# design 1

design_1/clock_nets.png
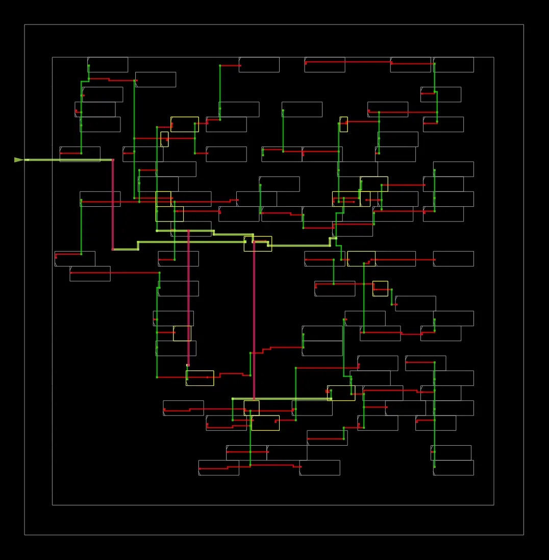

===== config.mk =====
export PLATFORM = sky130hd
export DESIGN_NAME = wr_burst_sequencer
export DESIGN_NICKNAME = d
export VERILOG_FILES = /design/src/rtl/wr_burst_sequencer.sv
export SDC_FILE = /design/constraint.sdc
export NUM_CORES = 1
export LEC_CHECK = 0
export CAP_MARGIN = 20
export CORE_AREA = 5 5 86 88
export DETAILED_ROUTE_END_ITERATION = 12
export DIE_AREA = 0 0 91 93
export HOLD_SLACK_MARGIN = 0.1
export PLACE_DENSITY = 0.85
export SYNTH_ARGS = -nofsm -noshare
export SYNTH_HDL_FRONTEND = slang
export SYNTH_SLANG_ARGS = --single-unit

===== constraint.sdc =====
create_clock -name CLK -period 2.59 [get_ports CLK]
set_input_delay 0.518 -clock CLK [delete_from_list [all_inputs] [get_ports CLK]]
set_output_delay 0.518 -clock CLK [all_outputs]
set_load 0.01 [all_outputs]

===== src/rtl/wr_burst_sequencer.sv =====
// One DDR write transaction: ACTIVE, tRCD, WRITE with auto-precharge, data burst, tWR, tRP.
// Every output is a flop loaded from the decode of the state being entered.
module wr_burst_sequencer #(
    parameter int T_RCD = 3,
    parameter int T_WR  = 2,
    parameter int T_RP  = 3,
    parameter int BL    = 4
) (
    input  logic        CLK,
    input  logic        RST,
    input  logic        REQ,
    input  logic [12:0] ROW,
    input  logic [9:0]  COL,
    input  logic [1:0]  BANK,
    input  logic [31:0] WR_DATA,
    output logic        READY,
    output logic        WR_DATA_POP,
    output logic        DONE,
    output logic        CKE,
    output logic        RAS,
    output logic        CAS,
    output logic        WE,
    output logic [1:0]  BA,
    output logic [12:0] ADDR,
    output logic [15:0] DQ_RISE,
    output logic [15:0] DQ_FALL,
    output logic        DQ_OE,
    output logic        DQS_OE
);
    localparam int CNT_W    = 8;
    localparam int RCD_LOAD = (T_RCD > 1) ? T_RCD - 2 : 0;
    localparam int RP_LOAD  = (T_RP > 1) ? T_RP - 2 : 0;
    localparam int DAT_LOAD = BL / 2 - 1;
    localparam int WR_LOAD  = T_WR - 1;

    typedef enum logic [2:0] {
        S_IDLE, S_ACT, S_RCD_WAIT, S_WRITE, S_DATA, S_WR_REC, S_RP_WAIT, S_DONE
    } state_t;

    state_t             state_q, state_d;
    logic [CNT_W-1:0]   cnt_q, cnt_d;
    logic [9:0]         col_q, col_d;
    logic [1:0]         bank_q, bank_d;
    logic               ready_q, ready_d;
    logic               pop_q, pop_d;
    logic               done_q, done_d;
    logic               cke_q, cke_d;
    logic               ras_q, ras_d, cas_q, cas_d, we_q, we_d;
    logic [1:0]         ba_q, ba_d;
    logic [12:0]        addr_q, addr_d;
    logic [15:0]        dq_rise_q, dq_rise_d, dq_fall_q, dq_fall_d;
    logic               dq_oe_q, dq_oe_d, dqs_oe_q, dqs_oe_d;
    logic               accept;

    // Next state; the counter is reloaded on entry to every timed state.
    always_comb begin
        state_d = state_q;
        cnt_d   = cnt_q;
        accept  = ready_q && REQ;
        col_d   = accept ? COL : col_q;
        bank_d  = accept ? BANK : bank_q;
        case (state_q)
            S_IDLE: if (accept) state_d = S_ACT;
            S_ACT: begin
                if (T_RCD > 1) begin
                    state_d = S_RCD_WAIT;
                    cnt_d   = CNT_W'(RCD_LOAD);
                end else begin
                    state_d = S_WRITE;
                end
            end
            S_RCD_WAIT: begin
                if (cnt_q == '0) state_d = S_WRITE;
                else             cnt_d   = cnt_q - 1'b1;
            end
            S_WRITE: begin
                state_d = S_DATA;
                cnt_d   = CNT_W'(DAT_LOAD);
            end
            S_DATA: begin
                if (cnt_q == '0) begin
                    state_d = S_WR_REC;
                    cnt_d   = CNT_W'(WR_LOAD);
                end else begin
                    cnt_d = cnt_q - 1'b1;
                end
            end
            S_WR_REC: begin
                if (cnt_q != '0) begin
                    cnt_d = cnt_q - 1'b1;
                end else if (T_RP > 1) begin
                    state_d = S_RP_WAIT;
                    cnt_d   = CNT_W'(RP_LOAD);
                end else begin
                    state_d = S_DONE;
                end
            end
            S_RP_WAIT: begin
                if (cnt_q == '0) state_d = S_DONE;
                else             cnt_d   = cnt_q - 1'b1;
            end
            S_DONE:  state_d = S_IDLE;
            default: state_d = S_IDLE;
        endcase
    end

    // Output decode of the state being entered. ACTIVE is only entered from
    // IDLE on accept, so it takes ROW/BANK straight from the request port.
    always_comb begin
        ready_d   = (state_d == S_IDLE);
        pop_d     = 1'b0;
        done_d    = 1'b0;
        cke_d     = 1'b1;
        ras_d     = 1'b1;
        cas_d     = 1'b1;
        we_d      = 1'b1;
        ba_d      = '0;
        addr_d    = '0;
        dq_rise_d = '0;
        dq_fall_d = '0;
        dq_oe_d   = 1'b0;
        dqs_oe_d  = 1'b0;
        case (state_d)
            S_ACT: begin
                ras_d  = 1'b0;
                ba_d   = BANK;
                addr_d = ROW;
            end
            S_WRITE: begin
                cas_d    = 1'b0;
                we_d     = 1'b0;
                ba_d     = bank_q;
                addr_d   = {2'b00, 1'b1, col_q};
                pop_d    = 1'b1;
                dqs_oe_d = 1'b1;
            end
            S_DATA: begin
                // Last beat was fetched by the previous cycle's pop.
                pop_d     = (cnt_d != '0);
                dq_rise_d = WR_DATA[31:16];
                dq_fall_d = WR_DATA[15:0];
                dq_oe_d   = 1'b1;
                dqs_oe_d  = 1'b1;
            end
            S_DONE:  done_d = 1'b1;
            default: ;
        endcase
    end

    always_ff @(posedge CLK) begin
        if (RST) begin
            state_q   <= S_IDLE;
            cnt_q     <= '0;
            col_q     <= '0;
            bank_q    <= '0;
            ready_q   <= 1'b0;
            pop_q     <= 1'b0;
            done_q    <= 1'b0;
            cke_q     <= 1'b1;
            ras_q     <= 1'b1;
            cas_q     <= 1'b1;
            we_q      <= 1'b1;
            ba_q      <= '0;
            addr_q    <= '0;
            dq_rise_q <= '0;
            dq_fall_q <= '0;
            dq_oe_q   <= 1'b0;
            dqs_oe_q  <= 1'b0;
        end else begin
            state_q   <= state_d;
            cnt_q     <= cnt_d;
            col_q     <= col_d;
            bank_q    <= bank_d;
            ready_q   <= ready_d;
            pop_q     <= pop_d;
            done_q    <= done_d;
            cke_q     <= cke_d;
            ras_q     <= ras_d;
            cas_q     <= cas_d;
            we_q      <= we_d;
            ba_q      <= ba_d;
            addr_q    <= addr_d;
            dq_rise_q <= dq_rise_d;
            dq_fall_q <= dq_fall_d;
            dq_oe_q   <= dq_oe_d;
            dqs_oe_q  <= dqs_oe_d;
        end
    end

    assign READY       = ready_q;
    assign WR_DATA_POP = pop_q;
    assign DONE        = done_q;
    assign CKE         = cke_q;
    assign RAS         = ras_q;
    assign CAS         = cas_q;
    assign WE          = we_q;
    assign BA          = ba_q;
    assign ADDR        = addr_q;
    assign DQ_RISE     = dq_rise_q;
    assign DQ_FALL     = dq_fall_q;
    assign DQ_OE       = dq_oe_q;
    assign DQS_OE      = dqs_oe_q;
endmodule


# design 2

===== src/rtl/alu_share_ctrl_if.sv =====
// rtl/alu_share_ctrl_if.sv - bundle of requester, ALU-side and response signals for alu_share_ctrl
interface alu_share_ctrl_if;
    // requester 0
    logic       req0_valid;
    logic       req0_ready;
    logic [5:0] req0_a;
    logic [5:0] req0_b;
    logic [3:0] req0_op;
    logic       req0_cin;
    // requester 1
    logic       req1_valid;
    logic       req1_ready;
    logic [5:0] req1_a;
    logic [5:0] req1_b;
    logic [3:0] req1_op;
    logic       req1_cin;
    // shared ALU
    logic [5:0] alu_a;
    logic [5:0] alu_b;
    logic [3:0] alu_op;
    logic       alu_cin;
    logic [5:0] alu_result;
    logic       alu_carry_out;
    // tagged response channel and status
    logic       rsp_valid;
    logic       rsp_ready;
    logic       rsp_id;
    logic [5:0] rsp_result;
    logic       rsp_carry;
    logic       rsp_err;
    logic       busy;
    logic [7:0] ops_done;

    // environment side: clients, ALU and response consumer
    modport master (
        output req0_valid, req0_a, req0_b, req0_op, req0_cin,
        output req1_valid, req1_a, req1_b, req1_op, req1_cin,
        output alu_result, alu_carry_out, rsp_ready,
        input  req0_ready, req1_ready,
        input  alu_a, alu_b, alu_op, alu_cin,
        input  rsp_valid, rsp_id, rsp_result, rsp_carry, rsp_err, busy, ops_done
    );

    // controller side
    modport slave (
        input  req0_valid, req0_a, req0_b, req0_op, req0_cin,
        input  req1_valid, req1_a, req1_b, req1_op, req1_cin,
        input  alu_result, alu_carry_out, rsp_ready,
        output req0_ready, req1_ready,
        output alu_a, alu_b, alu_op, alu_cin,
        output rsp_valid, rsp_id, rsp_result, rsp_carry, rsp_err, busy, ops_done
    );
endinterface


===== src/rtl/alu_share_ctrl.sv =====
// rtl/alu_share_ctrl.sv - round-robin sharing of one six_bit_ALU between two requesters
module alu_share_ctrl (
    input  logic             clk,
    input  logic             reset,
    alu_share_ctrl_if.slave  bus
);

    typedef enum logic [1:0] {
        IDLE = 2'd0,
        EXEC = 2'd1,
        RESP = 2'd2
    } state_t;

    localparam logic [3:0] OP_AND = 4'b0000;
    localparam logic [3:0] OP_OR  = 4'b0001;
    localparam logic [3:0] OP_ADD = 4'b0010;
    localparam logic [3:0] OP_SUB = 4'b0110;
    localparam logic [3:0] OP_NOR = 4'b1100;

    state_t     state;
    state_t     state_nxt;

    // operand registers: the only source of the ALU inputs
    logic [5:0] opnd_a;
    logic [5:0] opnd_b;
    logic [3:0] opnd_op;
    logic       opnd_cin;
    logic       opnd_id;
    logic       last_id;

    // response registers
    logic [5:0] res_q;
    logic       carry_q;
    logic       err_q;
    logic [7:0] ops_cnt;

    logic       grant_valid;
    logic       grant_id;
    logic       ready0;
    logic       ready1;
    logic       accept;
    logic       rsp_fire;
    logic       op_legal;

    // Arbitration: a lone requester wins; on a tie the one not served last wins.
    always_comb begin
        grant_valid = bus.req0_valid | bus.req1_valid;
        grant_id    = 1'b0;
        if (bus.req0_valid && bus.req1_valid) begin
            grant_id = ~last_id;
        end else if (bus.req1_valid) begin
            grant_id = 1'b1;
        end
    end

    assign ready0   = (state == IDLE) && grant_valid && !grant_id && !reset;
    assign ready1   = (state == IDLE) && grant_valid &&  grant_id && !reset;
    // ready is only raised toward a valid requester, so ready alone marks the handshake
    assign accept   = ready0 | ready1;
    assign rsp_fire = (state == RESP) && bus.rsp_ready;

    // Opcode decode: anything outside the five supported ops is reported as an error.
    always_comb begin
        op_legal = 1'b0;
        case (opnd_op)
            OP_AND, OP_OR, OP_ADD, OP_SUB, OP_NOR: op_legal = 1'b1;
            default:                               op_legal = 1'b0;
        endcase
    end

    // State register.
    always_ff @(posedge clk) begin
        if (reset) begin
            state <= IDLE;
        end else begin
            state <= state_nxt;
        end
    end

    // Next-state logic: accept in IDLE, one ALU cycle in EXEC, hold RESP until consumed.
    always_comb begin
        state_nxt = state;
        case (state)
            IDLE:    if (accept)   state_nxt = EXEC;
            EXEC:                  state_nxt = RESP;
            RESP:    if (rsp_fire) state_nxt = IDLE;
            default:               state_nxt = IDLE;
        endcase
    end

    // Operand capture on the request handshake; last_id remembers who was served.
    always_ff @(posedge clk) begin
        if (reset) begin
            opnd_a   <= 6'd0;
            opnd_b   <= 6'd0;
            opnd_op  <= 4'd0;
            opnd_cin <= 1'b0;
            opnd_id  <= 1'b0;
            last_id  <= 1'b1;
        end else if (accept) begin
            opnd_a   <= grant_id ? bus.req1_a   : bus.req0_a;
            opnd_b   <= grant_id ? bus.req1_b   : bus.req0_b;
            opnd_op  <= grant_id ? bus.req1_op  : bus.req0_op;
            opnd_cin <= grant_id ? bus.req1_cin : bus.req0_cin;
            opnd_id  <= grant_id;
            last_id  <= grant_id;
        end
    end

    // Response capture at the end of EXEC; illegal ops return zero data with err set.
    always_ff @(posedge clk) begin
        if (reset) begin
            res_q   <= 6'd0;
            carry_q <= 1'b0;
            err_q   <= 1'b0;
        end else if (state == EXEC) begin
            res_q   <= op_legal ? bus.alu_result    : 6'd0;
            carry_q <= op_legal ? bus.alu_carry_out : 1'b0;
            err_q   <= !op_legal;
        end
    end

    // Completed-response counter, wraps naturally at 8 bits.
    always_ff @(posedge clk) begin
        if (reset) begin
            ops_cnt <= 8'd0;
        end else if (rsp_fire) begin
            ops_cnt <= ops_cnt + 8'd1;
        end
    end

    // SUB needs a borrow-free two's-complement add, so carry-in is forced high for it.
    assign bus.alu_a      = opnd_a;
    assign bus.alu_b      = opnd_b;
    assign bus.alu_op     = opnd_op;
    assign bus.alu_cin    = (opnd_op == OP_SUB) ? 1'b1 : opnd_cin;

    assign bus.req0_ready = ready0;
    assign bus.req1_ready = ready1;

    assign bus.rsp_valid  = (state == RESP);
    assign bus.rsp_id     = opnd_id;
    assign bus.rsp_result = res_q;
    assign bus.rsp_carry  = carry_q;
    assign bus.rsp_err    = err_q;
    assign bus.busy       = (state != IDLE);
    assign bus.ops_done   = ops_cnt;

endmodule


===== src/flat_wrapper.sv =====
// flat-port wrapper written by rule: the top's interface ports become plain ports
module alu_share_ctrl_flat 
  (clk, reset, bus_req0_valid, bus_req0_a, bus_req0_b, bus_req0_op, bus_req0_cin, bus_req1_valid, bus_req1_a, bus_req1_b, bus_req1_op, bus_req1_cin, bus_alu_result, bus_alu_carry_out, bus_rsp_ready, bus_req0_ready, bus_req1_ready, bus_alu_a, bus_alu_b, bus_alu_op, bus_alu_cin, bus_rsp_valid, bus_rsp_id, bus_rsp_result, bus_rsp_carry, bus_rsp_err, bus_busy, bus_ops_done);
  alu_share_ctrl_if bus_i ();
  input  logic clk;
  input  logic reset;
  input wire logic [$bits(bus_i.req0_valid)-1:0] bus_req0_valid;
  input wire logic [$bits(bus_i.req0_a)-1:0] bus_req0_a;
  input wire logic [$bits(bus_i.req0_b)-1:0] bus_req0_b;
  input wire logic [$bits(bus_i.req0_op)-1:0] bus_req0_op;
  input wire logic [$bits(bus_i.req0_cin)-1:0] bus_req0_cin;
  input wire logic [$bits(bus_i.req1_valid)-1:0] bus_req1_valid;
  input wire logic [$bits(bus_i.req1_a)-1:0] bus_req1_a;
  input wire logic [$bits(bus_i.req1_b)-1:0] bus_req1_b;
  input wire logic [$bits(bus_i.req1_op)-1:0] bus_req1_op;
  input wire logic [$bits(bus_i.req1_cin)-1:0] bus_req1_cin;
  input wire logic [$bits(bus_i.alu_result)-1:0] bus_alu_result;
  input wire logic [$bits(bus_i.alu_carry_out)-1:0] bus_alu_carry_out;
  input wire logic [$bits(bus_i.rsp_ready)-1:0] bus_rsp_ready;
  output wire logic [$bits(bus_i.req0_ready)-1:0] bus_req0_ready;
  output wire logic [$bits(bus_i.req1_ready)-1:0] bus_req1_ready;
  output wire logic [$bits(bus_i.alu_a)-1:0] bus_alu_a;
  output wire logic [$bits(bus_i.alu_b)-1:0] bus_alu_b;
  output wire logic [$bits(bus_i.alu_op)-1:0] bus_alu_op;
  output wire logic [$bits(bus_i.alu_cin)-1:0] bus_alu_cin;
  output wire logic [$bits(bus_i.rsp_valid)-1:0] bus_rsp_valid;
  output wire logic [$bits(bus_i.rsp_id)-1:0] bus_rsp_id;
  output wire logic [$bits(bus_i.rsp_result)-1:0] bus_rsp_result;
  output wire logic [$bits(bus_i.rsp_carry)-1:0] bus_rsp_carry;
  output wire logic [$bits(bus_i.rsp_err)-1:0] bus_rsp_err;
  output wire logic [$bits(bus_i.busy)-1:0] bus_busy;
  output wire logic [$bits(bus_i.ops_done)-1:0] bus_ops_done;
  assign bus_i.req0_valid = bus_req0_valid;
  assign bus_i.req0_a = bus_req0_a;
  assign bus_i.req0_b = bus_req0_b;
  assign bus_i.req0_op = bus_req0_op;
  assign bus_i.req0_cin = bus_req0_cin;
  assign bus_i.req1_valid = bus_req1_valid;
  assign bus_i.req1_a = bus_req1_a;
  assign bus_i.req1_b = bus_req1_b;
  assign bus_i.req1_op = bus_req1_op;
  assign bus_i.req1_cin = bus_req1_cin;
  assign bus_i.alu_result = bus_alu_result;
  assign bus_i.alu_carry_out = bus_alu_carry_out;
  assign bus_i.rsp_ready = bus_rsp_ready;
  assign bus_req0_ready = bus_i.req0_ready;
  assign bus_req1_ready = bus_i.req1_ready;
  assign bus_alu_a = bus_i.alu_a;
  assign bus_alu_b = bus_i.alu_b;
  assign bus_alu_op = bus_i.alu_op;
  assign bus_alu_cin = bus_i.alu_cin;
  assign bus_rsp_valid = bus_i.rsp_valid;
  assign bus_rsp_id = bus_i.rsp_id;
  assign bus_rsp_result = bus_i.rsp_result;
  assign bus_rsp_carry = bus_i.rsp_carry;
  assign bus_rsp_err = bus_i.rsp_err;
  assign bus_busy = bus_i.busy;
  assign bus_ops_done = bus_i.ops_done;
  alu_share_ctrl u_core (.clk(clk), .reset(reset), .bus(bus_i));
endmodule

===== config.mk =====
export PLATFORM = sky130hd
export DESIGN_NAME = alu_share_ctrl_flat
export DESIGN_NICKNAME = d
export VERILOG_FILES = /design/src/rtl/alu_share_ctrl_if.sv /design/src/rtl/alu_share_ctrl.sv /design/src/flat_wrapper.sv
export SDC_FILE = /design/constraint.sdc
export NUM_CORES = 1
export LEC_CHECK = 0
export ABC_AREA = 1
export CAP_MARGIN = 20
export CORE_MARGIN = 2
export CORE_UTILIZATION = 40
export DETAILED_ROUTE_END_ITERATION = 7
export GPL_TIMING_DRIVEN = 0
export PLACE_DENSITY = 0.79
export SETUP_SLACK_MARGIN = 0.02
export SYNTH_ARGS = -nofsm -noshare
export SYNTH_HDL_FRONTEND = slang
export SYNTH_SLANG_ARGS = --single-unit

===== constraint.sdc =====
create_clock -name clk -period 1.4 [get_ports clk]
set_clock_uncertainty 0.1 [all_clocks]
set_input_delay 0.28 -clock clk [delete_from_list [all_inputs] [get_ports clk]]
set_output_delay 0.28 -clock clk [all_outputs]
set_load 0.005 [all_outputs]


==> notes/layouts.md <==
Pictures saved along the way, in no particular order.

Cell classes on the final placement.
Bar = 20 um.
shot_01.png
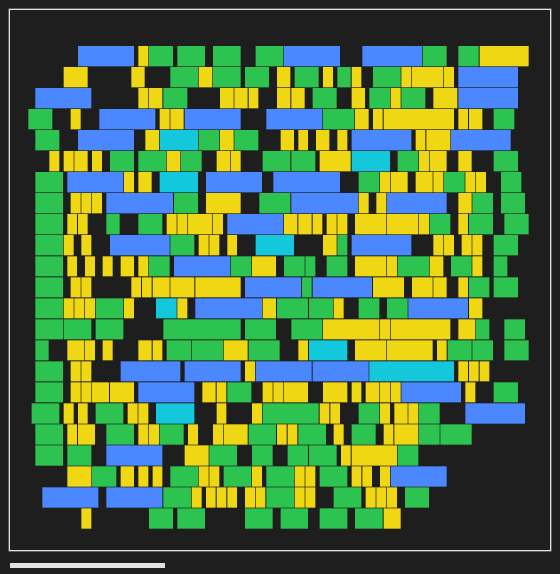
shot_02.png
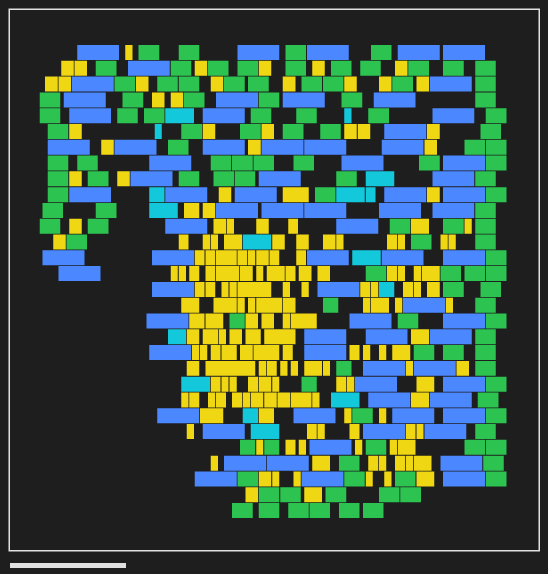
Of these, most sequential cells: shot_02.png
| picture | from |
|---|---|
| shot_01.png | design 2 |
| shot_02.png | design 1 |

Key to shot_01.png:
- cyan: clock drivers and dummy loads (cells 8)
- blue: registers (cells 37)
- yellow: remaining logic cells (cells 203)
- green: remaining buffers and delay cells (cells 121)

design_2/clock_nets.png
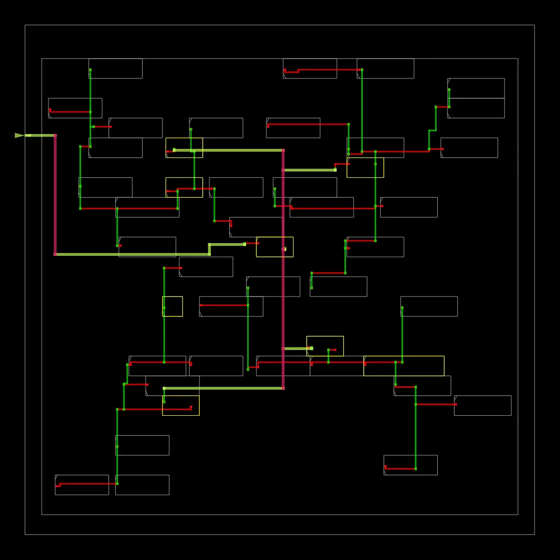
clock-net power: 974 uW
Late-Pin Clk Latency: 0.29 ns
clock buffers: 6
Num CTS Buffers: 5

==> results.py, design 2 <==
# Generated from Yosys and OpenROAD reports
metrics = {
    "run_status": {
        "status": "complete, but fails checks",
        "violations": "negative setup slack",
    },
    "route": {
        "wl_met1_mm": 2.32,
        "top_layer": "met4",
        "postRouteWirelength_mm": 5.61,
        "dr.pass1.iters": 4,
    },
    "clock_tree": {
        "cts_max_level": 2,
        "clockRootBuffer": "clkbuf_8",
        "clkTransAtPathRegs_ns": 0.08,
        "cts_setup_buffers": 24,
        "cts_resized": 95,
    },
    "timing": {
        "fin_crit_sh": 1.13,
        "setup_viol": 22,
        "final.setup.tns_ns": -1.87,
        "tightest_slew_ns": 0.609,
        "hold_slack_ns": 0.213,
        "setup_slack_ns": -0.176,
        "slew_headroom": 0.594,
        "period_needed_ns": 1.58,
    },
    "grt": {
        "grt_pass1_wl_mm": 8.76,
        "use_met3": 0.0808,
        "grt.total_usage": 0.224,
        "use_met1": 0.237,
        "grt_max_degree": 20,
    },
    "floorplanning": {
        "boundaryPins": 84,
        "initCoreUtil": 0.425,
        "die_w_um": 69.9,
        "die_y_um": 69.9,
    },
    "hold_path": {
        "holdCritStartpoint": "reset",
        "worstHoldEndpoint": "u_core.bus.ops_done[3]",
        "min_path_cells": 3,
    },
    "placement": {
        "finalWeightedCongestion": 0.745,
        "place_inst": 379,
        "dpl_cell_area_mm2": 0.00262,
    },
    "finish": {
        "fin_nets": 415,
        "seq_share": 0.247,
        "lay_top_cells": "nand2_1 (105), clkdlybuf4s50_1 (42), dlygate4sd2_1 (33)",
        "buffers": 121,
        "diodes": 0,
        "lay_top_count": "nand2_1",
        "non_clock_inverter_count": 17,
    },
    "pwr": {
        "irDropWorstVdd_v": 0.000560,
        "leakagePower_uw": 0.00148,
        "powerComb_uw": 744,
    },
    "synthesis": {
        "top_cell_area_share": 0.427,
        "flop_cell": "dfxtp_1",
        "netlist_instances": 247,
        "simple_gate_area_frac": 0.356,
        "top_area_cell": "dfxtp_1",
        "ys_sh_mux": 0,
    },
    "critical_path": {
        "cp_top_family": "flip-flops",
        "path_buffers": 2,
        "arrival_ns": 1.20,
    },
}
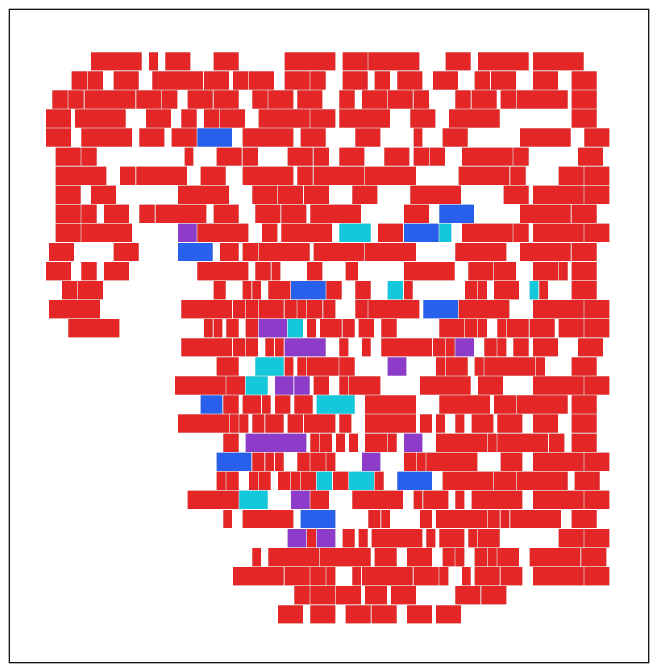
design_1/sizing.png
- purple: x3 and x4 (cells 13; share 3.3%; most used buf_4)
- cyan: x2 (cells 11; share 2.8%; most used nor2_2)
- blue: x6 and larger (cells 10; share 2.5%; most used clkbuf_8)
- red: x1 and smaller (cells 363; share 91%; most used clkdlybuf4s50_1)
design area: 0.00409 mm2
synthesis-to-layout area growth: 52.1%

About design_1/clock_nets.png:
Late-Pin Clk Latency: 0.35 ns
FFs & Latches: 77
CTS sink cnt: 77

==> results.py, design 1 <==
# Generated from Yosys and OpenROAD reports
metrics = {
    "run_status": {
        "status": "completed",
    },
    "flow_run": {
        "drv_cap": 0,
    },
    "clock_tree": {
        "clock_path_buffers": 2,
        "cts_setup_buffers": 0,
    },
    "hold_path": {
        "hp-class": "reg2reg",
    },
    "floorplanning": {
        "die_w_um": 91,
        "num_rows": 30,
        "well_tap_count": 80,
    },
    "synthesis": {
        "fa_ha_area_frac": 0.0140,
        "ys_cells": 276,
        "common_cells": "dfxtp_1 (77), and2_1 (35), nand2_1 (35)",
        "edf_count": 0,
        "ys_seq_frac": 0.574,
    },
    "grt": {
        "antenna_found_initial": 0,
        "grt_pass1_vias": 2230,
        "grt_max_degree": 35,
    },
    "finish": {
        "fin_cells": 477,
        "buffers": 120,
        "lay_top_cells": "clkdlybuf4s50_1 (114), dfxtp_1 (77), nand2_1 (35), and2_1 (35), a21oi_1 (22)",
        "drive_gt1_frac": 0.0856,
    },
    "pwr": {
        "irDropWorstVdd_v": 0.000407,
        "p_comb_frac": 0.204,
        "switching_share": 0.285,
    },
    "route": {
        "postRouteWirelength_mm": 6.73,
    },
    "critical_path": {
        "setup.worst_path.end": "WR_DATA_POP",
        "worst_setup_path_end_kind": "flop",
        "ff2ff_path_depth": 10,
        "path_buffers": 1,
        "crit_cells": 10,
        "worstPathRequired_ns": 2.81,
        "start_kind": "flop",
    },
    "placement": {
        "io_buffers": 114,
    },
    "timing": {
        "fmax_mhz": 415,
    },
}

# design 3

### src/rtl/seven_seg_pkg.sv
// rtl/seven_seg_pkg.sv - segment types and active-low hex decode shared by display blocks
package seven_seg_pkg;

  typedef logic [6:0] seg_t;

  localparam seg_t SEG_BLANK = 7'h7F;

  // Active-low {g,f,e,d,c,b,a} patterns for 0..F
  function automatic seg_t hex_to_seg(input logic [3:0] hex);
    seg_t s;
    case (hex)
      4'h0: s = 7'h40;
      4'h1: s = 7'h79;
      4'h2: s = 7'h24;
      4'h3: s = 7'h30;
      4'h4: s = 7'h19;
      4'h5: s = 7'h12;
      4'h6: s = 7'h02;
      4'h7: s = 7'h78;
      4'h8: s = 7'h00;
      4'h9: s = 7'h10;
      4'hA: s = 7'h08;
      4'hB: s = 7'h03;
      4'hC: s = 7'h46;
      4'hD: s = 7'h21;
      4'hE: s = 7'h06;
      default: s = 7'h0E;
    endcase
    return s;
  endfunction

endpackage

### src/rtl/seven_seg_scan_n_if.sv
// rtl/seven_seg_scan_n_if.sv - value/control inputs and pin-side outputs of the scanner
interface seven_seg_scan_n_if #(
  parameter int NUM_DIGITS = 8,
  parameter int BRIGHT_W   = 4
);
  import seven_seg_pkg::*;

  logic [4*NUM_DIGITS-1:0] value;
  logic [NUM_DIGITS-1:0]   dp_in;
  logic [NUM_DIGITS-1:0]   digit_en;
  logic                    lz_blank;
  logic [BRIGHT_W-1:0]     brightness;
  logic                    disp_on;
  logic [NUM_DIGITS-1:0]   anodes;
  seg_t                    seg;
  logic                    dp;
  logic                    frame_start;

  modport master (
    output value, dp_in, digit_en, lz_blank, brightness, disp_on,
    input  anodes, seg, dp, frame_start
  );

  modport slave (
    input  value, dp_in, digit_en, lz_blank, brightness, disp_on,
    output anodes, seg, dp, frame_start
  );

endinterface

### src/rtl/seven_seg_decoder.sv
// rtl/seven_seg_decoder.sv - combinational hex to active-low segments with blank override
module seven_seg_decoder
  import seven_seg_pkg::*;
(
  input  logic [3:0] hex,
  input  logic       blank,
  output seg_t       seg
);

  assign seg = blank ? SEG_BLANK : hex_to_seg(hex);

endmodule

### src/rtl/seven_seg_scan_n.sv
// rtl/seven_seg_scan_n.sv - N-digit multiplexed seven-segment scanner with snapshot, LZ blanking and PWM
module seven_seg_scan_n
  import seven_seg_pkg::*;
#(
  parameter int NUM_DIGITS   = 8,
  parameter int SLOT_LOG2    = 17,
  parameter int BLANK_CYCLES = 64,
  parameter int BRIGHT_W     = 4
) (
  input logic               clk,
  input logic               rst,
  seven_seg_scan_n_if.slave bus
);

  localparam int IDX_W = (NUM_DIGITS > 1) ? $clog2(NUM_DIGITS) : 1;
  localparam logic [IDX_W-1:0]     IDX_LAST    = IDX_W'(NUM_DIGITS - 1);
  localparam logic [SLOT_LOG2-1:0] BLANK_START = SLOT_LOG2'(BLANK_CYCLES);

  logic [SLOT_LOG2-1:0]    slot_cnt;
  logic [IDX_W-1:0]        idx;
  logic [4*NUM_DIGITS-1:0] value_snap;
  logic [NUM_DIGITS-1:0]   dp_snap;
  logic [NUM_DIGITS-1:0]   en_snap;
  logic                    lz_snap;

  logic take;
  assign take = (idx == '0) && (slot_cnt == '0);

  always_ff @(posedge clk) begin
    if (rst) begin
      slot_cnt <= '0;
      idx      <= '0;
    end else begin
      slot_cnt <= slot_cnt + 1'b1;
      if (slot_cnt == '1)
        idx <= (idx == IDX_LAST) ? '0 : idx + 1'b1;
    end
  end

  always_ff @(posedge clk) begin
    if (rst) begin
      value_snap <= '0;
      dp_snap    <= '0;
      en_snap    <= '0;
      lz_snap    <= 1'b0;
    end else if (take) begin
      value_snap <= bus.value;
      dp_snap    <= bus.dp_in;
      en_snap    <= bus.digit_en;
      lz_snap    <= bus.lz_blank;
    end
  end

  // In the snapshot cycle the registers still hold the old frame, so digit 0 reads the live inputs
  logic [4*NUM_DIGITS-1:0] value_cur;
  logic [NUM_DIGITS-1:0]   dp_cur;
  logic [NUM_DIGITS-1:0]   en_cur;
  logic                    lz_cur;

  always_comb begin
    value_cur = take ? bus.value    : value_snap;
    dp_cur    = take ? bus.dp_in    : dp_snap;
    en_cur    = take ? bus.digit_en : en_snap;
    lz_cur    = take ? bus.lz_blank : lz_snap;
  end

  logic [NUM_DIGITS:0]   zero_from;
  logic [NUM_DIGITS-1:0] lz_mask;

  always_comb begin
    zero_from             = '0;
    lz_mask               = '0;
    zero_from[NUM_DIGITS] = 1'b1;
    for (int i = NUM_DIGITS - 1; i >= 0; i--) begin
      zero_from[i] = (value_cur[4*i +: 4] == 4'h0) && zero_from[i+1];
      lz_mask[i]   = lz_cur && zero_from[i] && (i > 0);
    end
  end

  logic [3:0]            cur_hex;
  logic                  cur_dp;
  logic                  cur_en;
  logic                  cur_blank;
  logic [NUM_DIGITS-1:0] onehot;

  always_comb begin
    cur_hex   = 4'h0;
    cur_dp    = 1'b0;
    cur_en    = 1'b0;
    cur_blank = 1'b0;
    onehot    = '0;
    for (int i = 0; i < NUM_DIGITS; i++) begin
      if (idx == IDX_W'(i)) begin
        cur_hex   = value_cur[4*i +: 4];
        cur_dp    = dp_cur[i];
        cur_en    = en_cur[i];
        cur_blank = lz_mask[i];
        onehot[i] = 1'b1;
      end
    end
  end

  seg_t cur_seg;

  seven_seg_decoder u_dec (
    .hex   (cur_hex),
    .blank (cur_blank),
    .seg   (cur_seg)
  );

  logic [BRIGHT_W-1:0] phase;
  logic                anode_on;

  assign phase    = slot_cnt[SLOT_LOG2-1 -: BRIGHT_W];
  assign anode_on = bus.disp_on && cur_en && (slot_cnt >= BLANK_START) && (phase <= bus.brightness);

  always_ff @(posedge clk) begin
    if (rst) begin
      bus.anodes      <= '1;
      bus.seg         <= SEG_BLANK;
      bus.dp          <= 1'b1;
      bus.frame_start <= 1'b0;
    end else begin
      bus.anodes      <= anode_on ? ~onehot : '1;
      bus.seg         <= anode_on ? cur_seg : SEG_BLANK;
      bus.dp          <= anode_on ? ~cur_dp : 1'b1;
      bus.frame_start <= take;
    end
  end

endmodule

### src/flat_wrapper.sv
// flat-port wrapper written by rule: the top's interface ports become plain ports
module seven_seg_scan_n_flat import seven_seg_pkg::*;
#(
  parameter int NUM_DIGITS   = 8,
  parameter int SLOT_LOG2    = 17,
  parameter int BLANK_CYCLES = 64,
  parameter int BRIGHT_W     = 4
)
  (clk, rst, bus_value, bus_dp_in, bus_digit_en, bus_lz_blank, bus_brightness, bus_disp_on, bus_anodes, bus_seg, bus_dp, bus_frame_start);
  seven_seg_scan_n_if #(.NUM_DIGITS(NUM_DIGITS), .BRIGHT_W(BRIGHT_W)) bus_i ();
  input logic clk;
  input logic rst;
  input wire logic [$bits(bus_i.value)-1:0] bus_value;
  input wire logic [$bits(bus_i.dp_in)-1:0] bus_dp_in;
  input wire logic [$bits(bus_i.digit_en)-1:0] bus_digit_en;
  input wire logic [$bits(bus_i.lz_blank)-1:0] bus_lz_blank;
  input wire logic [$bits(bus_i.brightness)-1:0] bus_brightness;
  input wire logic [$bits(bus_i.disp_on)-1:0] bus_disp_on;
  output wire logic [$bits(bus_i.anodes)-1:0] bus_anodes;
  output wire logic [$bits(bus_i.seg)-1:0] bus_seg;
  output wire logic [$bits(bus_i.dp)-1:0] bus_dp;
  output wire logic [$bits(bus_i.frame_start)-1:0] bus_frame_start;
  assign bus_i.value = bus_value;
  assign bus_i.dp_in = bus_dp_in;
  assign bus_i.digit_en = bus_digit_en;
  assign bus_i.lz_blank = bus_lz_blank;
  assign bus_i.brightness = bus_brightness;
  assign bus_i.disp_on = bus_disp_on;
  assign bus_anodes = bus_i.anodes;
  assign bus_seg = bus_i.seg;
  assign bus_dp = bus_i.dp;
  assign bus_frame_start = bus_i.frame_start;
  seven_seg_scan_n #(.NUM_DIGITS(NUM_DIGITS), .SLOT_LOG2(SLOT_LOG2), .BLANK_CYCLES(BLANK_CYCLES), .BRIGHT_W(BRIGHT_W)) u_core (.clk(clk), .rst(rst), .bus(bus_i));
endmodule
### config.mk
export PLATFORM = sky130hd
export DESIGN_NAME = seven_seg_scan_n_flat
export DESIGN_NICKNAME = d
export VERILOG_FILES = /design/src/rtl/seven_seg_pkg.sv /design/src/rtl/seven_seg_scan_n_if.sv /design/src/rtl/seven_seg_decoder.sv /design/src/rtl/seven_seg_scan_n.sv /design/src/flat_wrapper.sv
export SDC_FILE = /design/constraint.sdc
export NUM_CORES = 1
export LEC_CHECK = 0
export CORE_AREA = 4 4 109 152
export DETAILED_ROUTE_END_ITERATION = 16
export DIE_AREA = 0 0 113 156
export GPL_TIMING_DRIVEN = 0
export SLEW_MARGIN = 20
export SYNTH_ARGS = -nofsm -noshare
export SYNTH_HDL_FRONTEND = slang
export SYNTH_SLANG_ARGS = --single-unit
### constraint.sdc
create_clock -name clk -period 3.09 [get_ports clk]
set_input_delay 0.618 -clock clk [delete_from_list [all_inputs] [get_ports clk]]
set_output_delay 0.618 -clock clk [all_outputs]
set_load 0.02 [all_outputs]
# design 4

**config.mk**
```make
export PLATFORM = sky130hd
export DESIGN_NAME = arbiter8_priority_ctrl
export DESIGN_NICKNAME = d
export VERILOG_FILES = /design/src/rtl/arb_pkg.sv /design/src/rtl/arb_rotate_pick.sv /design/src/rtl/arbiter8_priority_ctrl.sv
export SDC_FILE = /design/constraint.sdc
export NUM_CORES = 1
export LEC_CHECK = 0
export CORE_MARGIN = 2
export CORE_UTILIZATION = 62
export DETAILED_ROUTE_END_ITERATION = 16
export GPL_ROUTABILITY_DRIVEN = 0
export PLACE_DENSITY = 0.85
export SYNTH_ARGS = -nofsm -noshare
export SYNTH_HDL_FRONTEND = slang
export SYNTH_HIERARCHICAL = 1
export SYNTH_SLANG_ARGS = --single-unit
```
**constraint.sdc**
```tcl
create_clock -name clk -period 4.43 [get_ports clk]
set_input_delay 1.329 -clock clk [delete_from_list [all_inputs] [get_ports clk]]
set_output_delay 1.329 -clock clk [all_outputs]
set_load 0.05 [all_outputs]
```
**src/rtl/arb_pkg.sv**
```systemverilog
// Shared constants for the 8-way priority arbiter: requester count, id width,
// FSM state encoding and the default hold limit.
package arb_pkg;

  localparam int N_REQ        = 8;
  localparam int ID_W         = 3;
  localparam int MAX_HOLD_DEF = 16;

  // Two-state FSM encoding kept as plain constants for compatibility with
  // older tools that consume this package.
  localparam logic [0:0] ST_IDLE  = 1'b0;
  localparam logic [0:0] ST_GRANT = 1'b1;

endpackage

```
**src/rtl/arb_rotate_pick.sv**
```systemverilog
// Combinational wrap-around priority search. Starting at ptr and walking
// downward (7 wraps below 0), the first set request bit wins. With ptr=7 this
// is exactly the classic highest-index-wins 8-to-3 priority encoder.
module arb_rotate_pick
  import arb_pkg::*;
(
  input  logic [N_REQ-1:0] req,
  input  logic [ID_W-1:0]  ptr,
  output logic [ID_W-1:0]  id,
  output logic             any
);

  logic [ID_W-1:0] idx;

  // Scan eight positions from ptr downward and keep the first hit only.
  always_comb begin
    id  = '0;
    any = 1'b0;
    idx = '0;
    for (int i = 0; i < N_REQ; i++) begin
      idx = ptr - ID_W'(i);
      if (!any && req[idx]) begin
        id  = idx;
        any = 1'b1;
      end
    end
  end

endmodule

```
**src/rtl/arbiter8_priority_ctrl.sv**
```systemverilog
// Sequential 8-requester arbiter with registered one-hot grant, hold timeout
// and a mandatory dead cycle between grants.
// Optional macro ARB_ROUND_ROBIN_EN: rotate the search pointer so the last
// owner becomes lowest priority; otherwise fixed highest-index priority.
module arbiter8_priority_ctrl
  import arb_pkg::*;
#(
  parameter int MAX_HOLD = MAX_HOLD_DEF,
  parameter int CNT_W    = 8
)
(
  input  logic             clk,
  input  logic             rst_n,
  input  logic [N_REQ-1:0] req,
  input  logic             done,
  output logic [N_REQ-1:0] gnt,
  output logic [ID_W-1:0]  gnt_id,
  output logic             gnt_valid,
  output logic             timeout
);

  logic [0:0]       state_q,    state_d;
  logic [N_REQ-1:0] gnt_q,      gnt_d;
  logic [ID_W-1:0]  gntId_q,    gntId_d;
  logic             gntValid_q, gntValid_d;
  logic             timeout_q,  timeout_d;
  logic [CNT_W-1:0] holdCnt_q,  holdCnt_d;

  logic [ID_W-1:0]  prioPtr;
  logic [ID_W-1:0]  pickId;
  logic             pickAny;
  logic             ownerReq;
  logic             cntTerm;
  logic             releaseNow;

  arb_rotate_pick uPick (
    .req (req),
    .ptr (prioPtr),
    .id  (pickId),
    .any (pickAny)
  );

`ifdef ARB_ROUND_ROBIN_EN
  logic [ID_W-1:0] prioPtr_q;

  // After each grant the search starts just below the new owner, so that
  // owner is considered last next time (3-bit subtraction wraps 0 -> 7).
  always_ff @(posedge clk or negedge rst_n) begin
    if (!rst_n) begin
      prioPtr_q <= 3'd7;
    end else if (state_q == ST_IDLE && pickAny) begin
      prioPtr_q <= pickId - 3'd1;
    end
  end

  assign prioPtr = prioPtr_q;
`else
  assign prioPtr = 3'd7;
`endif

  assign ownerReq   = req[gntId_q];
  assign cntTerm    = (holdCnt_q == CNT_W'(MAX_HOLD - 1));
  assign releaseNow = done || !ownerReq || cntTerm;

  // Next-state logic: grant from IDLE on any request, release from GRANT on
  // done, owner drop or terminal count; timeout flags a counter-only release.
  always_comb begin
    state_d    = state_q;
    gnt_d      = gnt_q;
    gntId_d    = gntId_q;
    gntValid_d = gntValid_q;
    timeout_d  = 1'b0;
    holdCnt_d  = holdCnt_q;
    case (state_q)
      ST_IDLE: begin
        if (pickAny) begin
          state_d         = ST_GRANT;
          gnt_d           = '0;
          gnt_d[pickId]   = 1'b1;
          gntId_d         = pickId;
          gntValid_d      = 1'b1;
          holdCnt_d       = '0;
        end
      end
      default: begin
        if (releaseNow) begin
          state_d    = ST_IDLE;
          gnt_d      = '0;
          gntId_d    = '0;
          gntValid_d = 1'b0;
          holdCnt_d  = '0;
          timeout_d  = cntTerm && !done && ownerReq;
        end else begin
          holdCnt_d = holdCnt_q + CNT_W'(1);
        end
      end
    endcase
  end

  // State and output registers; reset clears everything without a clock.
  always_ff @(posedge clk or negedge rst_n) begin
    if (!rst_n) begin
      state_q    <= ST_IDLE;
      gnt_q      <= '0;
      gntId_q    <= '0;
      gntValid_q <= 1'b0;
      timeout_q  <= 1'b0;
      holdCnt_q  <= '0;
    end else begin
      state_q    <= state_d;
      gnt_q      <= gnt_d;
      gntId_q    <= gntId_d;
      gntValid_q <= gntValid_d;
      timeout_q  <= timeout_d;
      holdCnt_q  <= holdCnt_d;
    end
  end

  assign gnt       = gnt_q;
  assign gnt_id    = gntId_q;
  assign gnt_valid = gntValid_q;
  assign timeout   = timeout_q;

endmodule
```

==> gallery <==
Routed clock nets over the placement.
picture 1
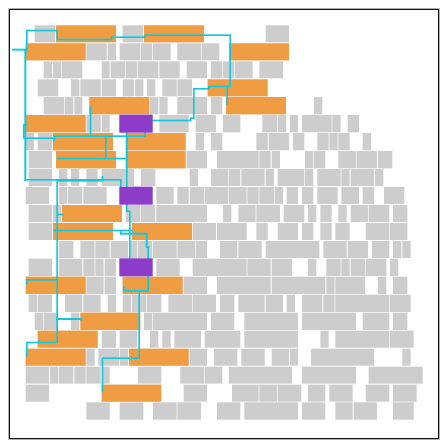
picture 2
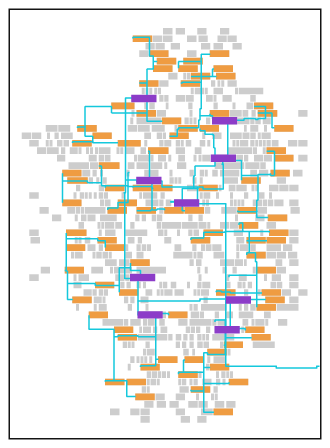
design 3 -> picture 2
design 4 -> picture 1
The one with the most sequential cells is picture 2.

design_4/clock_nets.png
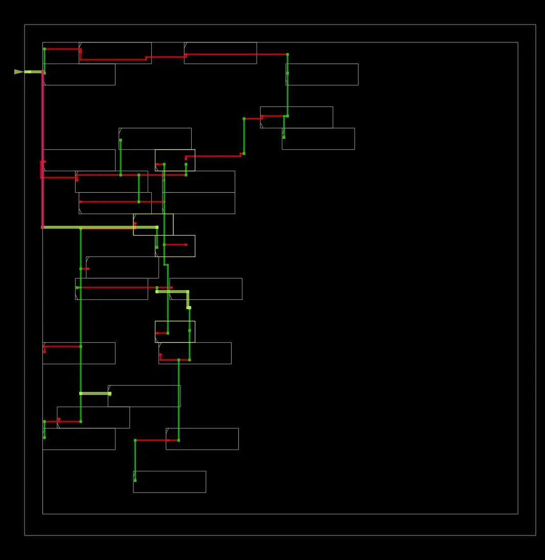
clock buffers: 4
clock-net power: 145 uW
clock skew: 0.00108 ns

==> results.py, design 4 <==
# Generated from Yosys and OpenROAD reports
metrics = {
    "hold_path": {
        "min_path_cells": 1,
        "hp-class": "reg2reg",
    },
    "clock_tree": {
        "worstSkewPairLatency_ns": 0.26,
        "cts_resized": 0,
        "cts_max_level": 1,
    },
    "finish": {
        "flop-count": 22,
        "seq_share": 0.207,
        "sh_comb_area": 0.614,
        "fin_nets": 292,
        "buffers": 34,
        "lay_top_cells": "nand2_1 (24), clkdlybuf4s50_1 (23), dfrtp_1 (22)",
        "diodes": 0,
        "syn2layout_area_growth_pct": 16.1,
        "logic_area_mm2": 0.00164,
    },
    "pwr": {
        "power-top-group": "combinational logic",
        "clock_power_share": 0.138,
        "irDropWorstVdd_v": 0.000451,
        "leakagePower_uw": 0.00115,
        "powerComb_uw": 568,
        "switching_share": 0.476,
    },
    "grt": {
        "globalRouteMet2Util": 0.473,
        "grt.total_usage": 0.301,
        "grt_pass1_vias": 2095,
        "grt-busiest-layer": "met2",
    },
    "timing": {
        "tightest_slew_ns": 1.15,
        "fmax_mhz": 240,
        "rsz0062_at_grt": "no",
        "hold_slack_ns": 0.549,
        "period_needed_ns": 4.16,
        "drv_slew": 0,
    },
    "synthesis": {
        "netlist_instances": 244,
        "area_leaders": "dfrtp_1 (24%), mux4_2 (13%), mux2i_1 (9.2%), nand2_1 (3.9%), o22ai_1 (3.5%)",
        "async_reset_ff_frac": 1.00,
        "synth_cell_type_count": 57,
        "synthTopLogicFamily": "multiplexers",
        "fa_ha_area_frac": 0.0164,
        "simple_gate_area_frac": 0.183,
        "ys_sh_aoi": 0.200,
    },
    "route": {
        "top_layer": "met4",
        "wl_met2_mm": 2.89,
        "wire_per_inst_um": 18.0,
        "via_per_inst": 6.62,
    },
    "floorplanning": {
        "die_w_um": 64.8,
        "core_area_mm2": 0.00361,
    },
    "critical_path": {
        "critPathKind": "in2reg",
        "setup.worst_path.end": "gnt[5]",
        "path_buffers": 1,
    },
    "run_status": {
        "status": "completed",
    },
    "placement": {
        "dpl_cell_area_mm2": 0.00261,
    },
}
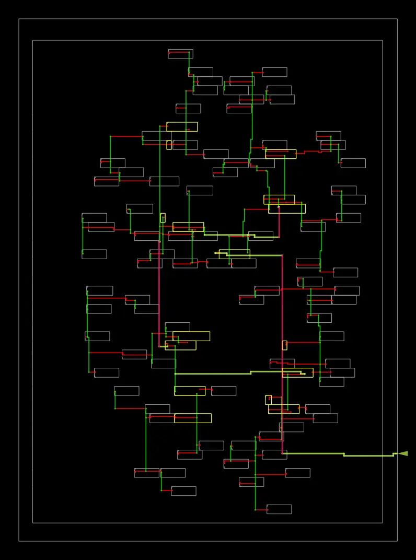
design_3/clock_nets.png
CTS sink cnt: 86
clock skew: 0.00648 ns
Late-Pin Clk Latency: 0.34 ns
clock buffers: 12
clock-net power: 1230 uW

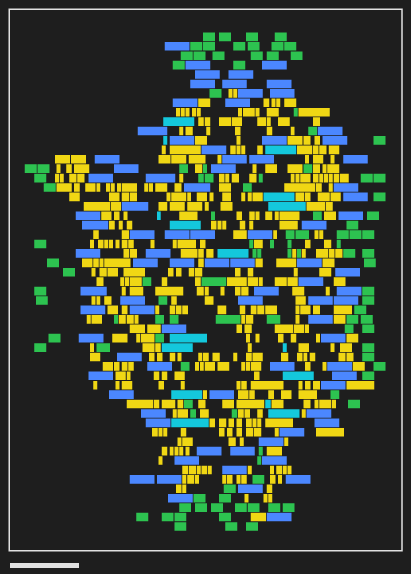
design_3/class_map.png
Bar = 20 um.
- green: remaining buffers and delay cells (cells 110)
- cyan: clock drivers and dummy loads (cells 16)
- yellow: remaining logic cells (cells 401)
- blue: registers (cells 86)
final core utilization: 0.398
core region area: 0.0151 mm2
design area: 0.00599 mm2
num rows: 53
Seq/total area: 0.290

==> results.py, design 3 <==
# Generated from Yosys and OpenROAD reports
metrics = {
    "run_status": {
        "status": "completed",
    },
    "floorplanning": {
        "boundaryPins": 73,
    },
    "clock_tree": {
        "cts_max_level": 3,
        "cts_hold_buf": 0,
    },
    "route": {
        "top_layer": "met4",
        "vias": 4171,
    },
    "synthesis": {
        "most_common_cell": "dfxtp_1",
        "netlist_instances": 515,
        "numSynthFlops": 86,
        "async_reset_ff_frac": 0,
    },
    "pwr": {
        "irDropWorstVdd_v": 0.000275,
    },
    "placement": {
        "finalWeightedCongestion": 0.920,
    },
    "timing": {
        "hold_slack_ns": 0.465,
    },
    "critical_path": {
        "worstPathRequired_ns": 3.32,
    },
    "grt": {
        "grt-busiest-layer": "met2",
        "grt_max_degree": 14,
    },
    "hold_path": {
        "min_path_cells": 2,
    },
}

# design 5

design_5/m1.png
Supply wires on this layer in grey.
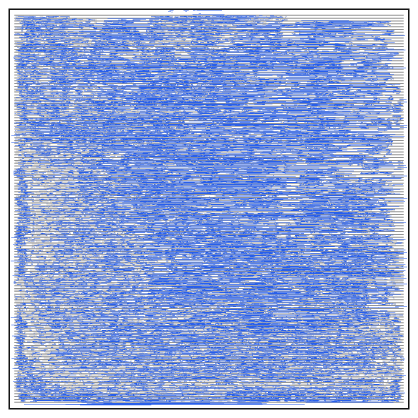

File: src/rtl/int_alu_pipe.sv
// Handshaked integer ALU: single-cycle ops plus an iterative signed divider,
// with a tagged output register that holds its result under back-pressure.
module int_alu_pipe #(
    parameter int unsigned DATA_WIDTH   = 32,
    parameter int unsigned OPCODE_WIDTH = 8,
    parameter int unsigned TAG_WIDTH    = 6
) (
    input  logic                    clk,
    input  logic                    rst,
    input  logic                    in_valid,
    output logic                    in_ready,
    input  logic [OPCODE_WIDTH-1:0] opcode,
    input  logic [DATA_WIDTH-1:0]   operand_a,
    input  logic [DATA_WIDTH-1:0]   operand_b,
    input  logic                    use_immediate,
    input  logic [DATA_WIDTH-1:0]   immediate_value,
    input  logic [TAG_WIDTH-1:0]    in_tag,
    output logic                    out_valid,
    input  logic                    out_ready,
    output logic [DATA_WIDTH-1:0]   result_out,
    output logic [TAG_WIDTH-1:0]    out_tag,
    output logic                    carry_out,
    output logic                    overflow_out,
    output logic                    illegal_out
);

    localparam int unsigned SHW = $clog2(DATA_WIDTH);

    localparam logic [OPCODE_WIDTH-1:0] OpAdd    = OPCODE_WIDTH'(8'h01);
    localparam logic [OPCODE_WIDTH-1:0] OpSub    = OPCODE_WIDTH'(8'h02);
    localparam logic [OPCODE_WIDTH-1:0] OpMul    = OPCODE_WIDTH'(8'h03);
    localparam logic [OPCODE_WIDTH-1:0] OpDiv    = OPCODE_WIDTH'(8'h04);
    localparam logic [OPCODE_WIDTH-1:0] OpNeg    = OPCODE_WIDTH'(8'h05);
    localparam logic [OPCODE_WIDTH-1:0] OpAbs    = OPCODE_WIDTH'(8'h06);
    localparam logic [OPCODE_WIDTH-1:0] OpRem    = OPCODE_WIDTH'(8'h07);
    localparam logic [OPCODE_WIDTH-1:0] OpAnd    = OPCODE_WIDTH'(8'h20);
    localparam logic [OPCODE_WIDTH-1:0] OpOr     = OPCODE_WIDTH'(8'h21);
    localparam logic [OPCODE_WIDTH-1:0] OpXor    = OPCODE_WIDTH'(8'h22);
    localparam logic [OPCODE_WIDTH-1:0] OpNot    = OPCODE_WIDTH'(8'h23);
    localparam logic [OPCODE_WIDTH-1:0] OpNor    = OPCODE_WIDTH'(8'h24);
    localparam logic [OPCODE_WIDTH-1:0] OpShl    = OPCODE_WIDTH'(8'h30);
    localparam logic [OPCODE_WIDTH-1:0] OpShr    = OPCODE_WIDTH'(8'h31);
    localparam logic [OPCODE_WIDTH-1:0] OpRotl   = OPCODE_WIDTH'(8'h32);
    localparam logic [OPCODE_WIDTH-1:0] OpRotr   = OPCODE_WIDTH'(8'h33);
    localparam logic [OPCODE_WIDTH-1:0] OpAsr    = OPCODE_WIDTH'(8'h34);
    localparam logic [OPCODE_WIDTH-1:0] OpEq     = OPCODE_WIDTH'(8'h40);
    localparam logic [OPCODE_WIDTH-1:0] OpNe     = OPCODE_WIDTH'(8'h41);
    localparam logic [OPCODE_WIDTH-1:0] OpLt     = OPCODE_WIDTH'(8'h42);
    localparam logic [OPCODE_WIDTH-1:0] OpLe     = OPCODE_WIDTH'(8'h43);
    localparam logic [OPCODE_WIDTH-1:0] OpGt     = OPCODE_WIDTH'(8'h44);
    localparam logic [OPCODE_WIDTH-1:0] OpGe     = OPCODE_WIDTH'(8'h45);
    localparam logic [OPCODE_WIDTH-1:0] OpLtu    = OPCODE_WIDTH'(8'h46);
    localparam logic [OPCODE_WIDTH-1:0] OpLeu    = OPCODE_WIDTH'(8'h47);
    localparam logic [OPCODE_WIDTH-1:0] OpGtu    = OPCODE_WIDTH'(8'h48);
    localparam logic [OPCODE_WIDTH-1:0] OpGeu    = OPCODE_WIDTH'(8'h49);
    localparam logic [OPCODE_WIDTH-1:0] OpMins   = OPCODE_WIDTH'(8'h60);
    localparam logic [OPCODE_WIDTH-1:0] OpMaxs   = OPCODE_WIDTH'(8'h61);
    localparam logic [OPCODE_WIDTH-1:0] OpMinu   = OPCODE_WIDTH'(8'h62);
    localparam logic [OPCODE_WIDTH-1:0] OpMaxu   = OPCODE_WIDTH'(8'h63);
    localparam logic [OPCODE_WIDTH-1:0] OpClz    = OPCODE_WIDTH'(8'h71);
    localparam logic [OPCODE_WIDTH-1:0] OpPopc   = OPCODE_WIDTH'(8'h72);
    localparam logic [OPCODE_WIDTH-1:0] OpAddsat = OPCODE_WIDTH'(8'h80);
    localparam logic [OPCODE_WIDTH-1:0] OpSubsat = OPCODE_WIDTH'(8'h81);
    localparam logic [OPCODE_WIDTH-1:0] OpAddcc  = OPCODE_WIDTH'(8'h90);
    localparam logic [OPCODE_WIDTH-1:0] OpSubcc  = OPCODE_WIDTH'(8'h91);
    localparam logic [OPCODE_WIDTH-1:0] OpMulcc  = OPCODE_WIDTH'(8'h92);

    localparam logic [DATA_WIDTH-1:0] MinVal  = {1'b1, {(DATA_WIDTH-1){1'b0}}};
    localparam logic [DATA_WIDTH-1:0] MaxVal  = {1'b0, {(DATA_WIDTH-1){1'b1}}};
    localparam logic [DATA_WIDTH-1:0] OnesVal = {DATA_WIDTH{1'b1}};
    localparam logic [SHW-1:0]        LastIt  = SHW'(DATA_WIDTH - 1);

    typedef enum logic [1:0] {StIdle, StDiv, StFix} state_e;

    state_e state_q, state_d;

    // Output register
    logic                  out_valid_q;
    logic [DATA_WIDTH-1:0] res_q;
    logic [TAG_WIDTH-1:0]  tag_out_q;
    logic                  carry_q, ovf_q, ill_q;

    // Divider state
    logic [DATA_WIDTH-1:0] a_q, dvd_q, dvsr_q, rem_q;
    logic [SHW-1:0]        cnt_q;
    logic                  q_neg_q, r_neg_q, is_rem_q, dz_q, dovf_q;
    logic [TAG_WIDTH-1:0]  div_tag_q;

    logic                  accept, is_div_op, out_free, fix_load;
    logic [DATA_WIDTH-1:0] b_eff, a_mag, b_mag;
    logic [SHW-1:0]        sh;
    logic [DATA_WIDTH:0]   add_w, sub_w, div_sh, div_diff;
    logic [2*DATA_WIDTH-1:0] prod;
    logic                  add_ovf, sub_ovf, lts, ltu, eq;
    logic [SHW:0]          clz_cnt, popc_cnt;
    logic [DATA_WIDTH-1:0] alu_res, fix_res, q_fix, r_fix;
    logic                  alu_c, alu_v, alu_ill, fix_v;

    assign b_eff     = use_immediate ? immediate_value : operand_b;
    assign accept    = in_valid && in_ready;
    assign is_div_op = (opcode == OpDiv) || (opcode == OpRem);
    assign out_free  = !out_valid_q || out_ready;
    assign sh        = b_eff[SHW-1:0];

    assign add_w   = {1'b0, operand_a} + {1'b0, b_eff};
    assign sub_w   = {1'b0, operand_a} - {1'b0, b_eff};
    assign prod    = {{DATA_WIDTH{operand_a[DATA_WIDTH-1]}}, operand_a} *
                     {{DATA_WIDTH{b_eff[DATA_WIDTH-1]}}, b_eff};
    assign add_ovf = (operand_a[DATA_WIDTH-1] == b_eff[DATA_WIDTH-1]) &&
                     (add_w[DATA_WIDTH-1] != operand_a[DATA_WIDTH-1]);
    assign sub_ovf = (operand_a[DATA_WIDTH-1] != b_eff[DATA_WIDTH-1]) &&
                     (sub_w[DATA_WIDTH-1] != operand_a[DATA_WIDTH-1]);
    assign lts     = $signed(operand_a) < $signed(b_eff);
    assign ltu     = operand_a < b_eff;
    assign eq      = operand_a == b_eff;

    // MIN's magnitude is 2^(W-1), which is exactly MIN's bit pattern unsigned
    assign a_mag = operand_a[DATA_WIDTH-1] ? -operand_a : operand_a;
    assign b_mag = b_eff[DATA_WIDTH-1] ? -b_eff : b_eff;

    // Restoring divide step: shift in next dividend bit, subtract if it fits
    assign div_sh   = {rem_q, dvd_q[DATA_WIDTH-1]};
    assign div_diff = div_sh - {1'b0, dvsr_q};

    // Leading-zero and population counts of operand A
    always_comb begin
        clz_cnt  = (SHW+1)'(DATA_WIDTH);
        popc_cnt = '0;
        for (int i = 0; i < DATA_WIDTH; i++) begin
            if (operand_a[i]) clz_cnt = (SHW+1)'(DATA_WIDTH - 1 - i);
            popc_cnt = popc_cnt + (SHW+1)'(operand_a[i]);
        end
    end

    // Single-cycle result and flags
    always_comb begin
        alu_res = '0;
        alu_c   = 1'b0;
        alu_v   = 1'b0;
        alu_ill = 1'b0;
        case (opcode)
            OpAdd:    alu_res = add_w[DATA_WIDTH-1:0];
            OpSub:    alu_res = sub_w[DATA_WIDTH-1:0];
            OpMul:    alu_res = prod[DATA_WIDTH-1:0];
            OpNeg:    alu_res = -operand_a;
            OpAbs: begin
                alu_res = a_mag;
                alu_v   = (operand_a == MinVal);
            end
            OpAnd:    alu_res = operand_a & b_eff;
            OpOr:     alu_res = operand_a | b_eff;
            OpXor:    alu_res = operand_a ^ b_eff;
            OpNot:    alu_res = ~operand_a;
            OpNor:    alu_res = ~(operand_a | b_eff);
            OpShl:    alu_res = operand_a << sh;
            OpShr:    alu_res = operand_a >> sh;
            // A shift by DATA_WIDTH yields 0, so rotate by 0 returns A
            OpRotl:   alu_res = (operand_a << sh) | (operand_a >> (DATA_WIDTH - sh));
            OpRotr:   alu_res = (operand_a >> sh) | (operand_a << (DATA_WIDTH - sh));
            OpAsr:    alu_res = $signed(operand_a) >>> sh;
            OpEq:     alu_res = {DATA_WIDTH{eq}};
            OpNe:     alu_res = {DATA_WIDTH{!eq}};
            OpLt:     alu_res = {DATA_WIDTH{lts}};
            OpLe:     alu_res = {DATA_WIDTH{lts || eq}};
            OpGt:     alu_res = {DATA_WIDTH{!lts && !eq}};
            OpGe:     alu_res = {DATA_WIDTH{!lts}};
            OpLtu:    alu_res = {DATA_WIDTH{ltu}};
            OpLeu:    alu_res = {DATA_WIDTH{ltu || eq}};
            OpGtu:    alu_res = {DATA_WIDTH{!ltu && !eq}};
            OpGeu:    alu_res = {DATA_WIDTH{!ltu}};
            OpMins:   alu_res = lts ? operand_a : b_eff;
            OpMaxs:   alu_res = lts ? b_eff : operand_a;
            OpMinu:   alu_res = ltu ? operand_a : b_eff;
            OpMaxu:   alu_res = ltu ? b_eff : operand_a;
            OpClz:    alu_res = DATA_WIDTH'(clz_cnt);
            OpPopc:   alu_res = DATA_WIDTH'(popc_cnt);
            OpAddsat: begin
                alu_res = add_ovf ? (operand_a[DATA_WIDTH-1] ? MinVal : MaxVal)
                                  : add_w[DATA_WIDTH-1:0];
                alu_v   = add_ovf;
            end
            OpSubsat: begin
                alu_res = sub_ovf ? (operand_a[DATA_WIDTH-1] ? MinVal : MaxVal)
                                  : sub_w[DATA_WIDTH-1:0];
                alu_v   = sub_ovf;
            end
            OpAddcc: begin
                alu_res = add_w[DATA_WIDTH-1:0];
                alu_c   = add_w[DATA_WIDTH];
            end
            OpSubcc: begin
                alu_res = sub_w[DATA_WIDTH-1:0];
                alu_c   = sub_w[DATA_WIDTH];
            end
            OpMulcc: begin
                alu_res = prod[DATA_WIDTH-1:0];
                alu_v   = prod[2*DATA_WIDTH-1:DATA_WIDTH] != {DATA_WIDTH{prod[DATA_WIDTH-1]}};
            end
            OpDiv, OpRem: alu_res = '0;
            default:  alu_ill = 1'b1;
        endcase
    end

    // Sign correction and special cases for the divider result
    always_comb begin
        q_fix   = q_neg_q ? -dvd_q : dvd_q;
        r_fix   = r_neg_q ? -rem_q : rem_q;
        fix_res = is_rem_q ? r_fix : q_fix;
        fix_v   = 1'b0;
        if (dz_q) begin
            fix_res = is_rem_q ? a_q : OnesVal;
        end else if (dovf_q) begin
            fix_res = is_rem_q ? '0 : MinVal;
            fix_v   = 1'b1;
        end
    end

    // State register
    always_ff @(posedge clk) begin
        if (rst) state_q <= StIdle;
        else     state_q <= state_d;
    end

    // Next-state logic
    always_comb begin
        state_d = state_q;
        case (state_q)
            StIdle:  if (accept && is_div_op) state_d = StDiv;
            StDiv:   if (cnt_q == LastIt) state_d = StFix;
            StFix:   if (out_free) state_d = StIdle;
            default: state_d = StIdle;
        endcase
    end

    // Handshake outputs
    always_comb begin
        in_ready = !rst && (state_q == StIdle) && out_free;
        fix_load = (state_q == StFix) && out_free;
    end

    // Divider datapath: capture operands at acceptance, iterate in StDiv
    always_ff @(posedge clk) begin
        if (rst) begin
            a_q       <= '0;
            dvd_q     <= '0;
            dvsr_q    <= '0;
            rem_q     <= '0;
            cnt_q     <= '0;
            q_neg_q   <= 1'b0;
            r_neg_q   <= 1'b0;
            is_rem_q  <= 1'b0;
            dz_q      <= 1'b0;
            dovf_q    <= 1'b0;
            div_tag_q <= '0;
        end else if (accept && is_div_op) begin
            a_q       <= operand_a;
            dvd_q     <= a_mag;
            dvsr_q    <= b_mag;
            rem_q     <= '0;
            cnt_q     <= '0;
            q_neg_q   <= operand_a[DATA_WIDTH-1] ^ b_eff[DATA_WIDTH-1];
            r_neg_q   <= operand_a[DATA_WIDTH-1];
            is_rem_q  <= (opcode == OpRem);
            dz_q      <= (b_eff == '0);
            dovf_q    <= (operand_a == MinVal) && (b_eff == OnesVal);
            div_tag_q <= in_tag;
        end else if (state_q == StDiv) begin
            rem_q <= div_diff[DATA_WIDTH] ? div_sh[DATA_WIDTH-1:0] : div_diff[DATA_WIDTH-1:0];
            dvd_q <= {dvd_q[DATA_WIDTH-2:0], !div_diff[DATA_WIDTH]};
            cnt_q <= cnt_q + SHW'(1);
        end
    end

    // Output register: load on single-cycle accept or divider fix, clear on drain
    always_ff @(posedge clk) begin
        if (rst) begin
            out_valid_q <= 1'b0;
            res_q       <= '0;
            tag_out_q   <= '0;
            carry_q     <= 1'b0;
            ovf_q       <= 1'b0;
            ill_q       <= 1'b0;
        end else if (accept && !is_div_op) begin
            out_valid_q <= 1'b1;
            res_q       <= alu_res;
            tag_out_q   <= in_tag;
            carry_q     <= alu_c;
            ovf_q       <= alu_v;
            ill_q       <= alu_ill;
        end else if (fix_load) begin
            out_valid_q <= 1'b1;
            res_q       <= fix_res;
            tag_out_q   <= div_tag_q;
            carry_q     <= 1'b0;
            ovf_q       <= fix_v;
            ill_q       <= 1'b0;
        end else if (out_valid_q && out_ready) begin
            out_valid_q <= 1'b0;
        end
    end

    assign out_valid    = out_valid_q;
    assign result_out   = res_q;
    assign out_tag      = tag_out_q;
    assign carry_out    = carry_q;
    assign overflow_out = ovf_q;
    assign illegal_out  = ill_q;

endmodule

File: config.mk
export PLATFORM = sky130hd
export DESIGN_NAME = int_alu_pipe
export DESIGN_NICKNAME = d
export VERILOG_FILES = /design/src/rtl/int_alu_pipe.sv
export SDC_FILE = /design/constraint.sdc
export NUM_CORES = 2
export LEC_CHECK = 0
export CORE_MARGIN = 4
export CORE_UTILIZATION = 45
export CTS_BUF_LIST = sky130_fd_sc_hd__clkbuf_8
export DETAILED_ROUTE_END_ITERATION = 10
export GPL_TIMING_DRIVEN = 0
export SLEW_MARGIN = 20
export SYNTH_ARGS = -nofsm -noshare
export SYNTH_HDL_FRONTEND = slang
export SYNTH_SLANG_ARGS = --single-unit
File: constraint.sdc
create_clock -name clk -period 38.6 [get_ports clk]
set_clock_uncertainty 0.2 [all_clocks]
set_input_delay 7.72 -clock clk [delete_from_list [all_inputs] [get_ports clk]]
set_output_delay 7.72 -clock clk [all_outputs]
set_load 0.1 [all_outputs]
# design 6

[config.mk]
export PLATFORM = sky130hd
export DESIGN_NAME = uart_hex_cmd_rx
export DESIGN_NICKNAME = d
export VERILOG_FILES = /design/src/rtl/uart_hex_cmd_rx.sv
export SDC_FILE = /design/constraint.sdc
export NUM_CORES = 1
export LEC_CHECK = 0
export CORE_MARGIN = 3
export CORE_UTILIZATION = 30
export DETAILED_ROUTE_END_ITERATION = 16
export PLACE_DENSITY = 0.57
export SLEW_MARGIN = 20
export SYNTH_ARGS = -nofsm -noshare
export SYNTH_HDL_FRONTEND = slang
export SYNTH_SLANG_ARGS = --single-unit
[constraint.sdc]
create_clock -name clk_i -period 5.58 [get_ports clk_i]
set_input_delay 1.395 -clock clk_i [delete_from_list [all_inputs] [get_ports clk_i]]
set_output_delay 1.395 -clock clk_i [all_outputs]
set_load 0.005 [all_outputs]
[src/rtl/uart_hex_cmd_rx.sv]
// 8N1 UART receiver feeding an ASCII-hex pair parser that emits command bytes.
// rx_done_o ~9.5 bit times after the start edge; cmd_valid_o one cycle later. No backpressure.
module uart_hex_cmd_rx #(
  parameter int CLKS_PER_BIT = 868
) (
  input  logic       clk_i,
  input  logic       reset_n_i,
  input  logic       rx_serial_i,
  output logic [7:0] rx_byte_o,
  output logic       rx_done_o,
  output logic       frame_err_o,
  output logic [7:0] cmd_data_o,
  output logic       cmd_valid_o,
  output logic       parse_err_o
);

  localparam int CW = $clog2(CLKS_PER_BIT);
  localparam logic [CW-1:0] HALF_M1 = CW'(CLKS_PER_BIT / 2 - 1);
  localparam logic [CW-1:0] FULL_M1 = CW'(CLKS_PER_BIT - 1);

  typedef enum logic [1:0] {S_IDLE, S_START, S_DATA, S_STOP} uart_st_t;
  typedef enum logic {P_WAIT_HI, P_WAIT_LO} parse_st_t;

  logic            r_sync1, r_sync2;
  logic            w_rx;
  uart_st_t        r_ust;
  logic [CW-1:0]   r_cnt;
  logic [2:0]      r_bit_idx;
  logic [7:0]      r_shift;
  logic [7:0]      r_rx_byte;
  logic            r_rx_done;
  logic            r_frame_err;

  parse_st_t       r_pst;
  logic [3:0]      r_hi;
  logic [7:0]      r_cmd_data;
  logic            r_cmd_valid;
  logic            r_parse_err;

  logic            w_is_hex;
  logic            w_is_sep;
  logic [3:0]      w_nib;

  // Synchroniser idles high so reset never looks like a start bit.
  always_ff @(posedge clk_i or negedge reset_n_i) begin
    if (!reset_n_i) begin
      r_sync1 <= 1'b1;
      r_sync2 <= 1'b1;
    end else begin
      r_sync1 <= rx_serial_i;
      r_sync2 <= r_sync1;
    end
  end

  assign w_rx = r_sync2;

  always_ff @(posedge clk_i or negedge reset_n_i) begin
    if (!reset_n_i) begin
      r_ust       <= S_IDLE;
      r_cnt       <= '0;
      r_bit_idx   <= '0;
      r_shift     <= '0;
      r_rx_byte   <= '0;
      r_rx_done   <= 1'b0;
      r_frame_err <= 1'b0;
    end else begin
      r_rx_done   <= 1'b0;
      r_frame_err <= 1'b0;
      case (r_ust)
        S_IDLE: begin
          r_cnt <= '0;
          if (!w_rx) r_ust <= S_START;
        end
        S_START: begin
          if (r_cnt == HALF_M1) begin
            r_cnt     <= '0;
            r_bit_idx <= '0;
            r_ust     <= w_rx ? S_IDLE : S_DATA;
          end else begin
            r_cnt <= r_cnt + 1'b1;
          end
        end
        S_DATA: begin
          if (r_cnt == FULL_M1) begin
            r_cnt              <= '0;
            r_shift[r_bit_idx] <= w_rx;
            if (r_bit_idx == 3'd7) r_ust <= S_STOP;
            else                   r_bit_idx <= r_bit_idx + 1'b1;
          end else begin
            r_cnt <= r_cnt + 1'b1;
          end
        end
        S_STOP: begin
          // Leaving at mid-stop leaves half a bit to catch a back-to-back start edge.
          if (r_cnt == FULL_M1) begin
            r_cnt <= '0;
            r_ust <= S_IDLE;
            if (w_rx) begin
              r_rx_byte <= r_shift;
              r_rx_done <= 1'b1;
            end else begin
              r_frame_err <= 1'b1;
            end
          end else begin
            r_cnt <= r_cnt + 1'b1;
          end
        end
        default: r_ust <= S_IDLE;
      endcase
    end
  end

  always_comb begin
    w_is_hex = 1'b0;
    w_is_sep = 1'b0;
    w_nib    = 4'd0;
    if (r_rx_byte >= 8'h30 && r_rx_byte <= 8'h39) begin
      w_is_hex = 1'b1;
      w_nib    = r_rx_byte[3:0];
    end else if ((r_rx_byte >= 8'h41 && r_rx_byte <= 8'h46) ||
                 (r_rx_byte >= 8'h61 && r_rx_byte <= 8'h66)) begin
      w_is_hex = 1'b1;
      w_nib    = r_rx_byte[3:0] + 4'd9;
    end else if (r_rx_byte == 8'h20 || r_rx_byte == 8'h0D || r_rx_byte == 8'h0A) begin
      w_is_sep = 1'b1;
    end
  end

  always_ff @(posedge clk_i or negedge reset_n_i) begin
    if (!reset_n_i) begin
      r_pst       <= P_WAIT_HI;
      r_hi        <= '0;
      r_cmd_data  <= '0;
      r_cmd_valid <= 1'b0;
      r_parse_err <= 1'b0;
    end else begin
      r_cmd_valid <= 1'b0;
      r_parse_err <= 1'b0;
      if (r_rx_done) begin
        case (r_pst)
          P_WAIT_HI: begin
            if (w_is_hex) begin
              r_hi  <= w_nib;
              r_pst <= P_WAIT_LO;
            end else if (!w_is_sep) begin
              r_parse_err <= 1'b1;
            end
          end
          P_WAIT_LO: begin
            r_pst <= P_WAIT_HI;
            if (w_is_hex) begin
              r_cmd_data  <= {r_hi, w_nib};
              r_cmd_valid <= 1'b1;
            end else begin
              r_parse_err <= 1'b1;
            end
          end
          default: r_pst <= P_WAIT_HI;
        endcase
      end
    end
  end

  assign rx_byte_o   = r_rx_byte;
  assign rx_done_o   = r_rx_done;
  assign frame_err_o = r_frame_err;
  assign cmd_data_o  = r_cmd_data;
  assign cmd_valid_o = r_cmd_valid;
  assign parse_err_o = r_parse_err;

endmodule
# design 7

--- src/rtl/pulse_width_meter.sv ---
// pulse_width_meter: measures high-pulse widths of sig_in and queues them in a show-ahead FIFO.
// Define PULSE_COUNT_EN to add the pulse_count output (qualifying pulses seen, including dropped ones).
module pulse_width_meter #(
  parameter int CNT_W      = 8,
  parameter int FIFO_DEPTH = 4,
  parameter int MIN_WIDTH  = 1
) (
  input  logic             clock,
  input  logic             reset,
  input  logic             sig_in,
  input  logic             out_ready,
  output logic             out_valid,
  output logic [CNT_W-1:0] out_width,
  output logic             out_sat,
  output logic             overflow,
`ifdef PULSE_COUNT_EN
  output logic [15:0]      pulse_count,
`endif
  output logic             busy
);
  localparam int AW = $clog2(FIFO_DEPTH);
  localparam logic [CNT_W-1:0] MIN_W = CNT_W'(MIN_WIDTH);
  localparam logic [AW:0] DEPTH = (AW+1)'(FIFO_DEPTH);
  typedef enum logic [1:0] {WAIT_LOW, ARMED, MEASURE} state_t;
  state_t state_q, state_d;
  logic [CNT_W-1:0] cnt_q, cnt_d;
  logic sat_q, sat_d, overflow_q, overflow_d;
  logic [AW-1:0] wr_ptr_q, rd_ptr_q;
  logic [AW:0] count_q, count_d;
  logic [CNT_W:0] mem_q [FIFO_DEPTH];
  logic push_req, push, pop, full;
  always_comb begin
    state_d  = state_q;
    cnt_d    = cnt_q;
    sat_d    = sat_q;
    push_req = 1'b0;
    case (state_q)
      WAIT_LOW: state_d = sig_in ? WAIT_LOW : ARMED;
      ARMED: if (sig_in) begin
        state_d = MEASURE;
        cnt_d   = CNT_W'(1);
        sat_d   = 1'b0;
      end
      MEASURE: if (sig_in) begin
        cnt_d = &cnt_q ? cnt_q : cnt_q + 1'b1;
        sat_d = sat_q | (&cnt_q);
      end else begin
        state_d  = ARMED;
        push_req = cnt_q >= MIN_W;
      end
      default: state_d = WAIT_LOW;
    endcase
  end
  assign out_valid  = count_q != '0;
  assign full       = count_q == DEPTH;
  assign pop        = out_valid & out_ready;
  // A full FIFO still accepts the new entry when the head leaves on the same edge.
  assign push       = push_req & (~full | pop);
  assign overflow_d = overflow_q | (push_req & full & ~pop);
  assign count_d    = count_q + (AW+1)'(push) - (AW+1)'(pop);
  assign out_width  = out_valid ? mem_q[rd_ptr_q][CNT_W-1:0] : '0;
  assign out_sat    = out_valid & mem_q[rd_ptr_q][CNT_W];
  assign overflow   = overflow_q;
  assign busy       = state_q == MEASURE;
  always_ff @(posedge clock or posedge reset) begin
    if (reset) begin
      state_q    <= WAIT_LOW;
      cnt_q      <= '0;
      sat_q      <= 1'b0;
      overflow_q <= 1'b0;
      wr_ptr_q   <= '0;
      rd_ptr_q   <= '0;
      count_q    <= '0;
    end else begin
      state_q    <= state_d;
      cnt_q      <= cnt_d;
      sat_q      <= sat_d;
      overflow_q <= overflow_d;
      count_q    <= count_d;
      if (push) wr_ptr_q <= wr_ptr_q + 1'b1;
      if (pop) rd_ptr_q <= rd_ptr_q + 1'b1;
    end
  end
  always_ff @(posedge clock) begin
    if (push) mem_q[wr_ptr_q] <= {sat_q, cnt_q};
  end
`ifdef PULSE_COUNT_EN
  logic [15:0] pulse_count_q;
  always_ff @(posedge clock or posedge reset) begin
    if (reset) pulse_count_q <= '0;
    else if (push_req) pulse_count_q <= pulse_count_q + 1'b1;
  end
  assign pulse_count = pulse_count_q;
`endif
endmodule

--- config.mk ---
export PLATFORM = sky130hd
export DESIGN_NAME = pulse_width_meter
export DESIGN_NICKNAME = d
export VERILOG_FILES = /design/src/rtl/pulse_width_meter.sv
export SDC_FILE = /design/constraint.sdc
export NUM_CORES = 1
export LEC_CHECK = 0
export CORE_UTILIZATION = 50
export CTS_BUF_LIST = sky130_fd_sc_hd__clkbuf_2
export DETAILED_ROUTE_END_ITERATION = 10
export HOLD_SLACK_MARGIN = 0.15
export PLACE_DENSITY = 0.77
export SLEW_MARGIN = 20
export SYNTH_ARGS = -nofsm -noshare
export SYNTH_HDL_FRONTEND = slang
export SYNTH_SLANG_ARGS = --single-unit
--- constraint.sdc ---
create_clock -name clock -period 2.6 [get_ports clock]
set_input_delay 0.26 -clock clock [delete_from_list [all_inputs] [get_ports clock]]
set_output_delay 0.26 -clock clock [all_outputs]
set_load 0.01 [all_outputs]
# design 8

===== src/rtl/instr_fetch_stage_if.sv =====
// Instruction-memory request bus between the fetch stage (master) and IMEM (slave).
// A transfer completes on any rising edge where IMemReq and IMemReady are both high.
interface instr_fetch_stage_if;
    logic        IMemReq;
    logic [31:0] IMemAddr;
    logic        IMemReady;
    logic [31:0] IMemRData;

    modport master (output IMemReq, output IMemAddr, input IMemReady, input IMemRData);
    modport slave  (input IMemReq, input IMemAddr, output IMemReady, output IMemRData);
endinterface


===== src/rtl/instr_fetch_stage.sv =====
// RV32 instruction fetch stage: IF/ID register, one-entry skid buffer for decode stalls,
// and redirect handling that discards a fetch still in flight when the redirect arrives.
module instr_fetch_stage #(
    parameter logic [31:0] RESET_PC  = 32'h0000_0000,
    parameter logic [31:0] NOP_INSTR = 32'h0000_0013
) (
    input  logic                       clk,
    input  logic                       rst,
    input  logic                       Stall,
    input  logic                       Redirect,
    input  logic [31:0]                RedirectPC,
    instr_fetch_stage_if.master        imem,
    output logic                       InstrValid,
    output logic [31:0]                Instr,
    output logic [31:0]                PC,
    output logic [31:0]                PCPlus4,
    output logic [6:0]                 OpCode,
    output logic [4:0]                 Rd,
    output logic [2:0]                 Funct3,
    output logic [4:0]                 Rs1,
    output logic [4:0]                 Rs2,
    output logic [6:0]                 Funct7
);

    typedef enum logic {
        S_FETCH = 1'b0,
        S_SKID  = 1'b1
    } state_t;

    state_t      r_state, w_state_nx;
    logic [31:0] r_addr, w_addr_nx;
    logic        r_drop, w_drop_nx;
    logic [31:0] r_tgt, w_tgt_nx;
    logic [31:0] r_skid_instr, w_skid_instr_nx;
    logic [31:0] r_skid_pc, w_skid_pc_nx;
    logic        r_valid, w_valid_nx;
    logic [31:0] r_instr, w_instr_nx;
    logic [31:0] r_pc, w_pc_nx;

    logic        w_req;
    logic        w_done;
    logic [31:0] w_target;

    // Gated by rst so the first request appears in the very first cycle after reset.
    assign w_req    = (r_state == S_FETCH) && !rst;
    assign w_done   = w_req && imem.IMemReady;
    assign w_target = RedirectPC & ~32'h3;

    always_comb begin
        w_state_nx      = r_state;
        w_addr_nx       = r_addr;
        w_drop_nx       = r_drop;
        w_tgt_nx        = r_tgt;
        w_skid_instr_nx = r_skid_instr;
        w_skid_pc_nx    = r_skid_pc;
        w_valid_nx      = r_valid;
        w_instr_nx      = r_instr;
        w_pc_nx         = r_pc;

        if (Redirect) begin
            w_state_nx = S_FETCH;
            w_valid_nx = 1'b0;
            w_instr_nx = NOP_INSTR;
            // An outstanding request must keep its address until it completes.
            if (w_req && !w_done) begin
                w_drop_nx = 1'b1;
                w_tgt_nx  = w_target;
            end else begin
                w_drop_nx = 1'b0;
                w_addr_nx = w_target;
            end
        end else if (r_state == S_SKID) begin
            if (!Stall) begin
                w_valid_nx = 1'b1;
                w_instr_nx = r_skid_instr;
                w_pc_nx    = r_skid_pc;
                w_state_nx = S_FETCH;
            end
        end else if (w_done && r_drop) begin
            w_drop_nx = 1'b0;
            w_addr_nx = r_tgt;
            if (!Stall) begin
                w_valid_nx = 1'b0;
                w_instr_nx = NOP_INSTR;
            end
        end else if (w_done) begin
            w_addr_nx = r_addr + 32'd4;
            if (!Stall || !r_valid) begin
                w_valid_nx = 1'b1;
                w_instr_nx = imem.IMemRData;
                w_pc_nx    = r_addr;
            end else begin
                w_skid_instr_nx = imem.IMemRData;
                w_skid_pc_nx    = r_addr;
                w_state_nx      = S_SKID;
            end
        end else if (!Stall) begin
            w_valid_nx = 1'b0;
            w_instr_nx = NOP_INSTR;
        end
    end

    always_ff @(posedge clk) begin
        if (rst) r_state <= S_FETCH;
        else     r_state <= w_state_nx;
    end

    always_ff @(posedge clk) begin
        if (rst) begin
            r_addr       <= RESET_PC;
            r_drop       <= 1'b0;
            r_tgt        <= '0;
            r_skid_instr <= '0;
            r_skid_pc    <= '0;
            r_valid      <= 1'b0;
            r_instr      <= NOP_INSTR;
            r_pc         <= RESET_PC;
        end else begin
            r_addr       <= w_addr_nx;
            r_drop       <= w_drop_nx;
            r_tgt        <= w_tgt_nx;
            r_skid_instr <= w_skid_instr_nx;
            r_skid_pc    <= w_skid_pc_nx;
            r_valid      <= w_valid_nx;
            r_instr      <= w_instr_nx;
            r_pc         <= w_pc_nx;
        end
    end

    assign imem.IMemReq  = w_req;
    assign imem.IMemAddr = r_addr;
    assign InstrValid    = r_valid;
    assign Instr         = r_instr;
    assign PC            = r_pc;
    assign PCPlus4       = r_pc + 32'd4;
    assign OpCode        = r_instr[6:0];
    assign Rd            = r_instr[11:7];
    assign Funct3        = r_instr[14:12];
    assign Rs1           = r_instr[19:15];
    assign Rs2           = r_instr[24:20];
    assign Funct7        = r_instr[31:25];

endmodule

===== src/flat_wrapper.sv =====
// flat-port wrapper written by rule: the top's interface ports become plain ports
module instr_fetch_stage_flat 
#(
    parameter logic [31:0] RESET_PC  = 32'h0000_0000,
    parameter logic [31:0] NOP_INSTR = 32'h0000_0013
)
  (clk, rst, Stall, Redirect, RedirectPC, InstrValid, Instr, PC, PCPlus4, OpCode, Rd, Funct3, Rs1, Rs2, Funct7, imem_IMemReq, imem_IMemAddr, imem_IMemReady, imem_IMemRData);
  instr_fetch_stage_if imem_i ();
  input  logic clk;
  input  logic rst;
  input  logic Stall;
  input  logic Redirect;
  input  logic [31:0] RedirectPC;
  output logic InstrValid;
  output logic [31:0] Instr;
  output logic [31:0] PC;
  output logic [31:0] PCPlus4;
  output logic [6:0] OpCode;
  output logic [4:0] Rd;
  output logic [2:0] Funct3;
  output logic [4:0] Rs1;
  output logic [4:0] Rs2;
  output logic [6:0] Funct7;
  output wire logic [$bits(imem_i.IMemReq)-1:0] imem_IMemReq;
  output wire logic [$bits(imem_i.IMemAddr)-1:0] imem_IMemAddr;
  input wire logic [$bits(imem_i.IMemReady)-1:0] imem_IMemReady;
  input wire logic [$bits(imem_i.IMemRData)-1:0] imem_IMemRData;
  assign imem_IMemReq = imem_i.IMemReq;
  assign imem_IMemAddr = imem_i.IMemAddr;
  assign imem_i.IMemReady = imem_IMemReady;
  assign imem_i.IMemRData = imem_IMemRData;
  instr_fetch_stage #(.RESET_PC(RESET_PC), .NOP_INSTR(NOP_INSTR)) u_core (.clk(clk), .rst(rst), .Stall(Stall), .Redirect(Redirect), .RedirectPC(RedirectPC), .imem(imem_i), .InstrValid(InstrValid), .Instr(Instr), .PC(PC), .PCPlus4(PCPlus4), .OpCode(OpCode), .Rd(Rd), .Funct3(Funct3), .Rs1(Rs1), .Rs2(Rs2), .Funct7(Funct7));
endmodule

===== config.mk =====
export PLATFORM = sky130hd
export DESIGN_NAME = instr_fetch_stage_flat
export DESIGN_NICKNAME = d
export VERILOG_FILES = /design/src/rtl/instr_fetch_stage_if.sv /design/src/rtl/instr_fetch_stage.sv /design/src/flat_wrapper.sv
export SDC_FILE = /design/constraint.sdc
export NUM_CORES = 1
export LEC_CHECK = 0
export ABC_AREA = 1
export CAP_MARGIN = 5
export CORE_ASPECT_RATIO = 1.5
export CORE_MARGIN = 2
export CORE_UTILIZATION = 30
export DETAILED_ROUTE_END_ITERATION = 8
export GPL_TIMING_DRIVEN = 0
export PLACE_DENSITY = 0.62
export SYNTH_ARGS = -nofsm -noshare
export SYNTH_HDL_FRONTEND = slang
export SYNTH_SLANG_ARGS = --single-unit

===== constraint.sdc =====
create_clock -name clk -period 5.65 [get_ports clk]
set_clock_uncertainty 0.2 [all_clocks]
set_input_delay 0.8475 -clock clk [delete_from_list [all_inputs] [get_ports clk]]
set_output_delay 0.8475 -clock clk [all_outputs]
set_load 0.1 [all_outputs]


==> screenshots <==
M1 wires.
Supply wires on this layer in grey.
panel A
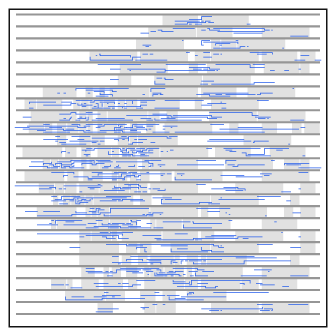
panel B
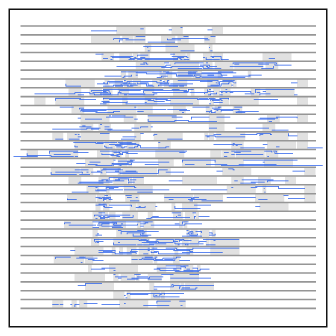
panel C
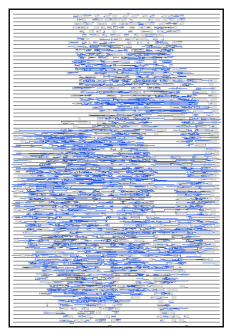
design 8: panel C
design 7: panel A
design 6: panel B

Key to panel A:
- share of all routed wire: 42%
- wire length on this layer: 1900 um
- main direction: horizontal
- nets with wire on the layer: 192
- longest straight run: 28.1 um

design_7/sizing.png
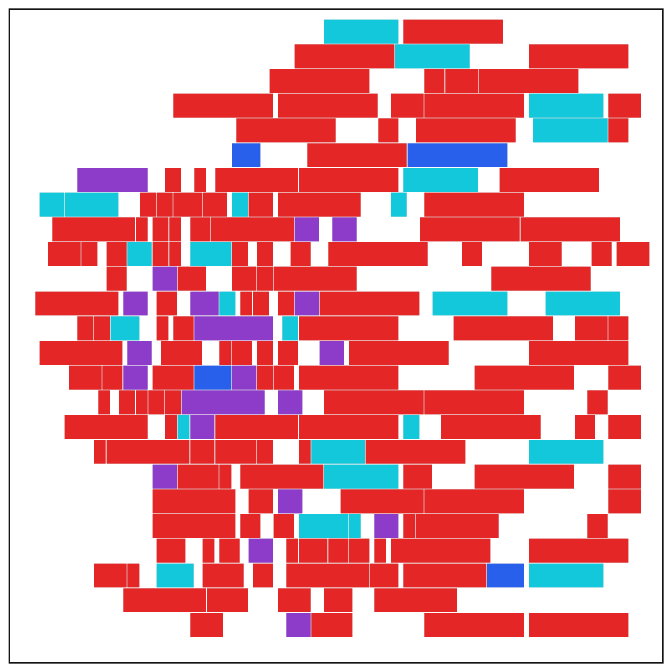
- red: x1 and smaller (cells 151; share 76%; most used edfxtp_1)
- blue: x6 and larger (cells 4; share 2.0%; most used buf_6)
- cyan: x2 (cells 25; share 13%; most used mux4_2)
- purple: x3 and x4 (cells 20; share 10%; most used buf_4)
Non-Clock Buffer Count: 33
setup ws final: -0.0505 ns

==> results.py, design 7 <==
# Generated from Yosys and OpenROAD reports
metrics = {
    "finish": {
        "flop-count": 55,
        "lay_top_count": "edfxtp_1",
        "logic_gates": 94,
        "reg_top3": "mem_q x36, cnt_q x8, count_q x3",
        "logic_area_um2": 866,
        "final.fill_count": 345,
        "lay_top_cells": "edfxtp_1 (36), dfrtp_1 (19), buf_4 (16)",
    },
    "route": {
        "wire_per_inst_um": 17.9,
        "dr.pass1.iters": 4,
    },
    "timing": {
        "hold_violations": 0,
        "setup_viol": 1,
        "setup_slack_ns": -0.0505,
        "finClkSkew_ns": 0.0238,
    },
    "grt": {
        "globalRouteMet2Util": 0.318,
        "grt-busiest-layer": "met2",
        "grt_max_degree": 20,
        "use_met1": 0.247,
    },
    "clock_tree": {
        "clkTransAtPathRegs_ns": 0.29,
    },
    "floorplanning": {
        "die_area_mm2": 0.00515,
        "well_tap_count": 54,
    },
    "critical_path": {
        "start_kind": "flop",
        "worst_setup_path_end_kind": "flop",
        "crit_path_max_incr_delay_ns": 0.47,
        "arrival_ns": 3.04,
    },
    "placement": {
        "finalWeightedCongestion": 0.875,
    },
    "run_status": {
        "violations": "negative setup slack",
        "status": "complete, but fails checks",
    },
    "synthesis": {
        "ys_cells": 163,
    },
    "flow_run": {
        "log.warning_count": 32,
    },
}
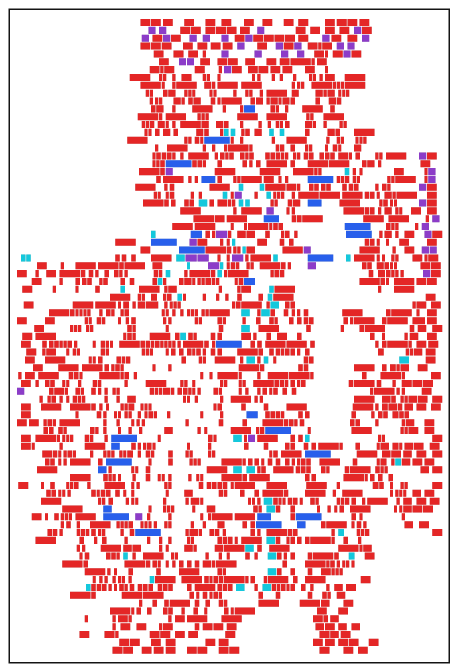
design_8/sizing.png
- blue: x6 and larger (cells 29; share 1.7%; most used clkbuf_16)
- purple: x3 and x4 (cells 50; share 2.9%; most used buf_4)
- red: x1 and smaller (cells 1599; share 92%; most used nand2_1)
- cyan: x2 (cells 55; share 3.2%; most used buf_2)
design area: 0.0132 mm2
Non-Clock Buffer Count: 347
setup ws final: 0.934 ns
synthesis-to-layout area growth: 33.5%

==> results.py, design 8 <==
# Generated from Yosys and OpenROAD reports
metrics = {
    "run_status": {
        "status": "completed",
    },
    "grt": {
        "grt_pass1_vias": 9798,
        "grt_pass1_wl_mm": 54.5,
        "grt.total_usage": 0.201,
        "antenna_found_initial": 2,
        "grt_overflow": 0,
    },
    "placement": {
        "finalWeightedCongestion": 0.964,
        "place_inst": 2116,
        "dpl_cell_area_mm2": 0.0126,
        "dpl.hpwl_mm": 27.8,
    },
    "route": {
        "vias": 10500,
        "wl_met2_mm": 18.1,
        "first_iter_violations": 706,
        "drc_errors": 0,
        "wire_per_inst_um": 16.5,
        "wl_met3_mm": 1.63,
    },
    "timing": {
        "setup_viol": 0,
        "final.setup.tns_ns": 0,
        "rsz0062_at_grt": "no",
        "slew_headroom": 0.277,
        "hold_violations": 0,
        "tightest_slew_ns": 1.08,
    },
    "finish": {
        "lay_top_cells": "nand2_1 (329), clkdlybuf4s50_1 (220), dfxtp_1 (187)",
        "seq_share": 0.285,
        "fin_cells": 2150,
        "seqCellArea_mm2": 0.00374,
        "fin_nets": 1791,
        "clkCellAreaFrac": 0.0420,
        "utilization": 0.404,
        "flop-count": 187,
        "nClkBuffers": 20,
        "logic_area_mm2": 0.00482,
        "buf_share": 0.221,
    },
    "critical_path": {
        "crit_chain": "ha_1 > nand2_1 > nor3_2 > nand2_1 > nor2_2 > nand2_1 > nor2_2 > nand3_1 > xor2_1 > clkdlybuf4s50_1",
        "ff2ff_path_depth": 9,
        "arrival_ns": 3.67,
        "reg2reg_from": "u_core.imem.IMemAddr[3]",
        "cp_top_family": "simple AND/OR/NAND/NOR gates",
        "crit_path_max_incr_delay_ns": 1.14,
    },
    "synthesis": {
        "xor_area_frac": 0.0355,
        "area_leaders": "dfxtp_1 (38%), nand2_1 (13%), a21oi_1 (8.0%), o21ai_0 (7.8%), inv_1 (6.1%)",
        "yosys_warnings": 0,
        "fa_ha_area_frac": 0.00254,
        "ys_sh_mux": 0,
        "simple_gate_area_frac": 0.233,
        "synthTopLogicFamily": "simple AND/OR/NAND/NOR gates",
        "top_cell_area_share": 0.380,
        "synth_cell_type_count": 32,
        "most_common_cell": "nand2_1",
        "flop_cell": "dfxtp_1",
    },
    "floorplanning": {
        "boundaryPins": 231,
        "die_area_mm2": 0.0344,
        "die_w_um": 152,
        "initCoreUtil": 0.303,
    },
    "flow_run": {
        "log.warning_count": 28,
    },
    "clock_tree": {
        "cts_tree": "built",
        "worstSkewPairLatency_ns": 0.45,
        "cts_setup_buffers": 0,
        "cts_hold_buf": 0,
        "clockRootBuffer": "clkbuf_16",
    },
}
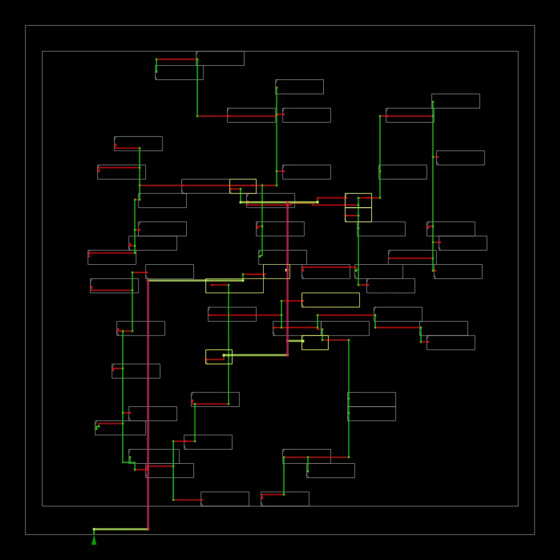
design_6/clock_nets.png
clock buffers: 6
Num CTS Buffers: 5
clock skew: 0.00860 ns
CTS sink cnt: 50

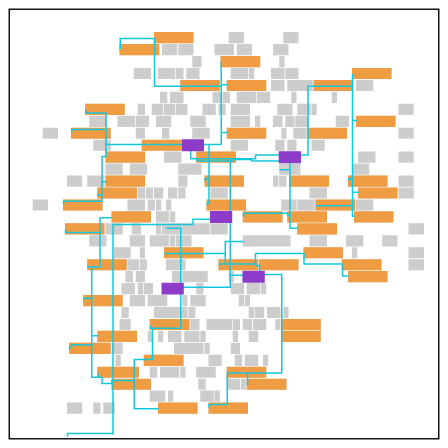
design_6/clock_wires.png
- purple: clock-net drivers (count 5)
- orange: flip-flops (count 50)
- cyan: clock wires (length 685 um)
- routed clock nets: 6
Late-Pin Clk Latency: 0.30 ns

==> results.py, design 6 <==
# Generated from Yosys and OpenROAD reports
metrics = {
    "synthesis": {
        "top_cell_area_share": 0.479,
        "simple_gate_area_frac": 0.179,
        "syn_nets": 224,
        "ys_sh_mux": 0.130,
        "synth_cell_type_count": 52,
        "async_reset_ff_frac": 1.00,
        "fa_ha_area_frac": 0.0399,
        "numSynthFlops": 50,
        "ys_seq_frac": 0.500,
    },
    "finish": {
        "largestClassByArea": "registers",
        "buffers": 23,
        "sh_comb_area": 0.393,
        "fin_cells": 336,
        "postLayoutCellArea_mm2": 0.00294,
        "non_clock_inverter_count": 10,
        "flop-count": 50,
    },
    "grt": {
        "antenna_found_initial": 0,
        "grt_pass1_vias": 1665,
        "grt_max_degree": 51,
        "grt_overflow": 0,
    },
    "route": {
        "wl_met2_mm": 2.14,
        "wire_per_inst_um": 14.2,
        "postRouteWirelength_mm": 4.78,
        "dr.pass1.iters": 4,
        "top_layer": "met4",
        "wl_met1_mm": 2.41,
        "wl_met3_um": 139,
        "first_iter_violations": 90,
    },
    "run_status": {
        "status": "completed",
    },
    "critical_path": {
        "crit_path_max_incr_delay_ns": 0.56,
        "startpoint": "rx_byte_o[0]",
        "path_max_fanout": 10,
        "worstPathRequired_ns": 4.18,
        "start_kind": "flop",
        "critPathKind": "reg2out",
        "reg2reg_from": "rx_byte_o[0]",
        "crit_chain": "clkdlybuf4s50_1",
    },
    "placement": {
        "place_inst": 328,
        "io_buffers": 22,
    },
    "clock_tree": {
        "clock_path_buffers": 2,
    },
    "flow_run": {
        "drv_cap": 0,
    },
    "timing": {
        "drv_slew": 0,
        "hold_violations": 0,
        "hold_slack_ns": 0.361,
    },
}
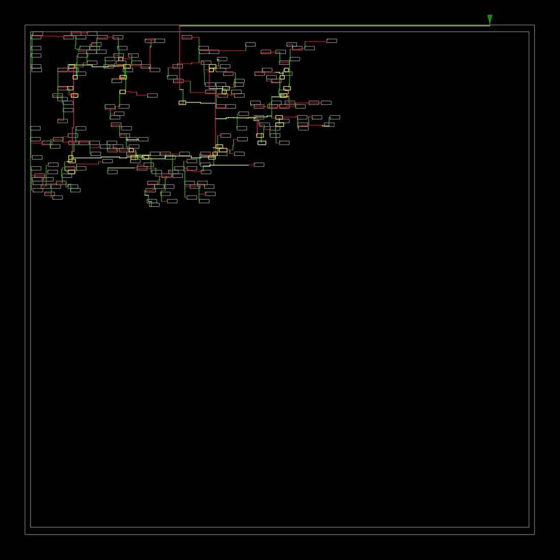
design_5/clock_nets.png
clock buffers: 17
Num CTS Buffers: 17

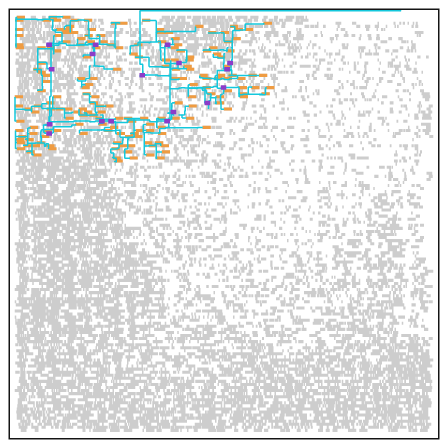
design_5/clock_wires.png
- orange: flip-flops (count 187)
- cyan: clock wires (length 2720 um)
- purple: clock-net drivers (count 17)
- routed clock nets: 18
Late-Pin Clk Latency: 0.55 ns

About design_5/m1.png:
- wire length on this layer: 136 mm
- nets with wire on the layer: 8827
- share of all routed wire: 34%
met1 Track Usage GR: 0.623
Total Wirelength: 402 mm
vias: 68100

==> results.py, design 5 <==
# Generated from Yosys and OpenROAD reports
metrics = {
    "clock_tree": {
        "clockRootBuffer": "clkbuf_8",
        "clkTransAtPathRegs_ns": 0.12,
        "cts_tree": "built",
        "clock_path_buffers": 2,
    },
    "timing": {
        "setup_viol": 0,
        "setup_slack_ns": 14.86,
        "hold_slack_ns": 0.264,
        "fmax_mhz": 42.1,
        "final.setup.tns_ns": 0,
    },
    "finish": {
        "sh_comb_area": 0.789,
        "syn2layout_area_growth_pct": 8.56,
        "lay_top_count": "fa_1",
        "seqCellArea_mm2": 0.00374,
        "non_clock_inverter_count": 929,
        "buffers": 733,
        "largestClassByArea": "multi-input combinational cells",
        "clkCellAreaFrac": 0.00567,
    },
    "hold_path": {
        "min_path_cells": 2,
        "holdCritStartpoint": "dvsr_q[5]",
    },
    "critical_path": {
        "worstPathRequired_ns": 38.80,
        "crit_path_max_incr_delay_ns": 1.05,
        "crit_top_cell": "fa_1",
        "startpoint": "operand_a[31]",
    },
    "synthesis": {
        "flop_cell": "dfxtp_1",
        "yosys_warnings": 0,
        "common_cells": "fa_1 (1110), nand2_1 (1032), inv_1 (901)",
        "synth_cell_type_count": 104,
        "fa_ha_area_frac": 0.423,
        "async_reset_ff_frac": 0,
        "ys_sh_aoi": 0.168,
    },
    "route": {
        "drtAntennaViolNets": 0,
        "drc_errors": 0,
    },
    "floorplanning": {
        "well_tap_count": 1794,
    },
    "run_status": {
        "status": "completed",
    },
    "grt": {
        "grt_overflow": 0,
        "grt.total_usage": 0.543,
        "grt-busiest-layer": "met2",
    },
}


==> notes/layouts.md <==
Pictures saved along the way, in no particular order.

Cell classes on the final placement.
Plate I
Bar = 100 um.
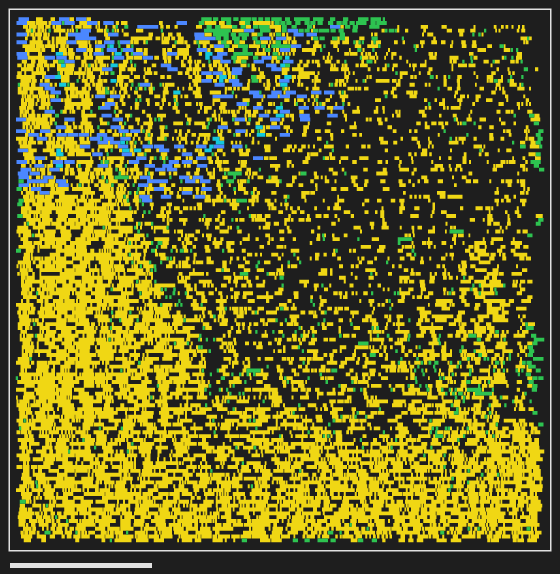
Plate II
Bar = 20 um.
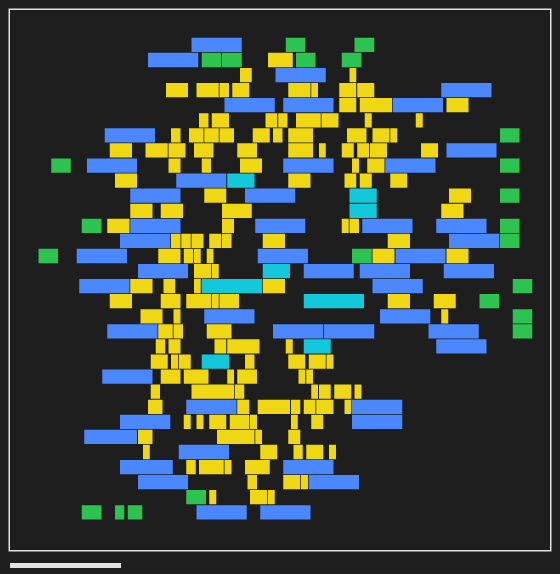
Plate III
Bar = 20 um.
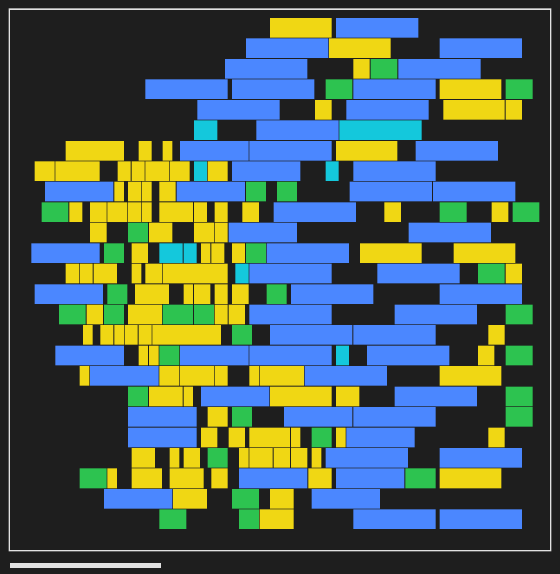
Plate IV
Bar = 50 um.
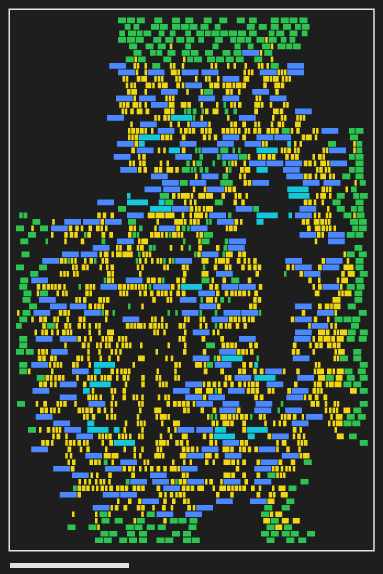
Plate V
Bar = 20 um.
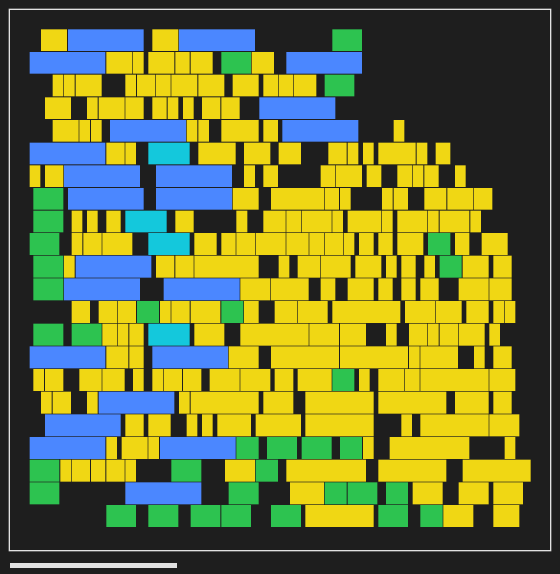
- highest utilization: Plate V
- fewest cells: Plate III
| picture | from |
|---|---|
| Plate I | design 5 |
| Plate II | design 6 |
| Plate V | design 4 |
| Plate III | design 7 |
| Plate IV | design 8 |

Key to Plate IV:
- yellow: remaining logic cells (cells 1167)
- blue: registers (cells 187)
- cyan: clock drivers and dummy loads (cells 32)
- green: remaining buffers and delay cells (cells 347)


==> layout pictures side by side <==
M1 wires.
Supply wires on this layer in grey.
image #1
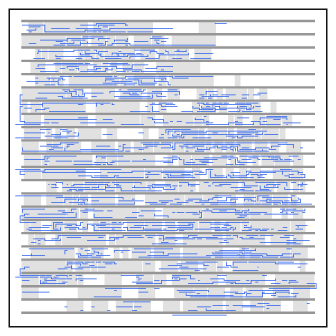
image #2
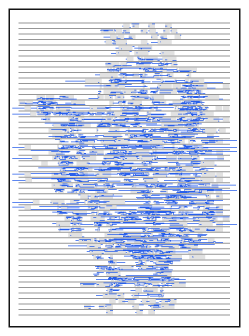
image #3
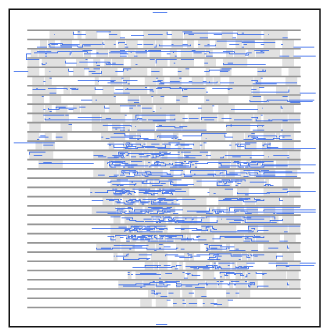
image #4
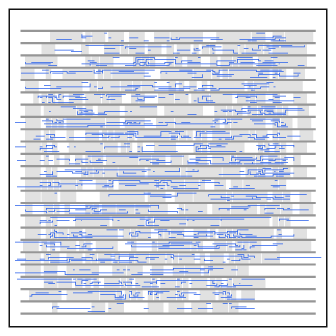
Design 3 is image #2.
Design 2 is image #4.
Design 4 is image #1.
Design 1 is image #3.

Power figures rest on the tool's default switching activity, not on a simulated workload.
